######## design 1 ########
==> design_1/clocks.png <==
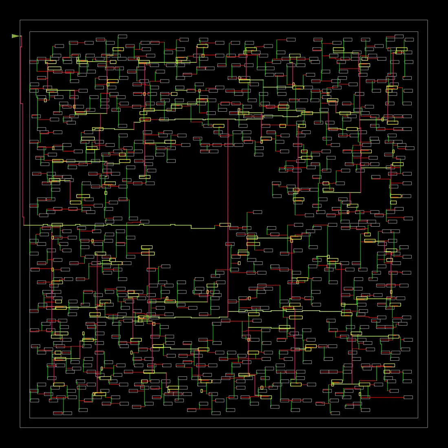

--- src/rtl/format_decode_stage.sv ---
// Decode stage 1: classifies each lane's primary opcode into a one-hot-OR
// format mask and carries the fetch group through a 2-entry skid buffer
// with valid/ready flow control, flush, per-lane illegal flags and a
// saturating illegal-lane counter.
module format_decode_stage #(
  parameter int unsigned LANES  = 2,
  parameter int unsigned INST_W = 32,
  parameter int unsigned ADDR_W = 64,
  parameter int unsigned PID_W  = 20,
  parameter int unsigned TID_W  = 16,
  parameter int unsigned ID_W   = 64,
  parameter int unsigned FMT_W  = 24,
  parameter int unsigned CNT_W  = 16
) (
  input  logic                    clock_i,
  input  logic                    reset_i,
  input  logic                    flush_i,
  input  logic                    valid_i,
  output logic                    ready_o,
  input  logic [LANES-1:0]        laneValid_i,
  input  logic [LANES*INST_W-1:0] instruction_i,
  input  logic [ADDR_W-1:0]       instructionAddress_i,
  input  logic [PID_W-1:0]        instructionPid_i,
  input  logic [TID_W-1:0]        instructionTid_i,
  input  logic [ID_W-1:0]         instructionMajId_i,
  output logic                    valid_o,
  input  logic                    ready_i,
  output logic [LANES-1:0]        laneValid_o,
  output logic [LANES*FMT_W-1:0]  instFormat_o,
  output logic [LANES-1:0]        illegal_o,
  output logic [LANES*INST_W-1:0] instruction_o,
  output logic [LANES*ADDR_W-1:0] instructionAddress_o,
  output logic [PID_W-1:0]        instructionPid_o,
  output logic [TID_W-1:0]        instructionTid_o,
  output logic [LANES*ID_W-1:0]   instructionMajId_o,
  output logic [CNT_W-1:0]        illegalCount_o
);

  // Format mask bit positions
  localparam int unsigned F_I    = 0;
  localparam int unsigned F_B    = 1;
  localparam int unsigned F_XL   = 2;
  localparam int unsigned F_DX   = 3;
  localparam int unsigned F_SC   = 4;
  localparam int unsigned F_D    = 5;
  localparam int unsigned F_X    = 6;
  localparam int unsigned F_XO   = 7;
  localparam int unsigned F_Z23  = 8;
  localparam int unsigned F_A    = 9;
  localparam int unsigned F_XS   = 10;
  localparam int unsigned F_XFX  = 11;
  localparam int unsigned F_DS   = 12;
  localparam int unsigned F_DQ   = 13;
  localparam int unsigned F_VA   = 14;
  localparam int unsigned F_VX   = 15;
  localparam int unsigned F_VC   = 16;
  localparam int unsigned F_M    = 17;
  localparam int unsigned F_MD   = 18;
  localparam int unsigned F_MDS  = 19;
  localparam int unsigned F_XFL  = 20;
  localparam int unsigned F_Z22  = 21;
  localparam int unsigned F_XX2  = 22;
  localparam int unsigned F_XX3  = 23;

  localparam int unsigned SUM_W = CNT_W + $clog2(LANES + 1);
  localparam logic [SUM_W-1:0] CNT_MAX = SUM_W'({CNT_W{1'b1}});

  typedef struct packed {
    logic [LANES-1:0]        lane_valid;
    logic [LANES*FMT_W-1:0]  fmt;
    logic [LANES-1:0]        illegal;
    logic [LANES*INST_W-1:0] inst;
    logic [LANES*ADDR_W-1:0] addr;
    logic [PID_W-1:0]        pid;
    logic [TID_W-1:0]        tid;
    logic [LANES*ID_W-1:0]   id;
  } group_t;

  // Primary opcode to format mask; an all-zero mask marks an illegal opcode
  function automatic logic [FMT_W-1:0] classify(input logic [5:0] op);
    logic [FMT_W-1:0] m;
    m = '0;
    case (op) inside
      6'd18: m[F_I] = 1'b1;
      6'd16: m[F_B] = 1'b1;
      6'd19: begin m[F_XL] = 1'b1; m[F_DX] = 1'b1; end
      6'd17: m[F_SC] = 1'b1;
      6'd31: begin
        m[F_X]  = 1'b1; m[F_XO] = 1'b1; m[F_Z23] = 1'b1;
        m[F_A]  = 1'b1; m[F_XS] = 1'b1; m[F_XFX] = 1'b1;
      end
      6'd4: begin m[F_VA] = 1'b1; m[F_VX] = 1'b1; m[F_VC] = 1'b1; end
      6'd20, 6'd21, 6'd23: m[F_M] = 1'b1;
      6'd30: begin m[F_MD] = 1'b1; m[F_MDS] = 1'b1; end
      6'd56: m[F_DQ] = 1'b1;
      6'd57, 6'd58, 6'd61, 6'd62: m[F_DS] = 1'b1;
      6'd59: begin
        m[F_A] = 1'b1; m[F_X] = 1'b1; m[F_Z22] = 1'b1; m[F_Z23] = 1'b1;
      end
      6'd60: begin m[F_XX2] = 1'b1; m[F_XX3] = 1'b1; end
      6'd63: begin
        m[F_A]   = 1'b1; m[F_X]   = 1'b1; m[F_XFL] = 1'b1;
        m[F_Z22] = 1'b1; m[F_Z23] = 1'b1;
      end
      6'd2, 6'd3, 6'd7, 6'd8, [6'd10:6'd15], [6'd24:6'd29], [6'd32:6'd55]:
        m[F_D] = 1'b1;
      default: m = '0;
    endcase
    return m;
  endfunction

  group_t            incoming;
  group_t            main_q;
  group_t            skid_q;
  logic              main_valid;
  logic              skid_valid;
  logic              accept;
  logic              consume;
  logic [INST_W-1:0] lane_inst;
  logic [FMT_W-1:0]  lane_fmt;
  logic [SUM_W-1:0]  illegal_add;
  logic [SUM_W-1:0]  count_sum;
  logic [CNT_W-1:0]  count_q;
  logic [CNT_W-1:0]  count_next;

  assign ready_o = ~skid_valid;
  assign valid_o = main_valid;
  assign accept  = valid_i & ready_o;
  assign consume = main_valid & ready_i;

  // Classify the group at the input and derive per-lane address / major ID
  always_comb begin
    incoming     = '0;
    lane_inst    = '0;
    lane_fmt     = '0;
    incoming.pid = instructionPid_i;
    incoming.tid = instructionTid_i;
    for (int unsigned k = 0; k < LANES; k++) begin
      lane_inst = instruction_i[k*INST_W +: INST_W];
      lane_fmt  = classify(lane_inst[INST_W-1 -: 6]);
      incoming.inst[k*INST_W +: INST_W] = lane_inst;
      incoming.addr[k*ADDR_W +: ADDR_W] = instructionAddress_i + ADDR_W'(4 * k);
      incoming.id[k*ID_W +: ID_W]       = instructionMajId_i + ID_W'(k);
      incoming.lane_valid[k]            = laneValid_i[k];
      if (laneValid_i[k]) begin
        incoming.fmt[k*FMT_W +: FMT_W] = lane_fmt;
        incoming.illegal[k]            = (lane_fmt == '0);
      end
    end
  end

  // Saturating sum of the counter and this group's illegal lanes
  always_comb begin
    illegal_add = '0;
    for (int unsigned k = 0; k < LANES; k++) begin
      illegal_add = illegal_add + SUM_W'(incoming.illegal[k]);
    end
    count_sum  = SUM_W'(count_q) + illegal_add;
    count_next = (count_sum > CNT_MAX) ? '1 : count_sum[CNT_W-1:0];
  end

  // Main/skid occupancy and data movement; skid always drains into main first
  always_ff @(posedge clock_i) begin
    if (reset_i) begin
      main_q     <= '0;
      skid_q     <= '0;
      main_valid <= 1'b0;
      skid_valid <= 1'b0;
      count_q    <= '0;
    end else if (flush_i) begin
      main_q     <= '0;
      skid_q     <= '0;
      main_valid <= 1'b0;
      skid_valid <= 1'b0;
    end else begin
      if (accept) begin
        count_q <= count_next;
      end
      if (consume) begin
        // accept cannot coincide with a full skid, so skid->main never loses a group
        if (skid_valid) begin
          main_q     <= skid_q;
          skid_valid <= 1'b0;
        end else if (accept) begin
          main_q <= incoming;
        end else begin
          main_valid <= 1'b0;
        end
      end else if (accept) begin
        if (main_valid) begin
          skid_q     <= incoming;
          skid_valid <= 1'b1;
        end else begin
          main_q     <= incoming;
          main_valid <= 1'b1;
        end
      end
    end
  end

  assign laneValid_o          = main_q.lane_valid;
  assign instFormat_o         = main_q.fmt;
  assign illegal_o            = main_q.illegal;
  assign instruction_o        = main_q.inst;
  assign instructionAddress_o = main_q.addr;
  assign instructionPid_o     = main_q.pid;
  assign instructionTid_o     = main_q.tid;
  assign instructionMajId_o   = main_q.id;
  assign illegalCount_o       = count_q;

endmodule

--- config.mk ---
export PLATFORM = sky130hd
export DESIGN_NAME = format_decode_stage
export DESIGN_NICKNAME = d
export VERILOG_FILES = /design/src/rtl/format_decode_stage.sv
export SDC_FILE = /design/constraint.sdc
export NUM_CORES = 2
export LEC_CHECK = 0
export CAP_MARGIN = 0
export CORE_MARGIN = 8
export CORE_UTILIZATION = 30
export DETAILED_ROUTE_END_ITERATION = 8
export PLACE_DENSITY_LB_ADDON = 0.08
export SLEW_MARGIN = 10
export SYNTH_ARGS = -nofsm -noshare
export SYNTH_HDL_FRONTEND = slang
export SYNTH_SLANG_ARGS = --single-unit
--- constraint.sdc ---
create_clock -name clock_i -period 4.8 [get_ports clock_i]
set_clock_uncertainty 0.05 [all_clocks]
set_input_delay 1.2 -clock clock_i [delete_from_list [all_inputs] [get_ports clock_i]]
set_output_delay 1.2 -clock clock_i [all_outputs]
set_load 0.05 [all_outputs]
######## design 2 ########
--- src/rtl/usr_pkg.sv ---
// Shared definitions for the universal shift register command sequencer.
// Mode codes match the register's select encoding.
package usr_pkg;

  localparam int CNT_W_DEF = 4;

  localparam logic [1:0] MODE_LOAD = 2'b00;
  localparam logic [1:0] MODE_SHR  = 2'b01;
  localparam logic [1:0] MODE_ROL  = 2'b10;
  localparam logic [1:0] MODE_HOLD = 2'b11;

  typedef enum logic [1:0] {
    ST_IDLE = 2'b00,
    ST_RUN  = 2'b01,
    ST_RESP = 2'b10
  } state_t;

endpackage

--- src/rtl/usr_cmd_sequencer.sv ---
// Command sequencer driving a 4-bit universal shift register:
// one handshaked command in, N register operations, one response out.
module usr_cmd_sequencer #(
  parameter int CNT_W = usr_pkg::CNT_W_DEF,
  parameter int SD_W  = 2**CNT_W
) (
  input  logic             clk,
  input  logic             rst_n,
  input  logic             cmd_valid,
  output logic             cmd_ready,
  input  logic [1:0]       cmd_op,
  input  logic [3:0]       cmd_data,
  input  logic [CNT_W-1:0] cmd_count,
  input  logic [SD_W-1:0]  cmd_sdata,
  output logic [1:0]       usr_s,
  output logic [3:0]       usr_pdata,
  output logic             usr_sin,
  input  logic [3:0]       usr_q,
  output logic             rsp_valid,
  input  logic             rsp_ready,
  output logic [3:0]       rsp_data,
  output logic             busy
);

  import usr_pkg::*;

  state_t           state_q, state_d;
  logic [1:0]       op_q, op_d;
  logic [SD_W-1:0]  sdata_q, sdata_d;
  logic [CNT_W-1:0] cnt_q, cnt_d;
  logic [CNT_W-1:0] n_cnt;
  logic [3:0]       pdata_q, pdata_d;
  logic             sin_q, sin_d;
  logic [3:0]       rdata_q, rdata_d;
  logic             rvalid_q, rvalid_d;

  always_ff @(posedge clk or negedge rst_n) begin
    if (!rst_n) begin
      state_q  <= ST_IDLE;
      op_q     <= MODE_HOLD;
      sdata_q  <= '0;
      cnt_q    <= '0;
      pdata_q  <= '0;
      sin_q    <= 1'b0;
      rdata_q  <= '0;
      rvalid_q <= 1'b0;
    end else begin
      state_q  <= state_d;
      op_q     <= op_d;
      sdata_q  <= sdata_d;
      cnt_q    <= cnt_d;
      pdata_q  <= pdata_d;
      sin_q    <= sin_d;
      rdata_q  <= rdata_d;
      rvalid_q <= rvalid_d;
    end
  end

  // sdata_q holds the not-yet-used serial bits, bit 0 = next shift
  always_comb begin
    state_d  = state_q;
    op_d     = op_q;
    sdata_d  = sdata_q;
    cnt_d    = cnt_q;
    pdata_d  = pdata_q;
    sin_d    = sin_q;
    rdata_d  = rdata_q;
    rvalid_d = rvalid_q;
    n_cnt    = '0;
    unique case (state_q)
      ST_IDLE: begin
        if (cmd_valid) begin
          n_cnt   = (cmd_op == MODE_LOAD) ? CNT_W'(1) : cmd_count;
          op_d    = cmd_op;
          sdata_d = cmd_sdata >> 1;
          cnt_d   = n_cnt;
          if (cmd_op == MODE_LOAD)
            pdata_d = cmd_data;
          if (n_cnt != '0) begin
            state_d = ST_RUN;
            sin_d   = (cmd_op == MODE_SHR) && cmd_sdata[0];
          end else begin
            state_d  = ST_RESP;
            sin_d    = 1'b0;
            rdata_d  = usr_q;
            rvalid_d = 1'b1;
          end
        end
      end
      ST_RUN: begin
        if (cnt_q <= CNT_W'(1)) begin
          state_d  = ST_RESP;
          cnt_d    = '0;
          sin_d    = 1'b0;
          rdata_d  = usr_q;
          rvalid_d = 1'b1;
        end else begin
          cnt_d   = cnt_q - CNT_W'(1);
          sin_d   = (op_q == MODE_SHR) && sdata_q[0];
          sdata_d = sdata_q >> 1;
        end
      end
      ST_RESP: begin
        if (rsp_ready) begin
          state_d  = ST_IDLE;
          rvalid_d = 1'b0;
        end
      end
      default: begin
        state_d  = ST_IDLE;
        rvalid_d = 1'b0;
        sin_d    = 1'b0;
      end
    endcase
  end

  assign cmd_ready = (state_q == ST_IDLE);
  assign busy      = (state_q != ST_IDLE);
  assign usr_s     = (state_q == ST_RUN) ? op_q : MODE_HOLD;
  assign usr_pdata = pdata_q;
  assign usr_sin   = sin_q;
  assign rsp_valid = rvalid_q;
  assign rsp_data  = rdata_q;

endmodule

--- config.mk ---
export PLATFORM = sky130hd
export DESIGN_NAME = usr_cmd_sequencer
export DESIGN_NICKNAME = d
export VERILOG_FILES = /design/src/rtl/usr_pkg.sv /design/src/rtl/usr_cmd_sequencer.sv
export SDC_FILE = /design/constraint.sdc
export NUM_CORES = 1
export LEC_CHECK = 0
export CORE_MARGIN = 2
export CORE_UTILIZATION = 48
export CTS_BUF_LIST = sky130_fd_sc_hd__clkbuf_4
export DETAILED_ROUTE_END_ITERATION = 16
export HOLD_SLACK_MARGIN = 0.06
export PLACE_DENSITY = 0.81
export SYNTH_ARGS = -nofsm -noshare
export SYNTH_HDL_FRONTEND = slang
export SYNTH_SLANG_ARGS = --single-unit
export TNS_END_PERCENT = 100
--- constraint.sdc ---
create_clock -name clk -period 2.2 [get_ports clk]
set_clock_uncertainty 0.2 [all_clocks]
set_input_delay 0.66 -clock clk [delete_from_list [all_inputs] [get_ports clk]]
set_output_delay 0.66 -clock clk [all_outputs]
set_load 0.05 [all_outputs]

==> layout pictures side by side <==
Clock distribution.
picture 1
(8 px per um)
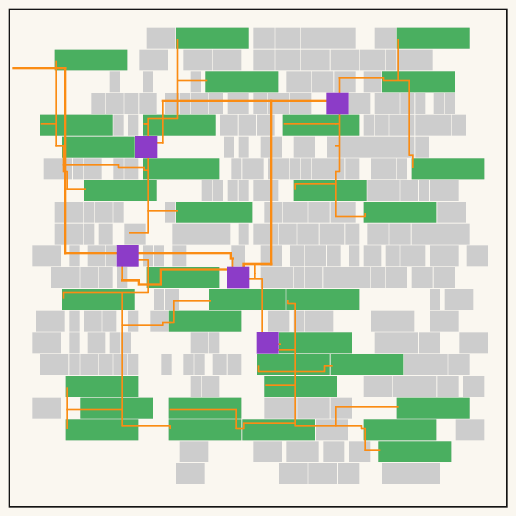
picture 2
(1.5 px per um)
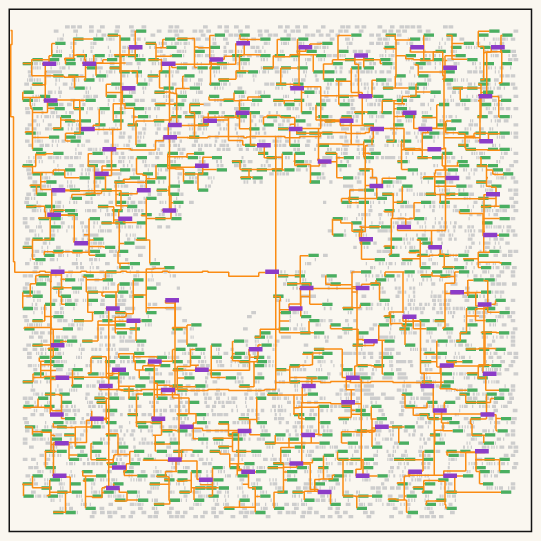
- most sequential cells: picture 2
- largest die: picture 2
Picture 2 is design 1.
Picture 1 is design 2.

==> design_1/placement_by_type.png <==
(1 px per um) Fill, decap, tap and diode cells in grey.
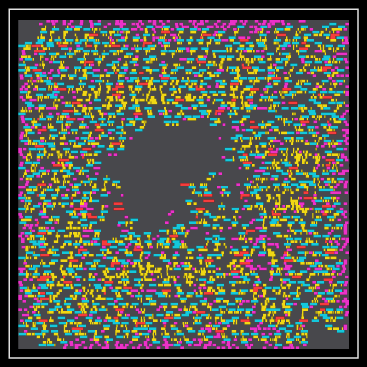
| class | colour | cells | share of their area |
|---|---|---|---|
| clock drivers and dummy loads | red | 169 | 7.3% |
| other buffers and delay cells | magenta | 774 | 18% |
| flops | cyan | 794 | 38% |
| combinational and other logic | yellow | 2993 | 37% |

Notes on design_1/clocks.png above:
Power Clock: 7250 uW
clock sinks: 794

==> results.py, design 1 <==
# Flow results
metrics = {
    "synthesis": {
        "synth.cellmix.compoundShare": 0.205,
        "synth_xor_xnor_area_share": 0.0327,
        "yosysSeqAreaShare": 0.483,
    },
    "grt": {
        "grt.met1_usage": 0.258,
        "gr-usage-all-layers": 0.205,
        "grt_use_met3": 0.0679,
        "gr-total-overflow": 0,
    },
    "route": {
        "drcViolationCount": 0,
        "routedLengthMet1_mm": 55.7,
    },
    "setup_path": {
        "start_kind": "input pin",
        "cp.required_ps": 5320,
    },
    "final_timing": {
        "hold_viol": 0,
    },
    "finish": {
        "regMostFlops": "skid_q",
        "flop_area_sq_mm": 0.0159,
        "drive_above_1_share": 0.0598,
        "largest_reg_flops": 388,
    },
    "status": {
        "outcome": "finished clean",
    },
    "flow_run": {
        "tool_warnings": 44,
    },
    "clocking": {
        "cts_setup_buffers": 0,
        "htree_levels": 3,
    },
    "die": {
        "ioPinCount": 661,
    },
}
==> design 1: final timing paths <==
kind                                                         to  slack [ps]  depth (start not counted)
worst max-delay path            illegalCount_o[11]$_SDFFE_PP0P_         600                         11
worst min-delay path                   skid_q[148]$_SDFFE_PP0P_         400                          2
worst max register to register    instruction_o[3]$_SDFFE_PP0P_        2250                          4
worst min register to register         skid_q[148]$_SDFFE_PP0P_         400                          2
==> design 1: stage by stage <==
| step | hold slack (ps) | TNS (ps) | cell area (sq um) |
|---|---|---|---|
| finish | 403 | 0 | 44100 |
| global route | 415 | 0 | 44100 |
| CTS | 404 | 0 | 44100 |
| detailed placement | 392 | -271 | 41000 |
| global placement | 392 | 0 | 41000 |
| floorplan | 382 | 0 | 32900 |
==> design 1: worst max-delay path: stages <==
cell and delay (ps):
clkdlybuf4s50_1 620, o31ai_1 320, a32oi_1 160, nor4_1 590
fa_1 390, ha_1 210, nand3_1 110, nor2_1 300
nand4_1 250, and2_1 290, a311oi_1 260
==> design 1: power by group <==
part	leakage [uW]	internal, uW	switching, uW
Clock	0.00152	4320	2920
Sequential	0.00644	6750	102
Combinational	0.00707	689	1360
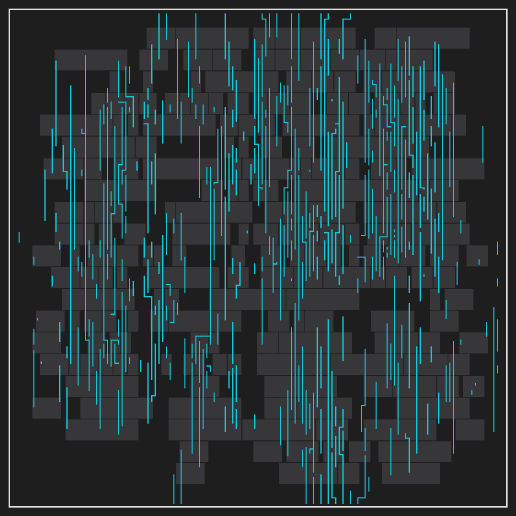
(design_2/layer_met2.png)
(8 px per um) Cells faint in the background.
longest straight run: 35.5 um
nets with wire on the layer: 229

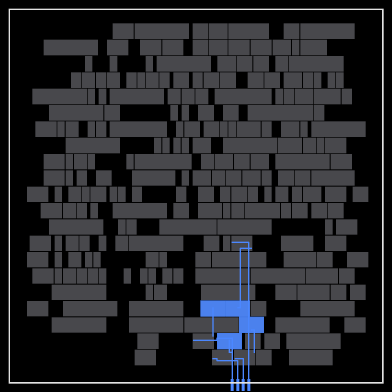
(design_2/io_fan.png)
(6 px per um)
| port | colour | bits | direction | edge | end cells | buffers | wire |
|---|---|---|---|---|---|---|---|
| cmd_data | blue | 4 | input | bottom | 4 | 4 | 75.7 um |
I/O pin total: 48
port bufs: 47

==> results.py, design 2 <==
# Flow results
metrics = {
    "power": {
        "comb_cell_power_uw": 2130,
        "seq_power_uw": 1140,
        "comb_power_share": 0.573,
    },
    "placement": {
        "placed_cells": 268,
    },
    "synthesis": {
        "synth_nets": 204,
        "most_common_cell": "nand2_1",
        "synth_warnings": 0,
    },
    "route": {
        "routed_wirelength_mm": 3.98,
    },
    "min_path": {
        "min_to": "op_q[1]$_DFFE_PN1P_",
    },
    "status": {
        "outcome": "finished clean",
    },
    "finish": {
        "layout_top_cell": "nand2_1",
        "fin_nets": 266,
    },
    "clocking": {
        "cts_sinks": 33,
    },
    "setup_path": {
        "r2r-end": "rsp_data[3]$_DFFE_PN0P_",
    },
    "final_timing": {
        "fmaxAchievable_mhz": 460,
    },
}
==> design 2: cells by family after synthesis <==
group,share of synthesized area
muxes,0.0651
buffers and inverters,0.0465
DFF,0.513
AOI/OAI and AO/OA,0.144
and+or+nand+nor,0.216
adders and majority gates,0.0155
==> design 2: routing by layer <==
layer | vias up | track usage | wire length [um]
met5 | - | 0 | 0
met2 | 59 | 0.369 | 1990
met4 | 0 | 0.122 | 130
met3 | 16 | 0.0580 | 269
li1 | 713 | - | -
met1 | 726 | 0.262 | 1590
==> design 2: worst max-delay path, stage by stage <==
cell	delay, ps
clkdlybuf4s50_1	440
or4_4	520
o21ai_4	260
mux2_4	320
==> design 2: timing repair <==
| action | CTS | global route |
|---|---|---|
| endpoints found under the setup margin | 7 | 2 |
| hold buffers | 0 | 0 |
| endpoints found under the hold margin | 0 | 0 |
| resized | 10 | 1 |
| pin swaps | 3 | 0 |
| setup buffers | 1 | 0 |
==> design 2: registers in the layout (all words and copies together), names as in the netlist <==
signal	count
usr_pdata	4
cnt_q	4
state_q	2
sdata_q	15
rsp_valid	1
op_q	2
rsp_data	4
usr_sin	1

######## design 3 ########
==> design_3/io_fan.png <==
(6 px per um)
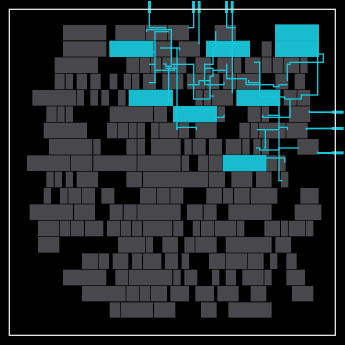

[config.mk]
export PLATFORM = sky130hd
export DESIGN_NAME = serial_pattern_timer
export DESIGN_NICKNAME = d
export VERILOG_FILES = /design/src/rtl/serial_pattern_timer.sv
export SDC_FILE = /design/constraint.sdc
export NUM_CORES = 1
export LEC_CHECK = 0
export CORE_MARGIN = 2
export CORE_UTILIZATION = 57
export CTS_BUF_LIST = sky130_fd_sc_hd__clkbuf_8
export CTS_CLUSTER_DIAMETER = 80
export DETAILED_ROUTE_END_ITERATION = 7
export GPL_ROUTABILITY_DRIVEN = 0
export PLACE_DENSITY = 0.81
export SYNTH_ARGS = -nofsm -noshare
export SYNTH_HDL_FRONTEND = slang
export SYNTH_SLANG_ARGS = --single-unit
[constraint.sdc]
create_clock -name clk -period 2.3 [get_ports clk]
set_input_delay 0.575 -clock clk [delete_from_list [all_inputs] [get_ports clk]]
set_output_delay 0.575 -clock clk [all_outputs]
set_load 0.03 [all_outputs]
[src/rtl/serial_pattern_timer.sv]
// Start handshake, serial pattern detect, LEN-bit payload capture, then a down-count with a busy window and done pulse.
// Optional build macro SERIAL_PATTERN_TIMER_AUTO_REARM_EN: DONE returns to DETECT instead of IDLE.
module serial_pattern_timer #(
  parameter int                 PAT_W   = 4,
  parameter logic [PAT_W-1:0]   PATTERN = 4'b1101,
  parameter int                 LEN     = 8
) (
  input  logic           clk,
  input  logic           rst,
  input  logic           start,
  input  logic           sin,
  input  logic           abort,
  output logic           ready,
  output logic           busy,
  output logic           done,
  output logic [LEN-1:0] count_val
);

  localparam int CNT_MAX = (LEN > PAT_W) ? LEN : PAT_W;
  localparam int CW      = $clog2(CNT_MAX + 1);

  typedef enum logic [2:0] {
    S_IDLE   = 3'd0,
    S_INIT   = 3'd1,
    S_DETECT = 3'd2,
    S_SHIFT  = 3'd3,
    S_LOAD   = 3'd4,
    S_DOWN   = 3'd5,
    S_DONE   = 3'd6
  } state_t;

  state_t           r_state;
  state_t           w_state_next;
  logic [PAT_W-1:0] r_window;
  logic [LEN-1:0]   r_payload;
  logic [CW-1:0]    r_bitcnt;
  logic [LEN-1:0]   r_count;

  logic [PAT_W-1:0] w_window_next;
  logic             w_match;
  logic             w_shift_last;
  logic             w_abort;

  // In DETECT the bit counter tracks bits seen since INIT, so a match needs a full window of fresh bits.
  assign w_window_next = {r_window[PAT_W-2:0], sin};
  assign w_match       = (w_window_next == PATTERN) && (r_bitcnt >= CW'(PAT_W - 1));
  assign w_shift_last  = (r_bitcnt == CW'(LEN - 1));
  assign w_abort       = abort && (r_state != S_IDLE);

  always_ff @(posedge clk) begin
    if (rst) r_state <= S_IDLE;
    else     r_state <= w_state_next;
  end

  always_comb begin
    w_state_next = r_state;
    case (r_state)
      S_IDLE:   if (start) w_state_next = S_INIT;
      S_INIT:   if (!start) w_state_next = S_DETECT;
      S_DETECT: if (w_match) w_state_next = S_SHIFT;
      S_SHIFT:  if (w_shift_last) w_state_next = S_LOAD;
      S_LOAD:   w_state_next = (r_payload == '0) ? S_DONE : S_DOWN;
      S_DOWN:   if (r_count == LEN'(1)) w_state_next = S_DONE;
`ifdef SERIAL_PATTERN_TIMER_AUTO_REARM_EN
      S_DONE:   w_state_next = S_DETECT;
`else
      S_DONE:   w_state_next = S_IDLE;
`endif
      default:  w_state_next = S_IDLE;
    endcase
    if (w_abort) w_state_next = S_IDLE;
  end

  always_ff @(posedge clk) begin
    if (rst) begin
      r_window  <= '0;
      r_payload <= '0;
      r_bitcnt  <= '0;
      r_count   <= '0;
    end else if (w_abort) begin
      r_count <= '0;
    end else begin
      case (r_state)
        S_INIT: begin
          r_window <= '0;
          r_bitcnt <= '0;
        end
        S_DETECT: begin
          r_window <= w_window_next;
          if (w_match)                      r_bitcnt <= '0;
          else if (r_bitcnt < CW'(PAT_W))   r_bitcnt <= r_bitcnt + CW'(1);
        end
        S_SHIFT: begin
          r_payload <= {r_payload[LEN-2:0], sin};
          r_bitcnt  <= r_bitcnt + CW'(1);
        end
        S_LOAD: r_count <= r_payload;
        S_DOWN: r_count <= r_count - LEN'(1);
`ifdef SERIAL_PATTERN_TIMER_AUTO_REARM_EN
        S_DONE: begin
          r_window <= '0;
          r_bitcnt <= '0;
        end
`endif
        default: ;
      endcase
    end
  end

  assign ready     = (r_state == S_IDLE);
  assign busy      = (r_state == S_DOWN);
  assign done      = (r_state == S_DONE);
  assign count_val = r_count;

endmodule
######## design 4 ########
### src/rtl/iter_mul_unit_pkg.sv
// rtl/iter_mul_unit_pkg.sv - shared encodings and constants for the iterative multiplier
package iter_mul_unit_pkg;

    localparam logic [1:0] OP_MUL   = 2'b00;
    localparam logic [1:0] OP_UMULH = 2'b01;
    localparam logic [1:0] OP_SMULH = 2'b10;
    localparam logic [1:0] OP_RSVD  = 2'b11;

    localparam logic [4:0] XZR_IDX    = 5'd31;
    localparam int         ITER_COUNT = 64;

    typedef enum logic [1:0] {
        ST_IDLE = 2'd0,
        ST_BUSY = 2'd1,
        ST_DONE = 2'd2
    } state_e;

endpackage

### src/rtl/iter_mul_unit.sv
// rtl/iter_mul_unit.sv - radix-2 shift-add multiplier, fixed 65-cycle busy window
module iter_mul_unit
    import iter_mul_unit_pkg::*;
#(
    parameter int WIDTH = 64
) (
    input  logic             Clk,
    input  logic             ResetN,
    input  logic             Start,
    input  logic [1:0]       Op,
    input  logic [WIDTH-1:0] BusA,
    input  logic [WIDTH-1:0] BusB,
    input  logic [4:0]       RWIn,
    output logic             Busy,
    output logic             Done,
    output logic [WIDTH-1:0] Result,
    output logic [4:0]       RWOut,
    output logic             RegWr
);

    localparam logic [6:0] LAST_CNT = 7'(ITER_COUNT);

    function automatic logic [WIDTH-1:0] magnitude(input logic [WIDTH-1:0] v);
        return v[WIDTH-1] ? ({WIDTH{1'b0}} - v) : v;
    endfunction

    function automatic logic [2*WIDTH-1:0] cond_negate(input logic [2*WIDTH-1:0] v,
                                                       input logic            en);
        return en ? ({(2*WIDTH){1'b0}} - v) : v;
    endfunction

    state_e               state_q, state_d;
    logic [6:0]           cnt_q, cnt_d;
    logic [2*WIDTH-1:0]   acc_q, acc_d;
    logic [WIDTH-1:0]     mcand_q, mcand_d;
    logic [1:0]           op_q, op_d;
    logic                 neg_q, neg_d;
    logic [4:0]           rw_q, rw_d;
    logic [WIDTH-1:0]     result_q, result_d;

    logic [WIDTH:0]       step_sum;
    logic [2*WIDTH-1:0]   product;

    // Upper half of acc accumulates partial products; lower half holds the multiplier, shifted out LSB first.
    assign step_sum = {1'b0, acc_q[2*WIDTH-1:WIDTH]} +
                      (acc_q[0] ? {1'b0, mcand_q} : {(WIDTH+1){1'b0}});
    assign product  = cond_negate(acc_q, neg_q);

    always_ff @(posedge Clk) begin
        if (!ResetN) begin
            state_q  <= ST_IDLE;
            cnt_q    <= '0;
            acc_q    <= '0;
            mcand_q  <= '0;
            op_q     <= OP_MUL;
            neg_q    <= 1'b0;
            rw_q     <= '0;
            result_q <= '0;
        end else begin
            state_q  <= state_d;
            cnt_q    <= cnt_d;
            acc_q    <= acc_d;
            mcand_q  <= mcand_d;
            op_q     <= op_d;
            neg_q    <= neg_d;
            rw_q     <= rw_d;
            result_q <= result_d;
        end
    end

    always_comb begin
        state_d  = state_q;
        cnt_d    = cnt_q;
        acc_d    = acc_q;
        mcand_d  = mcand_q;
        op_d     = op_q;
        neg_d    = neg_q;
        rw_d     = rw_q;
        result_d = result_q;

        case (state_q)
            ST_IDLE, ST_DONE: begin
                if (Start) begin
                    state_d = ST_BUSY;
                    cnt_d   = '0;
                    op_d    = Op;
                    rw_d    = RWIn;
                    if (Op == OP_SMULH) begin
                        mcand_d = magnitude(BusA);
                        acc_d   = {{WIDTH{1'b0}}, magnitude(BusB)};
                        neg_d   = BusA[WIDTH-1] ^ BusB[WIDTH-1];
                    end else begin
                        mcand_d = BusA;
                        acc_d   = {{WIDTH{1'b0}}, BusB};
                        neg_d   = 1'b0;
                    end
                end else begin
                    state_d = ST_IDLE;
                end
            end
            ST_BUSY: begin
                if (cnt_q != LAST_CNT) begin
                    acc_d = {step_sum, acc_q[WIDTH-1:1]};
                    cnt_d = cnt_q + 7'd1;
                end else begin
                    // Extra cycle after the last step applies the sign fix and half select.
                    case (op_q)
                        OP_MUL:             result_d = product[WIDTH-1:0];
                        OP_UMULH, OP_SMULH: result_d = product[2*WIDTH-1:WIDTH];
                        default:            result_d = '0;
                    endcase
                    state_d = ST_DONE;
                end
            end
            default: state_d = ST_IDLE;
        endcase
    end

    assign Busy   = (state_q == ST_BUSY);
    assign Done   = (state_q == ST_DONE);
    assign Result = result_q;
    assign RWOut  = rw_q;
    assign RegWr  = Done && (rw_q != XZR_IDX);

endmodule

### config.mk
export PLATFORM = sky130hd
export DESIGN_NAME = iter_mul_unit
export DESIGN_NICKNAME = d
export VERILOG_FILES = /design/src/rtl/iter_mul_unit_pkg.sv /design/src/rtl/iter_mul_unit.sv
export SDC_FILE = /design/constraint.sdc
export NUM_CORES = 1
export LEC_CHECK = 0
export ABC_AREA = 0
export CORE_MARGIN = 3
export CORE_UTILIZATION = 49
export DETAILED_ROUTE_END_ITERATION = 16
export PLACE_DENSITY = 0.68
export SLEW_MARGIN = 20
export SYNTH_ARGS = -nofsm -noshare
export SYNTH_HDL_FRONTEND = slang
export SYNTH_SLANG_ARGS = --single-unit
### constraint.sdc
create_clock -name Clk -period 4.1 [get_ports Clk]
set_input_delay 0.615 -clock Clk [delete_from_list [all_inputs] [get_ports Clk]]
set_output_delay 0.615 -clock Clk [all_outputs]
set_load 0.01 [all_outputs]
######## design 5 ########
**config.mk**
```make
export PLATFORM = sky130hd
export DESIGN_NAME = alarm_event_arbiter
export DESIGN_NICKNAME = d
export VERILOG_FILES = /design/src/rtl/alarm_pkg.sv /design/src/rtl/alarm_debounce.sv /design/src/rtl/alarm_event_arbiter.sv
export SDC_FILE = /design/constraint.sdc
export NUM_CORES = 1
export LEC_CHECK = 0
export ABC_AREA = 1
export CORE_MARGIN = 3
export CORE_UTILIZATION = 62
export DETAILED_ROUTE_END_ITERATION = 10
export HOLD_SLACK_MARGIN = 0.06
export PLACE_DENSITY_LB_ADDON = 0.1
export SLEW_MARGIN = 5
export SYNTH_ARGS = -nofsm -noshare
export SYNTH_HDL_FRONTEND = slang
export SYNTH_SLANG_ARGS = --single-unit
export TNS_END_PERCENT = 5
```
**constraint.sdc**
```tcl
create_clock -name clk -period 1.7 [get_ports clk]
set_input_delay 0.34 -clock clk [delete_from_list [all_inputs] [get_ports clk]]
set_output_delay 0.34 -clock clk [all_outputs]
set_load 0.005 [all_outputs]
```
**src/rtl/alarm_pkg.sv**
```systemverilog
// Shared definitions for the alarm event arbiter: channel map, FSM encoding
// and the fixed-priority picker (lowest index wins).
package alarm_pkg;

  localparam int N_CH = 4;
  localparam int CH_W = 2;

  localparam logic [CH_W-1:0] CH_FIRE  = 2'd0;
  localparam logic [CH_W-1:0] CH_GAS   = 2'd1;
  localparam logic [CH_W-1:0] CH_FULL  = 2'd2;
  localparam logic [CH_W-1:0] CH_FEVER = 2'd3;

  typedef enum logic [1:0] {
    ST_IDLE     = 2'd0,
    ST_OFFER    = 2'd1,
    ST_COOLDOWN = 2'd2
  } state_e;

  function automatic logic [CH_W-1:0] first_set(input logic [N_CH-1:0] v);
    first_set = CH_FIRE;
    for (int i = N_CH - 1; i >= 0; i--) begin
      if (v[i]) first_set = CH_W'(i);
    end
  endfunction

endpackage

```
**src/rtl/alarm_debounce.sv**
```systemverilog
// One alarm channel: 2-flop synchroniser plus debounce counter; the stable
// level flips DEB_CYC+2 cycles after a clean raw step, rise_o pulses 1 cycle.
module alarm_debounce #(
  parameter int DEB_CYC = 1000000
) (
  input  logic clk,
  input  logic rst_n,
  input  logic raw_i,
  output logic stable_o,
  output logic rise_o
);

  localparam int CW = $clog2(DEB_CYC + 1);
  localparam logic [CW-1:0] DEB_LAST = CW'(DEB_CYC - 1);

  logic          sync1_q, sync2_q;
  logic [CW-1:0] cnt_q, cnt_d;
  logic          stable_q, stable_d;
  logic          rise_q, rise_d;

  always_comb begin
    cnt_d    = '0;
    stable_d = stable_q;
    rise_d   = 1'b0;
    // Any cycle of agreement leaves cnt_d at zero.
    if (sync2_q != stable_q) begin
      if (cnt_q == DEB_LAST) begin
        stable_d = sync2_q;
        rise_d   = sync2_q;
      end else begin
        cnt_d = cnt_q + 1'b1;
      end
    end
  end

  always_ff @(posedge clk or negedge rst_n) begin
    if (!rst_n) begin
      sync1_q  <= 1'b0;
      sync2_q  <= 1'b0;
      cnt_q    <= '0;
      stable_q <= 1'b0;
      rise_q   <= 1'b0;
    end else begin
      sync1_q  <= raw_i;
      sync2_q  <= sync1_q;
      cnt_q    <= cnt_d;
      stable_q <= stable_d;
      rise_q   <= rise_d;
    end
  end

  assign stable_o = stable_q;
  assign rise_o   = rise_q;

endmodule

```
**src/rtl/alarm_event_arbiter.sv**
```systemverilog
// Debounces alarm levels, latches rising edges and offers them one at a time by priority over
// valid/ready, then cools down. ALARM_CANCEL_EN: a debounced fall cancels a not-yet-offered event.
module alarm_event_arbiter
  import alarm_pkg::*;
#(
  parameter int DEB_CYC      = 1000000,
  parameter int COOLDOWN_CYC = 500000000
) (
  input  logic            clk,
  input  logic            rst_n,
  input  logic [N_CH-1:0] alarm_raw,
  output logic [N_CH-1:0] alarm_stable,
  output logic [N_CH-1:0] pending,
  output logic            evt_valid,
  output logic [CH_W-1:0] evt_ch,
  input  logic            evt_ready
);

  localparam int CD_W = (COOLDOWN_CYC > 0) ? $clog2(COOLDOWN_CYC + 1) : 1;
  localparam logic [CD_W-1:0] CD_LAST = CD_W'((COOLDOWN_CYC > 0) ? COOLDOWN_CYC - 1 : 0);

  logic [N_CH-1:0] stable_w;
  logic [N_CH-1:0] rise_w;

  for (genvar gi = 0; gi < N_CH; gi++) begin : g_ch
    alarm_debounce #(.DEB_CYC(DEB_CYC)) u_deb (
      .clk      (clk),
      .rst_n    (rst_n),
      .raw_i    (alarm_raw[gi]),
      .stable_o (stable_w[gi]),
      .rise_o   (rise_w[gi])
    );
  end

  state_e          state_q, state_d;
  logic [CH_W-1:0] ch_q, ch_d;
  logic [CD_W-1:0] cd_q, cd_d;
  logic [N_CH-1:0] pend_q, pend_d;
  logic            hs;

`ifdef ALARM_CANCEL_EN
  logic [N_CH-1:0] stable_prev_q;
  logic [N_CH-1:0] fall_w;

  assign fall_w = stable_prev_q & ~stable_w;

  always_ff @(posedge clk or negedge rst_n) begin
    if (!rst_n) stable_prev_q <= '0;
    else        stable_prev_q <= stable_w;
  end
`endif

  assign hs = (state_q == ST_OFFER) && evt_ready;

  always_comb begin
    state_d = state_q;
    ch_d    = ch_q;
    cd_d    = cd_q;
    pend_d  = pend_q;

`ifdef ALARM_CANCEL_EN
    // The event currently on offer is committed; only waiting ones are cancelled.
    for (int i = 0; i < N_CH; i++) begin
      if (fall_w[i] && !((state_q == ST_OFFER) && (ch_q == CH_W'(i)))) pend_d[i] = 1'b0;
    end
`endif

    case (state_q)
      ST_IDLE: begin
        if (|pend_q) begin
          ch_d    = first_set(pend_q);
          state_d = ST_OFFER;
        end
      end
      ST_OFFER: begin
        if (hs) begin
          pend_d[ch_q] = 1'b0;
          cd_d         = '0;
          state_d      = (COOLDOWN_CYC == 0) ? ST_IDLE : ST_COOLDOWN;
        end
      end
      ST_COOLDOWN: begin
        if (cd_q == CD_LAST) begin
          cd_d    = '0;
          state_d = ST_IDLE;
        end else begin
          cd_d = cd_q + 1'b1;
        end
      end
      default: state_d = ST_IDLE;
    endcase

    // A new edge on the delivery edge wins, so that event is offered again.
    pend_d = pend_d | rise_w;
  end

  always_ff @(posedge clk or negedge rst_n) begin
    if (!rst_n) begin
      state_q <= ST_IDLE;
      ch_q    <= '0;
      cd_q    <= '0;
      pend_q  <= '0;
    end else begin
      state_q <= state_d;
      ch_q    <= ch_d;
      cd_q    <= cd_d;
      pend_q  <= pend_d;
    end
  end

  assign alarm_stable = stable_w;
  assign pending      = pend_q;
  assign evt_valid    = (state_q == ST_OFFER);
  assign evt_ch       = ch_q;

endmodule

```
==> design_4/clocks.png <==
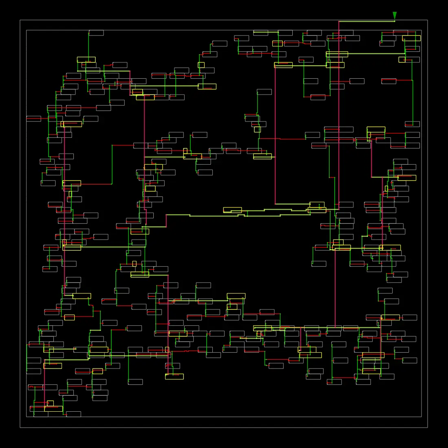
Clock Buffer Count: 43
clock sinks: 273
clk latency late pin: 600 ps
flip-flops: 273

==> results.py, design 4 <==
# Flow results
metrics = {
    "placement": {
        "pre_cts_ws_ps": 14.8,
        "portBuffers": 209,
    },
    "final_timing": {
        "postLayoutSetupSlackWorst_ps": 157,
        "tns_ps": 0,
        "fin_worst_skew_ps": 11.0,
        "rsz0062_at_grt": "false",
    },
    "synthesis": {
        "synth.avg_cell_area_sq_um": 7.40,
        "syn_inst": 2660,
        "ys_sh_mux": 0.00108,
        "synthSimpleGateAreaFrac": 0.245,
        "synthTopLogicFamily": "AND-OR/OR-AND gates",
        "top_area_frac": 0.278,
    },
    "setup_path": {
        "path_max_fanout": 7,
        "startpoint": "acc_q[32]$_SDFFE_PN0P_",
        "cpMaxStageDelayCell": "or4_1",
    },
    "clocking": {
        "cts-resized-gates": 0,
        "cts_tree": "yes",
    },
    "grt": {
        "gr-total-overflow": 0,
        "grt_pass1_wl_mm": 116,
    },
    "route": {
        "top_layer": "met5",
    },
    "finish": {
        "fin_nets": 3119,
        "syn_to_final_growth_pct": 23.4,
    },
    "die": {
        "fp.coreArea_sq_mm": 0.0392,
    },
    "status": {
        "outcome": "finished clean",
    },
    "power": {
        "power.density_mw_per_mm2": 302,
        "pwr-share-seq": 0.396,
    },
}
[design 4: state kept, by name (all words and copies together) (netlist names)]
| register | flops |
|---|---|
| RWOut | 5 |
| Result | 64 |
| acc_q | 128 |
| cnt_q | 7 |
| mcand_q | 64 |
| neg_q | 1 |
| op_q | 2 |
| state_q | 2 |
[design 4: cells in the final DEF, fill, tap and decap left out, types with 31 or more instances in the layout]
master             n
nor2_1           210
xnor2_1          173
nor4_1            37
xor2_1           125
clkdlybuf4s50_1  209
ha_1              71
a21o_1            32
nor3_1            75
o31ai_1           49
and2_1            70
a22oi_1           98
clkbuf_16         31
inv_1             40
buf_4            167
a21oi_1          220
or3_1             49
o21ai_0          191
dfxtp_1          272
nand4_1           36
a211oi_1          52
nand3_1           71
nand2_1          341
[design 4: stage by stage]
stage	total power [uW]	area, sq um	utilization
finish	7340	24300	0.620
global placement	4380	23200	0.591
global route	7590	24300	0.620
detailed placement	4400	23200	0.591
CTS	7320	24200	0.619
floorplan	3740	19700	-
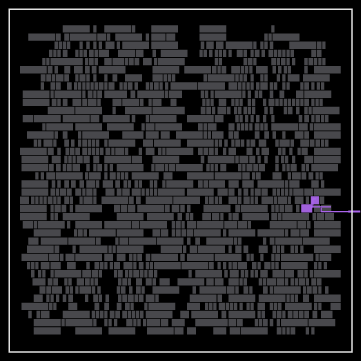
(design_5/io_fan.png)
(3 px per um)
| port | colour | bits | direction | edge | end cells | buffers | wire |
|---|---|---|---|---|---|---|---|
| evt_ready | purple | 1 | input | right | 2 | 1 | 21.2 um |

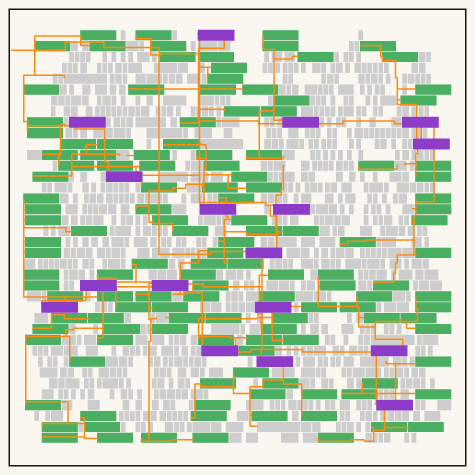
(design_5/clk_routes.png)
(4 px per um)
[flip-flops] green | count: 133
[clock wires] orange | length: 1710 um
[clock drivers] purple | count: 17
flops lie: all over the die
clk latency late pin: 420 ps
Max Clock Skew: 7.08 ps
power share of the clock group: 0.458

==> results.py, design 5 <==
# Flow results
metrics = {
    "synthesis": {
        "yosysSeqAreaShare": 0.462,
        "top_cells_by_area": "dfrtp_1 (46%), nand2_1 (10%), nor2_1 (9.0%)",
        "ys_top_cells_by_count": "nand2_1 (201), nor2_1 (172), dfrtp_1 (133), inv_1 (120), nand3_1 (69)",
        "enable_flop_cells": 0,
        "top_area_frac": 0.462,
        "yosysChipArea_sq_mm": 0.00720,
        "netlist_area_sq_mm": 0.00720,
        "yosysCellCount": 931,
    },
    "clocking": {
        "clk_path_buf_depth": 2,
        "path_clk_slew_ps": 60,
        "cts-resized-gates": 8,
        "htree_levels": 4,
    },
    "status": {
        "outcome": "finished clean",
    },
    "flow_run": {
        "tool_warnings": 28,
    },
    "power": {
        "p_switching_uw": 2350,
        "power.group.top": "clock",
        "comb_cell_power_uw": 1180,
        "clock_power_uw": 3960,
    },
    "setup_path": {
        "reg2reg_from": "cd_q[1]$_DFFE_PN0P_",
        "reg2reg_depth": 7,
        "cp.required_ps": 2000,
        "cpPeakStageDelay_ps": 390,
    },
    "final_timing": {
        "finalClockPeriodUsage": 0.962,
        "hold_viol": 0,
    },
    "die": {
        "die_h_um": 114,
        "die_area_sq_mm": 0.0129,
    },
    "min_path": {
        "min_path_type": "input pin to register",
    },
    "finish": {
        "drive_above_1_share": 0.114,
    },
}
design 5: cells by family (layout without fill, tap and decap cells):
group           Yosys count  after routing  share of synthesized area
compound gates           57             57                     0.0440
xor+xnor                 53             53                     0.0655
fa+ha+maj                 5              5                    0.00869
buf+inv                 129            195                     0.0706
flops                   133            133                      0.462
simple gates            554            554                      0.349
design 5: routing by layer:
metal,track usage,vias up,part of all wire,wire length [um]
li1,-,3048,-,-
met4,0.0921,0,0.014,216
met3,0.0679,26,0.046,724
met5,0,-,0,0
met2,0.448,153,0.49,7760
met1,0.336,2971,0.45,7070
design 5: final cells by class:
type,count,area [sq um]
clock inverter,14,199
sequential,133,3330
multi-input combinational,669,3410
inverter,122,458
timing repair buffer,41,380
clock buffer,18,439
fill,786,2690
tap,140,175
design 5: through the flow:
step / utilization / setup slack (ps) / power [uW] / hold slack, ps
2_1_floorplan: - / 274 / 4140 / 44.4
3_3_place_gp: 0.693 / -3.99 / 4670 / 330
3_5_place_dp: 0.693 / -35.3 / 4730 / 331
4_1_cts: 0.752 / -16.3 / 8680 / 340
5_1_grt: 0.757 / -31.6 / 8970 / 345
6_report: 0.757 / 65.3 / 8650 / 353
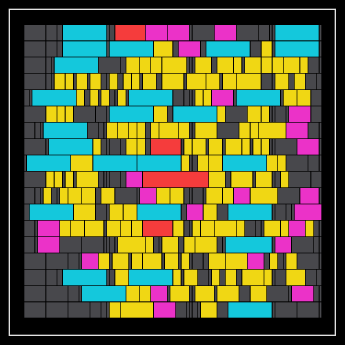
(design_3/placement_by_type.png)
(6 px per um) Fill, decap, tap and diode cells in grey.
| class | colour | cells | share of their area |
|---|---|---|---|
| combinational and other logic | yellow | 139 | 51% |
| other buffers and delay cells | magenta | 23 | 13% |
| flops | cyan | 26 | 32% |
| clock drivers and dummy loads | red | 4 | 4.3% |

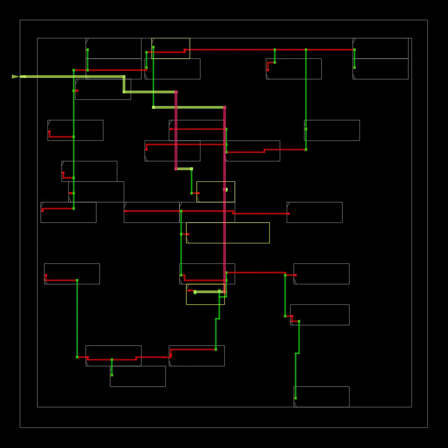
(design_3/clocks.png)
Max Clock Skew: 1.35 ps
flip-flops: 26
clock sinks: 26

About design_3/io_fan.png:
| port | colour | bits | direction | edge | end cells | buffers | wire |
|---|---|---|---|---|---|---|---|
| count_val | cyan | 8 | output | 5 top, 3 right | 8 | 8 | 255 um |

==> results.py, design 3 <==
# Flow results
metrics = {
    "route": {
        "first_pass_iters": 4,
        "vias_per_cell": 6.21,
        "final_antenna_net_count": 0,
        "routedWlPerCell_um": 15.5,
    },
    "finish": {
        "fin_area_sq_mm": 0.00168,
        "inverters": 7,
    },
    "grt": {
        "antenna_found_initial": 0,
        "grt_pass1_vias": 1200,
    },
    "status": {
        "outcome": "finished clean",
    },
    "setup_path": {
        "timing_worst_setup_path_type": "input pin to register",
        "critical_path.endpoint": "r_bitcnt[3]$_SDFFE_PP0P_",
    },
    "final_timing": {
        "tightestPinTransition_ps": 475,
    },
    "placement": {
        "dp_hpwl_mm": 2.49,
    },
    "min_path": {
        "min_to": "count_val[1]$_SDFFE_PP0P_",
    },
    "clocking": {
        "ctsRootBufferMaster": "clkbuf_8",
    },
    "flow_run": {
        "max_cap_viol_count": 0,
    },
}
-- design 3: metal layers --
layer	global-route usage	up-vias	part of all wire
met3	0.0417	9	0.057
met1	0.335	646	0.46
met5	0	-	0
met4	0.0917	0	0.017
met2	0.441	52	0.47
li1	-	672	-
-- design 3: sequential cells by signal (all words and copies together) (netlist names) --
register,count
r_window,3
count_val,8
r_payload,8
r_bitcnt,4
r_state,3
-- design 3: cells in the mapped netlist (2+ instances only) --
| cell type | instances |
|---|---|
| nand2_1 | 27 |
| dfxtp_1 | 26 |
| a21oi_1 | 20 |
| nor2_1 | 10 |
| inv_1 | 7 |
| nand2b_1 | 6 |
| and3_1 | 5 |
| mux2i_1 | 5 |
| nor3_1 | 5 |
| a31oi_1 | 4 |
| clkbuf_1 | 4 |
| clkbuf_8 | 4 |
| nor4_1 | 4 |
| ha_1 | 3 |
| o211ai_1 | 3 |
| o311ai_0 | 3 |
| a22oi_1 | 2 |
| a311o_1 | 2 |
| nand3_1 | 2 |
| nand3b_1 | 2 |
| o21ai_0 | 2 |
| o31ai_1 | 2 |
| or2_2 | 2 |
| or3_1 | 2 |

######## design 6 ########
$ cat src/rtl/microondas_pkg.sv
// Shared types and default constants for the microwave cook-cycle controller.
// Optional feature macro used by the design files: NIVEL_POTENCIA_EN.
package microondas_pkg;

  typedef enum logic [1:0] {
    OCIOSO    = 2'd0,
    AQUECENDO = 2'd1,
    PAUSADO   = 2'd2,
    CONCLUIDO = 2'd3
  } estado_t;

  localparam int T_W_PADRAO           = 12;
  localparam int TICKS_POR_SEG_PADRAO = 100;
  localparam int BEEP_SEG_PADRAO      = 3;
  localparam int NIVEL_MAX            = 10;

  // Power levels above the maximum behave as the maximum.
  function automatic logic [3:0] satura_nivel(input logic [3:0] n);
    return (n > 4'(NIVEL_MAX)) ? 4'(NIVEL_MAX) : n;
  endfunction

endpackage

$ cat src/rtl/controlador_microondas_if.sv
// Front-panel / magnetron signal bundle for controlador_microondas.
// The nivel input exists only when NIVEL_POTENCIA_EN is defined.
interface controlador_microondas_if #(
  parameter int T_W = microondas_pkg::T_W_PADRAO
);
  logic           startn;
  logic           stopn;
  logic           clrn;
  logic           porta_fechada;
  logic           carregar;
  logic [T_W-1:0] tempo_in;
`ifdef NIVEL_POTENCIA_EN
  logic [3:0]     nivel;
`endif
  logic           ligar;
  logic [T_W-1:0] tempo_restante;
  logic           zero;
  logic           alarme;
  logic [1:0]     estado;

  // Panel side drives the controls and observes the status.
  modport master (
    output startn, stopn, clrn, porta_fechada, carregar, tempo_in,
`ifdef NIVEL_POTENCIA_EN
    output nivel,
`endif
    input  ligar, tempo_restante, zero, alarme, estado
  );

  modport slave (
    input  startn, stopn, clrn, porta_fechada, carregar, tempo_in,
`ifdef NIVEL_POTENCIA_EN
    input  nivel,
`endif
    output ligar, tempo_restante, zero, alarme, estado
  );

endinterface

$ cat src/rtl/contador_tempo.sv
// Second prescaler plus loadable seconds down-counter; tick marks the
// prescaler wrap while counting is enabled.
module contador_tempo #(
  parameter int TICKS_POR_SEG = microondas_pkg::TICKS_POR_SEG_PADRAO,
  parameter int T_W           = microondas_pkg::T_W_PADRAO
) (
  input  logic           clk,
  input  logic           rst,
  input  logic           clr,
  input  logic           load,
  input  logic [T_W-1:0] load_val,
  input  logic           reinicia,
  input  logic           conta,
  input  logic           decr,
  output logic           tick,
  output logic           zero,
  output logic [T_W-1:0] tempo
);

  localparam int PW = (TICKS_POR_SEG > 1) ? $clog2(TICKS_POR_SEG) : 1;
  localparam logic [PW-1:0] ULTIMO = PW'(TICKS_POR_SEG - 1);

  logic [PW-1:0] pres;

  assign tick = conta && (pres == ULTIMO);
  assign zero = (tempo == '0);

  always_ff @(posedge clk or posedge rst) begin
    if (rst) begin
      pres  <= '0;
      tempo <= '0;
    end else if (clr) begin
      pres  <= '0;
      tempo <= '0;
    end else begin
      // reinicia restarts the second phase; otherwise the phase is held when not counting
      if (reinicia)
        pres <= '0;
      else if (conta)
        pres <= tick ? '0 : pres + 1'b1;

      if (load)
        tempo <= load_val;
      else if (decr && tick && !zero)
        tempo <= tempo - 1'b1;
    end
  end

endmodule

$ cat src/rtl/controlador_microondas.sv
// Cook-cycle sequencer: edge-detected start/stop, countdown, pause and alarm.
// Define NIVEL_POTENCIA_EN to add the nivel power-level duty cycle on ligar.
module controlador_microondas
  import microondas_pkg::*;
#(
  parameter int TICKS_POR_SEG = TICKS_POR_SEG_PADRAO,
  parameter int T_W           = T_W_PADRAO,
  parameter int BEEP_SEG      = BEEP_SEG_PADRAO
) (
  input logic clk,
  input logic rst,
  controlador_microondas_if.slave bus
);

  localparam int BW = (BEEP_SEG > 1) ? $clog2(BEEP_SEG + 1) : 1;
  localparam logic [BW-1:0] BEEP_ULT = BW'(BEEP_SEG - 1);

  estado_t estado, estado_prox;

  logic prev_start, prev_stop;
  logic ev_start, ev_stop;

  logic c_clr, c_load, c_reinicia, c_conta, c_decr;
  logic tick, zero;
  logic [T_W-1:0] tempo;

  logic          beep_clr;
  logic [BW-1:0] beep_cnt;

  // Panel buttons act once per press (1->0), however long they are held.
  assign ev_start = ~bus.startn & prev_start;
  assign ev_stop  = ~bus.stopn  & prev_stop;

  always_ff @(posedge clk or posedge rst) begin
    if (rst) begin
      prev_start <= 1'b1;
      prev_stop  <= 1'b1;
    end else begin
      prev_start <= bus.startn;
      prev_stop  <= bus.stopn;
    end
  end

  contador_tempo #(
    .TICKS_POR_SEG (TICKS_POR_SEG),
    .T_W           (T_W)
  ) u_contador (
    .clk      (clk),
    .rst      (rst),
    .clr      (c_clr),
    .load     (c_load),
    .load_val (bus.tempo_in),
    .reinicia (c_reinicia),
    .conta    (c_conta),
    .decr     (c_decr),
    .tick     (tick),
    .zero     (zero),
    .tempo    (tempo)
  );

  always_ff @(posedge clk or posedge rst) begin
    if (rst)
      estado <= OCIOSO;
    else
      estado <= estado_prox;
  end

  always_comb begin
    estado_prox = estado;
    c_clr       = 1'b0;
    c_load      = 1'b0;
    c_reinicia  = 1'b0;
    c_conta     = 1'b0;
    c_decr      = 1'b0;
    beep_clr    = 1'b0;
    if (!bus.clrn) begin
      estado_prox = OCIOSO;
      c_clr       = 1'b1;
    end else begin
      case (estado)
        OCIOSO: begin
          // A button event, even an ineffective one, masks carregar this cycle.
          if (!ev_stop) begin
            if (ev_start) begin
              if (bus.porta_fechada && !zero) begin
                estado_prox = AQUECENDO;
                c_reinicia  = 1'b1;
              end
            end else if (bus.carregar) begin
              c_load = 1'b1;
            end
          end
        end
        AQUECENDO: begin
          // Leaving for PAUSADO freezes the phase, so the last tick cannot land.
          if (!bus.porta_fechada || ev_stop) begin
            estado_prox = PAUSADO;
          end else begin
            c_conta = 1'b1;
            c_decr  = 1'b1;
            if (tick && (tempo == T_W'(1))) begin
              estado_prox = CONCLUIDO;
              c_reinicia  = 1'b1;
              beep_clr    = 1'b1;
            end
          end
        end
        PAUSADO: begin
          if (ev_stop) begin
            estado_prox = OCIOSO;
            c_clr       = 1'b1;
          end else if (ev_start && bus.porta_fechada) begin
            estado_prox = AQUECENDO;
          end
        end
        CONCLUIDO: begin
          if (ev_stop) begin
            estado_prox = OCIOSO;
          end else begin
            c_conta = 1'b1;
            if (tick && (beep_cnt == BEEP_ULT))
              estado_prox = OCIOSO;
          end
        end
        default: estado_prox = OCIOSO;
      endcase
    end
  end

  always_ff @(posedge clk or posedge rst) begin
    if (rst)
      beep_cnt <= '0;
    else if (beep_clr)
      beep_cnt <= '0;
    else if ((estado == CONCLUIDO) && tick)
      beep_cnt <= beep_cnt + 1'b1;
  end

`ifdef NIVEL_POTENCIA_EN
  logic [3:0] janela;
  logic       janela_clr;

  // Ten-second duty window: magnetron is on for the first nivel seconds of each.
  assign janela_clr = !bus.clrn || ((estado == OCIOSO) && (estado_prox == AQUECENDO));

  always_ff @(posedge clk or posedge rst) begin
    if (rst)
      janela <= '0;
    else if (janela_clr)
      janela <= '0;
    else if ((estado == AQUECENDO) && tick)
      janela <= (janela == 4'd9) ? 4'd0 : janela + 4'd1;
  end

  assign bus.ligar = (estado == AQUECENDO) && (janela < satura_nivel(bus.nivel));
`else
  assign bus.ligar = (estado == AQUECENDO);
`endif

  assign bus.alarme         = (estado == CONCLUIDO);
  assign bus.estado         = estado;
  assign bus.zero           = zero;
  assign bus.tempo_restante = tempo;

endmodule

$ cat src/flat_wrapper.sv
// flat-port wrapper written by rule: the top's interface ports become plain ports
module controlador_microondas_flat import microondas_pkg::*;
#(
  parameter int TICKS_POR_SEG = TICKS_POR_SEG_PADRAO,
  parameter int T_W           = T_W_PADRAO,
  parameter int BEEP_SEG      = BEEP_SEG_PADRAO
)
  (clk, rst, bus_startn, bus_stopn, bus_clrn, bus_porta_fechada, bus_carregar, bus_tempo_in, bus_ligar, bus_tempo_restante, bus_zero, bus_alarme, bus_estado);
  controlador_microondas_if #(.T_W(T_W)) bus_i ();
  input logic clk;
  input logic rst;
  input wire logic [$bits(bus_i.startn)-1:0] bus_startn;
  input wire logic [$bits(bus_i.stopn)-1:0] bus_stopn;
  input wire logic [$bits(bus_i.clrn)-1:0] bus_clrn;
  input wire logic [$bits(bus_i.porta_fechada)-1:0] bus_porta_fechada;
  input wire logic [$bits(bus_i.carregar)-1:0] bus_carregar;
  input wire logic [$bits(bus_i.tempo_in)-1:0] bus_tempo_in;
  output wire logic [$bits(bus_i.ligar)-1:0] bus_ligar;
  output wire logic [$bits(bus_i.tempo_restante)-1:0] bus_tempo_restante;
  output wire logic [$bits(bus_i.zero)-1:0] bus_zero;
  output wire logic [$bits(bus_i.alarme)-1:0] bus_alarme;
  output wire logic [$bits(bus_i.estado)-1:0] bus_estado;
  assign bus_i.startn = bus_startn;
  assign bus_i.stopn = bus_stopn;
  assign bus_i.clrn = bus_clrn;
  assign bus_i.porta_fechada = bus_porta_fechada;
  assign bus_i.carregar = bus_carregar;
  assign bus_i.tempo_in = bus_tempo_in;
  assign bus_ligar = bus_i.ligar;
  assign bus_tempo_restante = bus_i.tempo_restante;
  assign bus_zero = bus_i.zero;
  assign bus_alarme = bus_i.alarme;
  assign bus_estado = bus_i.estado;
  controlador_microondas #(.TICKS_POR_SEG(TICKS_POR_SEG), .T_W(T_W), .BEEP_SEG(BEEP_SEG)) u_core (.clk(clk), .rst(rst), .bus(bus_i));
endmodule
$ cat config.mk
export PLATFORM = sky130hd
export DESIGN_NAME = controlador_microondas_flat
export DESIGN_NICKNAME = d
export VERILOG_FILES = /design/src/rtl/microondas_pkg.sv /design/src/rtl/controlador_microondas_if.sv /design/src/rtl/contador_tempo.sv /design/src/rtl/controlador_microondas.sv /design/src/flat_wrapper.sv
export SDC_FILE = /design/constraint.sdc
export NUM_CORES = 1
export LEC_CHECK = 0
export ABC_AREA = 1
export CAP_MARGIN = 20
export CORE_MARGIN = 3
export CORE_UTILIZATION = 35
export DETAILED_ROUTE_END_ITERATION = 16
export PLACE_DENSITY = 0.59
export SKIP_CTS_REPAIR_TIMING = 1
export SLEW_MARGIN = 5
export SYNTH_ARGS = -nofsm -noshare
export SYNTH_HDL_FRONTEND = slang
export SYNTH_HIERARCHICAL = 1
export SYNTH_SLANG_ARGS = --single-unit
$ cat constraint.sdc
create_clock -name clk -period 2.3 [get_ports clk]
set_input_delay 0.46 -clock clk [delete_from_list [all_inputs] [get_ports clk]]
set_output_delay 0.46 -clock clk [all_outputs]
set_load 0.05 [all_outputs]
######## design 7 ########
===== config.mk =====
export PLATFORM = sky130hd
export DESIGN_NAME = issp_target
export DESIGN_NICKNAME = d
export VERILOG_FILES = /design/src/rtl/issp_target.sv
export SDC_FILE = /design/constraint.sdc
export NUM_CORES = 1
export LEC_CHECK = 0
export CORE_MARGIN = 2
export CORE_UTILIZATION = 30
export DETAILED_ROUTE_END_ITERATION = 12
export GPL_ROUTABILITY_DRIVEN = 0
export SYNTH_ARGS = -nofsm -noshare
export SYNTH_HDL_FRONTEND = slang
export SYNTH_SLANG_ARGS = --single-unit

===== constraint.sdc =====
create_clock -name osc -period 2.5 [get_ports osc]
set_clock_uncertainty 0.2 [all_clocks]
set_input_delay 0.625 -clock osc [delete_from_list [all_inputs] [get_ports osc]]
set_output_delay 0.625 -clock osc [all_outputs]
set_load 0.01 [all_outputs]

===== src/rtl/issp_target.sv =====
// Target end of the ISSP serial link for loopback self-test of the programmer.
// Samples host SCLK/SDATA through synchronisers and assembles 22-bit vectors
// MSB-first. Plays the target half of the SDATA handshakes: the power-on
// acknowledge (SDATA low) and the execute busy/ready sequence (high, low, tail).
// Strobes vec_valid, exec_done and err_timeout are single-cycle pulses.
module issp_target #(
    parameter int VEC_BITS       = 22,
    parameter int POR_ACK_CYCLES = 48,
    parameter int BUSY_CYCLES    = 120,
    parameter int TAIL_CLKS      = 50,
    parameter int IDLE_TIMEOUT   = 2400
) (
    input  logic                osc,
    input  logic                rst,
    input  logic                sclk_in,
    input  logic                sdata_in,
    output logic                sdata_out,
    output logic                sdata_oe,
    output logic [VEC_BITS-1:0] vec_data,
    output logic                vec_valid,
    input  logic                exec_req,
    output logic                exec_busy,
    output logic                exec_done,
    output logic                err_timeout,
    output logic [2:0]          dbg_state
);

    localparam int CNT_MAX = (POR_ACK_CYCLES > BUSY_CYCLES) ? POR_ACK_CYCLES : BUSY_CYCLES;
    localparam int CNT_W   = $clog2(CNT_MAX);
    localparam int BIT_W   = $clog2(VEC_BITS + 1);
    localparam int TAIL_W  = $clog2(TAIL_CLKS + 1);
    localparam int IDLE_W  = $clog2(IDLE_TIMEOUT + 1);

    typedef enum logic [2:0] {
        ST_POR_ACK   = 3'd0,
        ST_RX        = 3'd1,
        ST_EXEC_HI   = 3'd2,
        ST_EXEC_LO   = 3'd3,
        ST_EXEC_TAIL = 3'd4
    } state_t;

    state_t              state_q, state_d;
    logic [CNT_W-1:0]    cnt_q, cnt_d;
    logic [BIT_W-1:0]    bitcnt_q, bitcnt_d;
    logic [TAIL_W-1:0]   tailcnt_q, tailcnt_d;
    logic [IDLE_W-1:0]   idle_q, idle_d;
    logic [VEC_BITS-1:0] shreg_q, shreg_d;
    logic [VEC_BITS-1:0] vec_data_q, vec_data_d;
    logic                pending_q, pending_d;
    logic                sdata_out_q, sdata_out_d;
    logic                sdata_oe_q, sdata_oe_d;
    logic                vec_valid_q, vec_valid_d;
    logic                exec_busy_q, exec_busy_d;
    logic                exec_done_q, exec_done_d;
    logic                err_timeout_q, err_timeout_d;
    logic                sclk_s1_q, sclk_s1_d;
    logic                sclk_s2_q, sclk_s2_d;
    logic                sclk_s3_q, sclk_s3_d;
    logic                sdata_s1_q, sdata_s1_d;
    logic                sdata_s2_q, sdata_s2_d;
    logic                sclk_rise;

    assign sclk_rise = sclk_s2_q & ~sclk_s3_q;

    // Next-state logic: synchronisers, handshake FSM, vector assembly and timeout.
    always_comb begin
        state_d       = state_q;
        cnt_d         = cnt_q;
        bitcnt_d      = bitcnt_q;
        tailcnt_d     = tailcnt_q;
        idle_d        = idle_q;
        shreg_d       = shreg_q;
        vec_data_d    = vec_data_q;
        sdata_out_d   = sdata_out_q;
        sdata_oe_d    = sdata_oe_q;
        vec_valid_d   = 1'b0;
        exec_done_d   = 1'b0;
        err_timeout_d = 1'b0;
        // Requests are latched in every state and only serviced from RX.
        pending_d     = pending_q | exec_req;

        sclk_s1_d  = sclk_in;
        sclk_s2_d  = sclk_s1_q;
        sclk_s3_d  = sclk_s2_q;
        sdata_s1_d = sdata_in;
        sdata_s2_d = sdata_s1_q;

        case (state_q)
            ST_POR_ACK: begin
                sdata_oe_d  = 1'b1;
                sdata_out_d = 1'b0;
                if (cnt_q == '0) begin
                    sdata_oe_d = 1'b0;
                    state_d    = ST_RX;
                end else begin
                    cnt_d = cnt_q - CNT_W'(1);
                end
            end
            ST_RX: begin
                if (bitcnt_q == BIT_W'(VEC_BITS)) begin
                    // Publish the completed vector; a pending execute waits one more cycle.
                    vec_data_d  = shreg_q;
                    vec_valid_d = 1'b1;
                    bitcnt_d    = '0;
                    idle_d      = '0;
                end else if (pending_q && (bitcnt_q == '0)) begin
                    state_d     = ST_EXEC_HI;
                    sdata_oe_d  = 1'b1;
                    sdata_out_d = 1'b1;
                    cnt_d       = CNT_W'(BUSY_CYCLES - 1);
                    pending_d   = exec_req;
                end else if (sclk_rise) begin
                    shreg_d  = {shreg_q[VEC_BITS-2:0], sdata_s2_q};
                    bitcnt_d = bitcnt_q + BIT_W'(1);
                    idle_d   = '0;
                end else if (bitcnt_q != '0) begin
                    if (idle_q == IDLE_W'(IDLE_TIMEOUT)) begin
                        // Host went quiet mid-vector: drop the partial bits.
                        err_timeout_d = 1'b1;
                        bitcnt_d      = '0;
                        idle_d        = '0;
                    end else begin
                        idle_d = idle_q + IDLE_W'(1);
                    end
                end
            end
            ST_EXEC_HI: begin
                if (cnt_q == '0) begin
                    sdata_out_d = 1'b0;
                    state_d     = ST_EXEC_LO;
                end else begin
                    cnt_d = cnt_q - CNT_W'(1);
                end
            end
            ST_EXEC_LO: begin
                tailcnt_d = '0;
                state_d   = ST_EXEC_TAIL;
            end
            ST_EXEC_TAIL: begin
                if (tailcnt_q == TAIL_W'(TAIL_CLKS)) begin
                    sdata_oe_d  = 1'b0;
                    exec_done_d = 1'b1;
                    bitcnt_d    = '0;
                    idle_d      = '0;
                    state_d     = ST_RX;
                end else if (sclk_rise) begin
                    tailcnt_d = tailcnt_q + TAIL_W'(1);
                end
            end
            default: begin
                state_d = ST_POR_ACK;
            end
        endcase

        // Busy is decoded from the next state so it lines up with the state register.
        exec_busy_d = (state_d == ST_EXEC_HI) || (state_d == ST_EXEC_LO) ||
                      (state_d == ST_EXEC_TAIL);
    end

    // State and output registers with synchronous reset into POR_ACK.
    always_ff @(posedge osc) begin
        if (rst) begin
            state_q       <= ST_POR_ACK;
            cnt_q         <= CNT_W'(POR_ACK_CYCLES - 1);
            bitcnt_q      <= '0;
            tailcnt_q     <= '0;
            idle_q        <= '0;
            shreg_q       <= '0;
            vec_data_q    <= '0;
            pending_q     <= 1'b0;
            sdata_out_q   <= 1'b0;
            sdata_oe_q    <= 1'b1;
            vec_valid_q   <= 1'b0;
            exec_busy_q   <= 1'b0;
            exec_done_q   <= 1'b0;
            err_timeout_q <= 1'b0;
            sclk_s1_q     <= 1'b0;
            sclk_s2_q     <= 1'b0;
            sclk_s3_q     <= 1'b0;
            sdata_s1_q    <= 1'b0;
            sdata_s2_q    <= 1'b0;
        end else begin
            state_q       <= state_d;
            cnt_q         <= cnt_d;
            bitcnt_q      <= bitcnt_d;
            tailcnt_q     <= tailcnt_d;
            idle_q        <= idle_d;
            shreg_q       <= shreg_d;
            vec_data_q    <= vec_data_d;
            pending_q     <= pending_d;
            sdata_out_q   <= sdata_out_d;
            sdata_oe_q    <= sdata_oe_d;
            vec_valid_q   <= vec_valid_d;
            exec_busy_q   <= exec_busy_d;
            exec_done_q   <= exec_done_d;
            err_timeout_q <= err_timeout_d;
            sclk_s1_q     <= sclk_s1_d;
            sclk_s2_q     <= sclk_s2_d;
            sclk_s3_q     <= sclk_s3_d;
            sdata_s1_q    <= sdata_s1_d;
            sdata_s2_q    <= sdata_s2_d;
        end
    end

    assign sdata_out   = sdata_out_q;
    assign sdata_oe    = sdata_oe_q;
    assign vec_data    = vec_data_q;
    assign vec_valid   = vec_valid_q;
    assign exec_busy   = exec_busy_q;
    assign exec_done   = exec_done_q;
    assign err_timeout = err_timeout_q;
    assign dbg_state   = state_q;

endmodule


######## design 8 ########
File: src/rtl/reduce_pkg.sv
// Shared op encodings and helpers for the pipelined bitwise reduction tree.
package reduce_pkg;

  localparam logic [1:0] OP_AND  = 2'b00;
  localparam logic [1:0] OP_OR   = 2'b01;
  localparam logic [1:0] OP_XOR  = 2'b10;
  localparam logic [1:0] OP_NAND = 2'b11;

  // Widest operand the combine helper handles; callers cast in and out of this width.
  localparam int unsigned MaxW = 64;

  function automatic int unsigned clog2(input int unsigned n);
    int unsigned r;
    r = 0;
    while ((32'd1 << r) < n) r++;
    return r;
  endfunction

  // NAND combines as AND here; inversion is applied once, at the final stage.
  function automatic logic [MaxW-1:0] combine(input logic [1:0] op,
                                              input logic [MaxW-1:0] x,
                                              input logic [MaxW-1:0] y);
    logic [MaxW-1:0] r;
    case (op)
      OP_OR:   r = x | y;
      OP_XOR:  r = x ^ y;
      default: r = x & y;
    endcase
    return r;
  endfunction

endpackage

File: src/rtl/reduce_stage.sv
// One level of the reduction tree: M words in, M/2 registered words out, global hold.
module reduce_stage
  import reduce_pkg::*;
#(
  parameter int unsigned M          = 2,
  parameter int unsigned W          = 1,
  parameter bit          InvertNand = 1'b0
) (
  input  logic                 clk,
  input  logic                 rst_n,
  input  logic                 hold,
  input  logic                 in_valid,
  input  logic [1:0]           in_op,
  input  logic [M*W-1:0]       in_data,
  output logic                 out_valid,
  output logic [1:0]           out_op,
  output logic [(M/2)*W-1:0]   out_data
);

  localparam int unsigned P = M / 2;

  logic [P*W-1:0] data_d, data_q;
  logic [1:0]     op_q;
  logic           valid_q;

  always_comb begin
    data_d = '0;
    for (int unsigned i = 0; i < P; i++) begin
      data_d[i*W +: W] = W'(combine(in_op, MaxW'(in_data[2*i*W +: W]),
                                    MaxW'(in_data[(2*i+1)*W +: W])));
    end
    if (InvertNand && (in_op == OP_NAND)) data_d = ~data_d;
  end

  // Data and op only load on valid so the output keeps its last computed value across bubbles.
  always_ff @(posedge clk or negedge rst_n) begin
    if (!rst_n) begin
      valid_q <= 1'b0;
      op_q    <= '0;
      data_q  <= '0;
    end else if (!hold) begin
      valid_q <= in_valid;
      if (in_valid) begin
        op_q   <= in_op;
        data_q <= data_d;
      end
    end
  end

  assign out_valid = valid_q;
  assign out_op    = op_q;
  assign out_data  = data_q;

endmodule

File: src/rtl/reduce_tree_pipe.sv
// Pipelined N-operand AND/OR/XOR/NAND reduction with valid/ready flow control and a global stall.
module reduce_tree_pipe
  import reduce_pkg::*;
#(
  parameter int unsigned N = 8,
  parameter int unsigned W = 1
) (
  input  logic           clk,
  input  logic           rst_n,
  input  logic           in_valid,
  output logic           in_ready,
  input  logic [N*W-1:0] a,
  input  logic [1:0]     op,
  output logic           out_valid,
  input  logic           out_ready,
  output logic [W-1:0]   out,
  output logic [1:0]     out_op
);

  localparam int unsigned L = clog2(N);

  if ((N < 2) || ((N & (N - 1)) != 0)) begin : g_bad_n
    $error("reduce_tree_pipe: N must be a power of two >= 2");
  end
  if ((W < 1) || (W > MaxW)) begin : g_bad_w
    $error("reduce_tree_pipe: W out of range");
  end

  logic stall;

  for (genvar k = 0; k < L; k++) begin : g_stage
    localparam int unsigned M = N >> k;

    logic                 v_in;
    logic [1:0]           op_in;
    logic [M*W-1:0]       d_in;
    logic                 v_out;
    logic [1:0]           op_out;
    logic [(M/2)*W-1:0]   d_out;

    if (k == 0) begin : g_first
      assign v_in  = in_valid;
      assign op_in = op;
      assign d_in  = a;
    end else begin : g_next
      assign v_in  = g_stage[k-1].v_out;
      assign op_in = g_stage[k-1].op_out;
      assign d_in  = g_stage[k-1].d_out;
    end

    reduce_stage #(
      .M          (M),
      .W          (W),
      .InvertNand (k == L - 1)
    ) u_stage (
      .clk       (clk),
      .rst_n     (rst_n),
      .hold      (stall),
      .in_valid  (v_in),
      .in_op     (op_in),
      .in_data   (d_in),
      .out_valid (v_out),
      .out_op    (op_out),
      .out_data  (d_out)
    );
  end

  assign out_valid = g_stage[L-1].v_out;
  assign out_op    = g_stage[L-1].op_out;
  assign out       = g_stage[L-1].d_out;

  assign stall    = out_valid & ~out_ready;
  assign in_ready = ~stall;

endmodule

File: config.mk
export PLATFORM = sky130hd
export DESIGN_NAME = reduce_tree_pipe
export DESIGN_NICKNAME = d
export VERILOG_FILES = /design/src/rtl/reduce_pkg.sv /design/src/rtl/reduce_stage.sv /design/src/rtl/reduce_tree_pipe.sv
export SDC_FILE = /design/constraint.sdc
export NUM_CORES = 1
export LEC_CHECK = 0
export CORE_MARGIN = 3
export CORE_UTILIZATION = 45
export CTS_CLUSTER_SIZE = 40
export DETAILED_ROUTE_END_ITERATION = 10
export PLACE_DENSITY = 0.7
export SLEW_MARGIN = 10
export SYNTH_ARGS = -nofsm -noshare
export SYNTH_HDL_FRONTEND = slang
export SYNTH_SLANG_ARGS = --single-unit
File: constraint.sdc
create_clock -name clk -period 1.8 [get_ports clk]
set_clock_uncertainty 0.2 [all_clocks]
set_input_delay 0.36 -clock clk [delete_from_list [all_inputs] [get_ports clk]]
set_output_delay 0.36 -clock clk [all_outputs]
set_load 0.01 [all_outputs]
==> design_7/io_fan.png <==
(3 px per um)
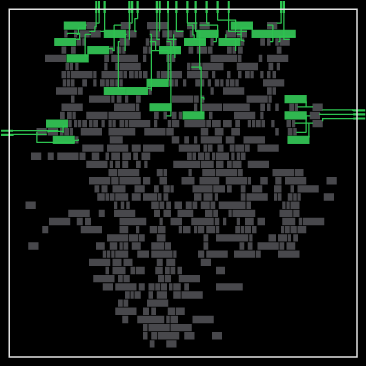
| port | colour | bits | direction | edge | end cells | buffers | wire |
|---|---|---|---|---|---|---|---|
| vec_data | green | 22 | output | 17 top, 3 right, 2 left | 22 | 22 | 498 um |
port bufs: 35
I/O pin total: 36

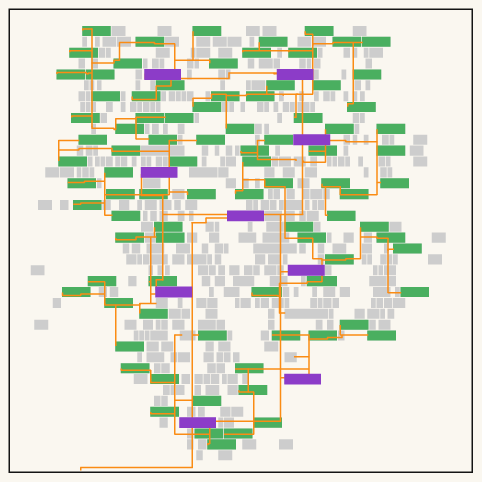
(design_7/clk_routes.png)
(4 px per um)
[flip-flops] green | count: 89
[clock wires] orange | length: 1170 um
[clock drivers] purple | count: 9
routed clock nets: 10

==> results.py, design 7 <==
# Flow results
metrics = {
    "status": {
        "outcome": "finished clean",
    },
    "grt": {
        "antenna_found_initial": 0,
        "use_met2": 0.192,
        "grt_pass1_wl_mm": 13.2,
    },
    "die": {
        "die_h_um": 115,
        "num_rows": 40,
    },
    "setup_path": {
        "reg2reg_depth": 7,
        "cpPeakStageDelay_ps": 650,
        "r2r-end": "idle_q[8]$_SDFFE_PP0P_",
        "timing_worst_setup_path_type": "register to primary output",
        "start_kind": "register",
        "crit_path_end_kind": "primary output",
        "path_depth": 1,
    },
    "route": {
        "routed_wirelength_mm": 7.85,
        "final_antenna_net_count": 0,
        "routedLengthMet1_mm": 3.81,
    },
    "synthesis": {
        "yosysCellCount": 443,
        "synth_warnings": 0,
        "synth_nets": 457,
        "synthTopLogicFamily": "simple AND/OR/NAND/NOR gates",
        "synth.cellmix.compoundShare": 0.148,
    },
    "final_timing": {
        "tightestPinTransition_ps": 476,
        "fmaxAchievable_mhz": 415,
        "tns_ps": 0,
        "relSlewSlack": 0.680,
    },
    "clocking": {
        "cts-resized-gates": 0,
        "clkLatencyLatePin_ps": 350,
        "cts_tree": "yes",
        "cts_setup_buffers": 0,
    },
    "finish": {
        "fin_nets": 496,
        "drive_above_1_share": 0.101,
    },
    "min_path": {
        "worstHoldStart": "sdata_s1_q$_SDFF_PP0_",
        "min_path_type": "register to register",
    },
    "placement": {
        "placed_cells": 639,
    },
}
-- design 7: layout by cell type, fill, tap and decap left out, types with 6 or more instances in the layout --
cell             count
clkdlybuf4s50_1     34
ha_1                 9
a21oi_1             62
clkbuf_16            9
or3_1                6
inv_1               12
nand2_1            104
dfxtp_1             87
xor2_1               6
o21ai_0             11
nor2_1              21
buf_4               17
nor3_1              14
nand3_1             10
xnor2_1              7
-- design 7: cell type report --
cell class / instances / area (sq um) / share of cell area
Sequential cell: 89 / 1780 / 0.385
Clock buffer: 10 / 229 / 0.0494
Tap cell: 168 / 210 / 0.0454
Multi-Input combinational cell: 317 / 1780 / 0.383
Clock inverter: 6 / 97.6 / 0.0211
Inverter: 12 / 45.0 / 0.00972
Timing Repair Buffer: 53 / 493 / 0.106
-- design 7: sequential cells by signal, indices dropped and copies added (netlist names) --
register	count
vec_valid	1
exec_busy	1
dbg_state	3
idle_q	12
sdata_s2_q	1
vec_data	22
sclk_s3_q	1
sdata_out	1
pending_q	1
bitcnt_q	5
tailcnt_q	6
sclk_s2_q	1
sdata_oe	1
err_timeout	1
shreg_q	22
sclk_s1_q	1
exec_done	1
cnt_q	7
sdata_s1_q	1
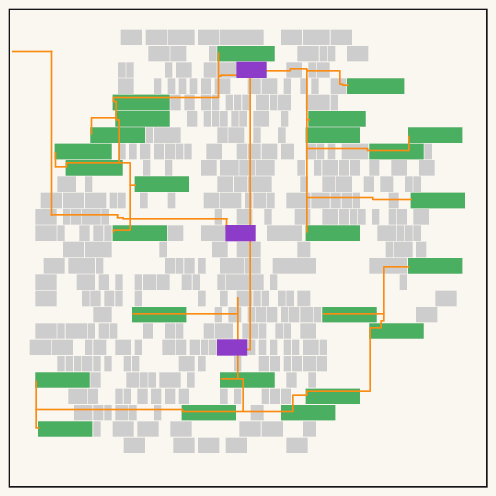
(design_6/clk_routes.png)
(6 px per um)
[clock drivers] purple | count: 3
[flip-flops] green | count: 25
[clock wires] orange | length: 432 um
flops lie: all over the die

==> results.py, design 6 <==
# Flow results
metrics = {
    "status": {
        "outcome": "finished clean",
    },
    "synthesis": {
        "ys_ff": 25,
        "ys_async_sr_fraction": 1.00,
        "synth_adder_area_share": 0.0266,
        "synth_nets": 292,
        "synthSimpleGateAreaFrac": 0.395,
        "synth.cellmix.compoundShare": 0.118,
    },
    "finish": {
        "combGateArea_sq_mm": 0.00108,
        "seq_area_frac": 0.243,
        "buffers": 61,
    },
    "final_timing": {
        "finalClockPeriodUsage": 0.939,
        "fin_worst_skew_ps": 8.20,
    },
    "setup_path": {
        "path_cells": "nand2_1 > inv_2 > clkdlybuf4s50_1",
        "critical_path.endpoint": "bus_alarme",
        "reg2reg_from": "u_core/u_contador/tempo[0]$_DFFE_PP0P_",
        "reg2reg_depth": 13,
        "path_max_fanout": 4,
    },
    "power": {
        "peakVddDrop_uv": 781,
    },
    "grt": {
        "gr-total-overflow": 0,
        "grt_max_degree": 20,
    },
    "placement": {
        "portBuffers": 35,
    },
    "die": {
        "die_h_um": 79.4,
    },
    "route": {
        "routedWlPerCell_um": 11.8,
    },
}
design 6: sequential cells by signal, summed over array words and instances, names as in the netlist:
register                 cells
u_core/u_contador/tempo     12
u_core/bus.estado            2
u_core/beep_cnt              2
u_core/u_contador/pres       7
u_core/prev_start            1
u_core/prev_stop             1
design 6: stage by stage:
| step | instance area (sq um) | setup TNS [ps] | instances |
|---|---|---|---|
| CTS | 2560 | -676 | 400 |
| finish | 2600 | 0 | 401 |
| detailed placement | 2510 | -3960 | 396 |
| floorplan | 1890 | 0 | 269 |
| global placement | 2510 | -2820 | 396 |
| global route | 2600 | -2.26 | 401 |
design 6: metal layers:
metal  routed length (um)  track usage  vias to the layer above
li1                     -            -                      981
met1                 2340        0.231                      873
met2                 2130        0.253                       38
met3                  185       0.0204                        5
met4                   74       0.0601                        0
met5                    0            0                        -
design 6: power breakdown:
part | internal (uW) | switching, uW | leakage [uW] | total [uW]
Sequential | 561 | 178 | 0.000320 | 739
Clock | 124 | 165 | 0.0000217 | 289
Combinational | 693 | 1210 | 0.000873 | 1910
design 6: critical path, delay by kind of cell, from the launching register on:
kind                   cells  cell delay (ps)
AND/OR/NAND/NOR            1              100
buffers and inverters      2              900
flip-flops                 1              410
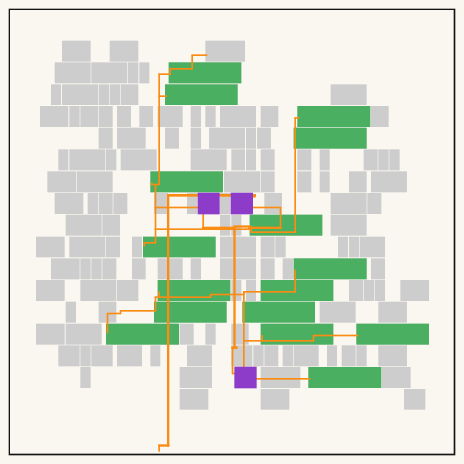
(design_8/clk_routes.png)
(8 px per um)
[clock drivers] purple | count: 3
[flip-flops] green | count: 16
[clock wires] orange | length: 226 um
routed clock nets: 4
Power Clock: 237 uW
power share of the clock group: 0.171
clk latency late pin: 290 ps

==> results.py, design 8 <==
# Flow results
metrics = {
    "power": {
        "seq_power_uw": 567,
        "p_switching_uw": 498,
        "power.density_mw_per_mm2": 1020,
        "comb_power_share": 0.420,
        "power_uw": 1380,
    },
    "synthesis": {
        "synth_xor_xnor_area_share": 0.00795,
        "synth_area_leader_cell": "dfrtp_1",
        "most_common_cell": "inv_1",
        "synthTopLogicFamily": "adder cells",
        "ys_ff": 16,
        "ys_sh_mux": 0,
        "ys_top_cells_by_count": "inv_1 (22), ha_1 (21), nand2_1 (21), dfrtp_1 (16), a21oi_1 (14)",
        "synth_adder_area_share": 0.239,
    },
    "route": {
        "vias_per_cell": 4.73,
        "routedWlPerCell_um": 9.78,
        "first_pass_iters": 4,
    },
    "status": {
        "outcome": "finished clean",
    },
    "finish": {
        "num-multi-input-gates": 83,
        "fin_area_sq_mm": 0.00136,
        "finalNonFillerCells": 176,
        "flop_area_sq_um": 400,
        "largest_class": "logic gates",
    },
    "setup_path": {
        "reg2reg_from": "g_stage[1].u_stage.out_op[0]$_DFFE_PN0P_",
        "path_cells": "clkdlybuf4s50_1 > nand2b_4 > dlygate4sd2_1",
        "r2r_setup_slack_ps": 190,
        "reg2reg_depth": 6,
        "cpPeakStageDelay_ps": 460,
    },
    "clocking": {
        "ctsRootBufferMaster": "clkbuf_4",
        "cts-resized-gates": 2,
        "cts_sinks": 16,
        "cts_setup_buffers": 0,
    },
    "die": {
        "die_x_um": 55.5,
    },
    "final_timing": {
        "tns_ps": 0,
        "fin_hold_ws_ps": 176,
        "rsz0062_at_grt": "false",
        "hold_viol": 0,
        "fmaxAchievable_mhz": 567,
    },
    "placement": {
        "placed_cells": 172,
    },
    "flow_run": {
        "max_cap_viol_count": 0,
        "tool_warnings": 37,
    },
    "min_path": {
        "min_path_type": "input pin to async pin",
    },
    "grt": {
        "grt_pass1_vias": 853,
    },
}
==> design 8: sequential cells by signal (all words and copies together), names as in the netlist <==
signal / flops
g_stage.u_stage.out_op: 6
g_stage.u_stage.out_valid: 3
g_stage.u_stage.out_data: 7
==> design 8: cells in the final DEF, fill, tap and decap left out <==
cell type and count:
inv_1 22, nor2b_1 1, dlygate4sd2_1 2, ha_1 21, nand2b_1 7, xnor2_1 1, o21ai_0 8, nand2_2 1
nand2_4 1, nand2b_4 1, clkbuf_8 1, o21ai_1 4, o21ai_2 3, buf_4 5, nand2_1 21, clkdlybuf4s50_1 16
clkbuf_4 3, dfrtp_1 16, a21oi_1 14
==> design 8: cells by family (layout without fill, tap and decap cells) <==
group	count (synthesis)	count (layout)
xor gates and xnor gates	1	1
AOI/OAI and AO/OA	29	29
DFF	16	16
and+or+nand+nor	32	32
adders and majority gates	21	21
buffers and inverters	25	49
==> design 8: layer usage <==
metal / up-vias / GRT usage / part of all wire
met5: - / 0 / 0
met1: 367 / 0.133 / 0.41
met2: 23 / 0.247 / 0.51
met3: 4 / 0.0234 / 0.049
met4: 0 / 0.0729 / 0.027
li1: 438 / - / -

######## design 9 ########
==> design_9/placement_by_type.png <==
(3 px per um) Fill, decap, tap and diode cells in grey.
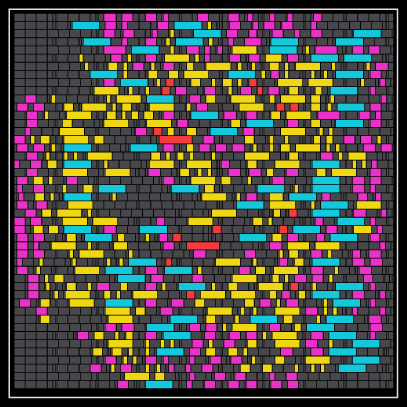
==> design_9/layer_met2.png <==
(4 px per um) Cells faint in the background.
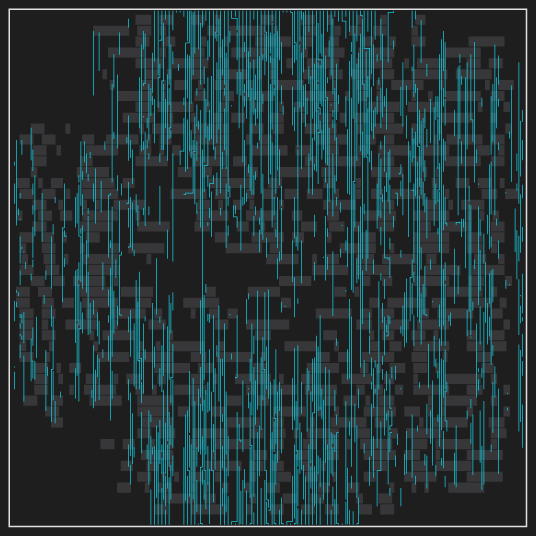
==> design_9/clk_routes.png <==
(4 px per um)
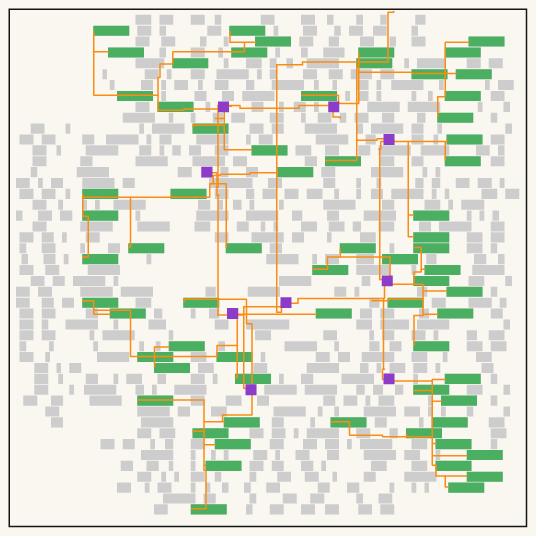
## src/rtl/mux2by1_zero_case.sv

```systemverilog
// Registered 64-bit add/subtract unit: a per-bit 2:1 mux picks B or ~B and a
// ripple-carry chain (carry-in = control) produces the result and NZCV-style flags.
module mux2by1_zero_case #(
  parameter int WIDTH = 64
) (
  input  logic             clk,
  input  logic             reset,
  input  logic [WIDTH-1:0] A,
  input  logic [WIDTH-1:0] B,
  input  logic             control,
  output logic [WIDTH-1:0] out,
  output logic             zero,
  output logic             overflow,
  output logic             carryOut,
  output logic             negative
);

  logic [WIDTH-1:0] b_eff;
  logic [WIDTH-1:0] sum;
  logic [WIDTH:0]   carry;

  assign carry[0] = control;

  // carry[i+1] is the carry out of bit i, so carry[WIDTH] leaves the MSB.
  for (genvar i = 0; i < WIDTH; i++) begin : g_bit
    assign b_eff[i]   = control ? ~B[i] : B[i];
    assign sum[i]     = A[i] ^ b_eff[i] ^ carry[i];
    assign carry[i+1] = (A[i] & b_eff[i]) | (A[i] & carry[i]) | (b_eff[i] & carry[i]);
  end

  logic sum_zero;
  logic sum_overflow;
  logic sum_carry;
  logic sum_negative;

  assign sum_zero     = ~(|sum);
  assign sum_overflow = carry[WIDTH-1] ^ carry[WIDTH];
  assign sum_carry    = carry[WIDTH];
  assign sum_negative = sum[WIDTH-1];

  // Result and flags share one register stage so they always describe the same operation.
  always_ff @(posedge clk or negedge reset) begin
    if (!reset) begin
      out      <= '0;
      zero     <= 1'b0;
      overflow <= 1'b0;
      carryOut <= 1'b0;
      negative <= 1'b0;
    end else begin
      out      <= sum;
      zero     <= sum_zero;
      overflow <= sum_overflow;
      carryOut <= sum_carry;
      negative <= sum_negative;
    end
  end

endmodule

```

## config.mk

```make
export PLATFORM = sky130hd
export DESIGN_NAME = mux2by1_zero_case
export DESIGN_NICKNAME = d
export VERILOG_FILES = /design/src/rtl/mux2by1_zero_case.sv
export SDC_FILE = /design/constraint.sdc
export NUM_CORES = 1
export LEC_CHECK = 0
export CELL_PAD_IN_SITES_DETAIL_PLACEMENT = 2
export CELL_PAD_IN_SITES_GLOBAL_PLACEMENT = 2
export CORE_UTILIZATION = 26
export CTS_BUF_LIST = sky130_fd_sc_hd__clkbuf_4
export DETAILED_ROUTE_END_ITERATION = 8
export GPL_ROUTABILITY_DRIVEN = 0
export PLACE_DENSITY = 0.94
export REMOVE_ABC_BUFFERS = 1
export SETUP_SLACK_MARGIN = 0.4
export SYNTH_ARGS = -nofsm -noshare
export SYNTH_HDL_FRONTEND = slang
export SYNTH_SLANG_ARGS = --single-unit
```

## constraint.sdc

```tcl
create_clock -name clk -period 0.8 [get_ports clk]
set_input_delay 0.2 -clock clk [delete_from_list [all_inputs] [get_ports clk]]
set_output_delay 0.2 -clock clk [all_outputs]
set_load 0.01 [all_outputs]
```

==> results.py <==
# Flow results
metrics = {
    "status": {
        "outcome": "finished with violations",
        "violations": "design-rule violations, negative hold slack, negative setup slack",
    },
    "die": {
        "die_x_um": 129,
        "ioPinCount": 199,
    },
    "route": {
        "drcViolationCount": 2,
        "first_pass_iters": 6,
    },
    "finish": {
        "fin_nets": 769,
        "drive_above_1_share": 0.409,
    },
    "final_timing": {
        "rsz0062_at_grt": "true",
        "finalSetupViolations": 134,
        "postLayoutSetupSlackWorst_ps": -24330,
        "hold_viol": 67,
        "fin_hold_ws_ps": -422,
    },
    "setup_path": {
        "crit_arrival_ps": 25470,
    },
    "clocking": {
        "clk_path_buf_depth": 2,
        "cts_setup_buffers": 1,
    },
    "synthesis": {
        "top_cells_by_area": "dfrtp_1 (40%), fa_1 (30%), xnor2_1 (13%)",
    },
}
Notes on design_9/placement_by_type.png above:
| class | colour | cells | share of their area |
|---|---|---|---|
| combinational and other logic | yellow | 273 | 40% |
| flops | cyan | 67 | 26% |
| other buffers and delay cells | magenta | 224 | 32% |
| clock drivers and dummy loads | red | 16 | 2.4% |

Notes on design_9/layer_met2.png above:
longest straight run: 76.5 um
wire length on this layer: 9220 um
main direction: vertical
share of all routed wire: 58%
DR vias: 3232
Routed WL: 16.0 mm

Notes on design_9/clk_routes.png above:
[clock drivers] purple | count: 9
[flip-flops] green | count: 67
[clock wires] orange | length: 1150 um
routed clock nets: 10
power share of the clock group: 0.184
Power Clock: 2690 uW

## power by group
| part | leakage (uW) | internal [uW] | switching, uW | total, uW |
|---|---|---|---|---|
| Clock | 0.0000868 | 1330 | 1360 | 2690 |
| Sequential | 0.000783 | 4370 | 446 | 4810 |
| Combinational | 0.00217 | 3720 | 3410 | 7130 |
| Total | 0.00304 | 9420 | 5210 | 14600 |
## worst paths after layout
| check | from | to | slack (ps) | cells past startpoint |
|---|---|---|---|---|
| worst max-delay path | A[0] | zero$_DFF_PN0_ | -24330 | 71 |
| worst min-delay path | reset | out[28]$_DFF_PN0_ | -420 | 1 |
| max in group asynchronous | reset | out[42]$_DFF_PN0_ | 800 | 2 |
| min in group clk | A[0] | out[0]$_DFF_PN0_ | 240 | 3 |
## layout make-up
cell class | count | area share
sequential | 67 | 0.246
clock inverter | 5 | 0.0114
antenna | 1 | 0.000367
timing repair buffer | 224 | 0.304
multi-input combinational | 151 | 0.320
clock buffer | 11 | 0.0121
inverter | 122 | 0.0675
tap | 216 | 0.0396
## state kept, by name, indices dropped and copies added, names as in the netlist
| register | cells |
|---|---|
| carryOut | 1 |
| negative | 1 |
| out | 63 |
| overflow | 1 |
| zero | 1 |


==> layout pictures side by side <==
Cell classes on the final placement.
Plate I
(4 px per um) Fill, decap, tap and diode cells in grey.
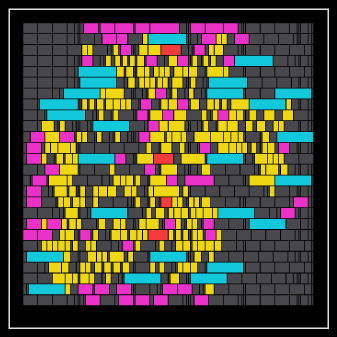
Plate II
(3 px per um) Fill, decap, tap and diode cells in grey.
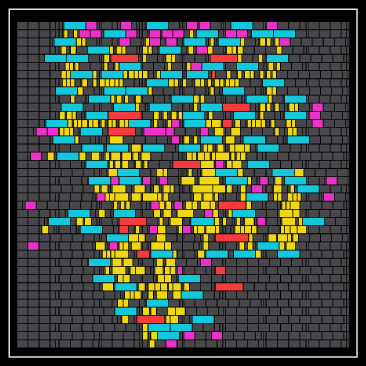
Plate III
(6 px per um) Fill, decap, tap and diode cells in grey.
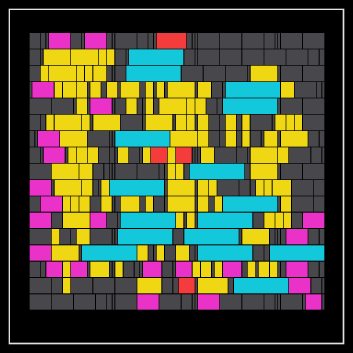
Plate IV
(6 px per um) Fill, decap, tap and diode cells in grey.
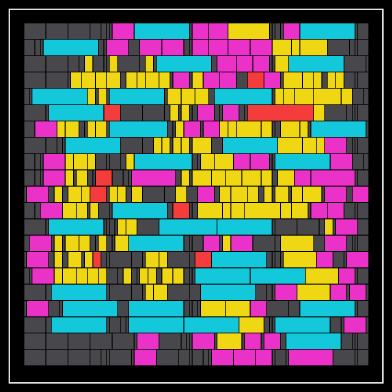
Plate V
(3 px per um) Fill, decap, tap and diode cells in grey.
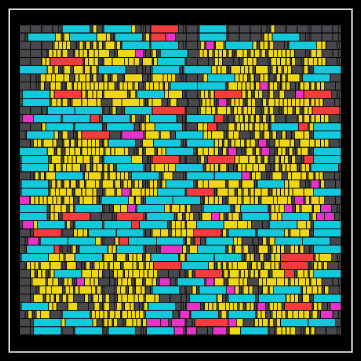
Plate VI
(2 px per um) Fill, decap, tap and diode cells in grey.
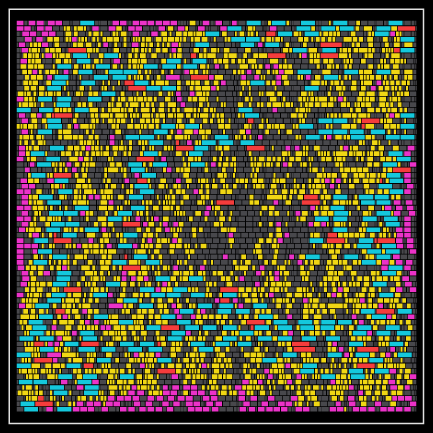
design 4: Plate VI
design 7: Plate II
design 2: Plate IV
design 5: Plate V
design 8: Plate III
design 6: Plate I
Of these, smallest die: Plate III


==> gallery <==
The clock network.
panel A
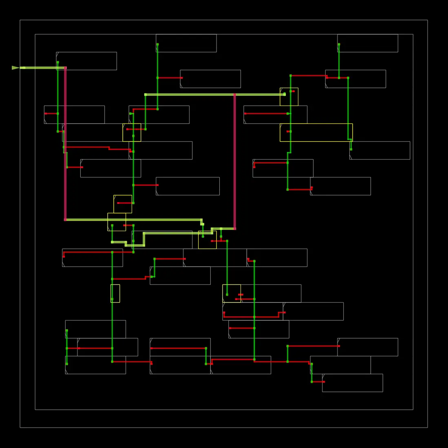
panel B
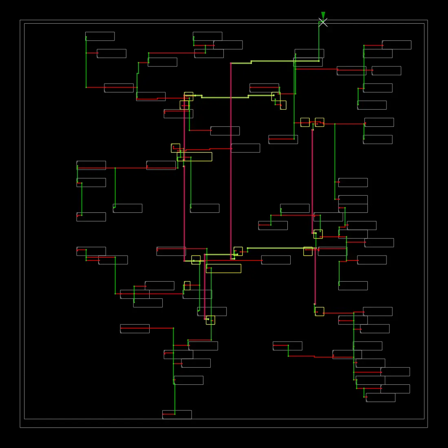
panel C
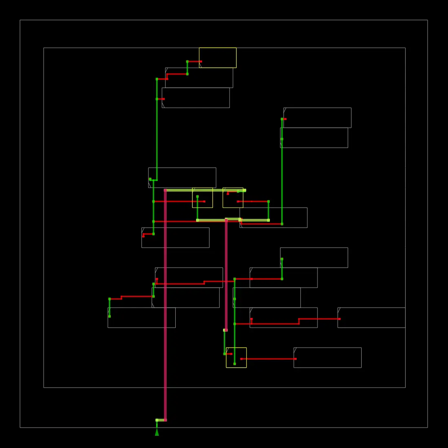
panel D
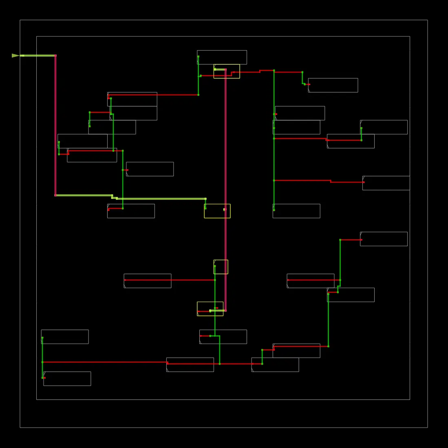
panel E
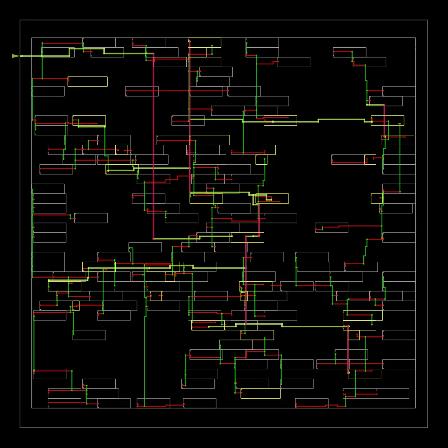
panel F
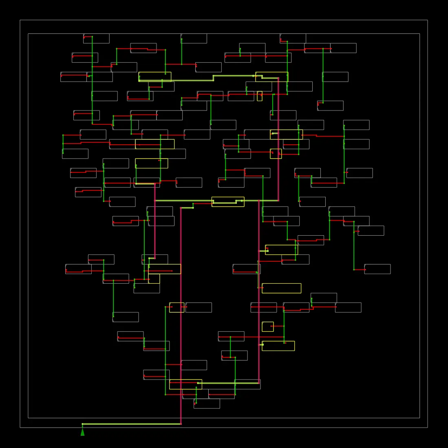
Design 9 is panel B.
Design 2 is panel A.
Design 7 is panel F.
Design 5 is panel E.
Design 8 is panel C.
Design 6 is panel D.
The one with the most clock buffers is panel E.
The one with the most sequential cells is panel E.

Power and IR drop assume default switching activity.
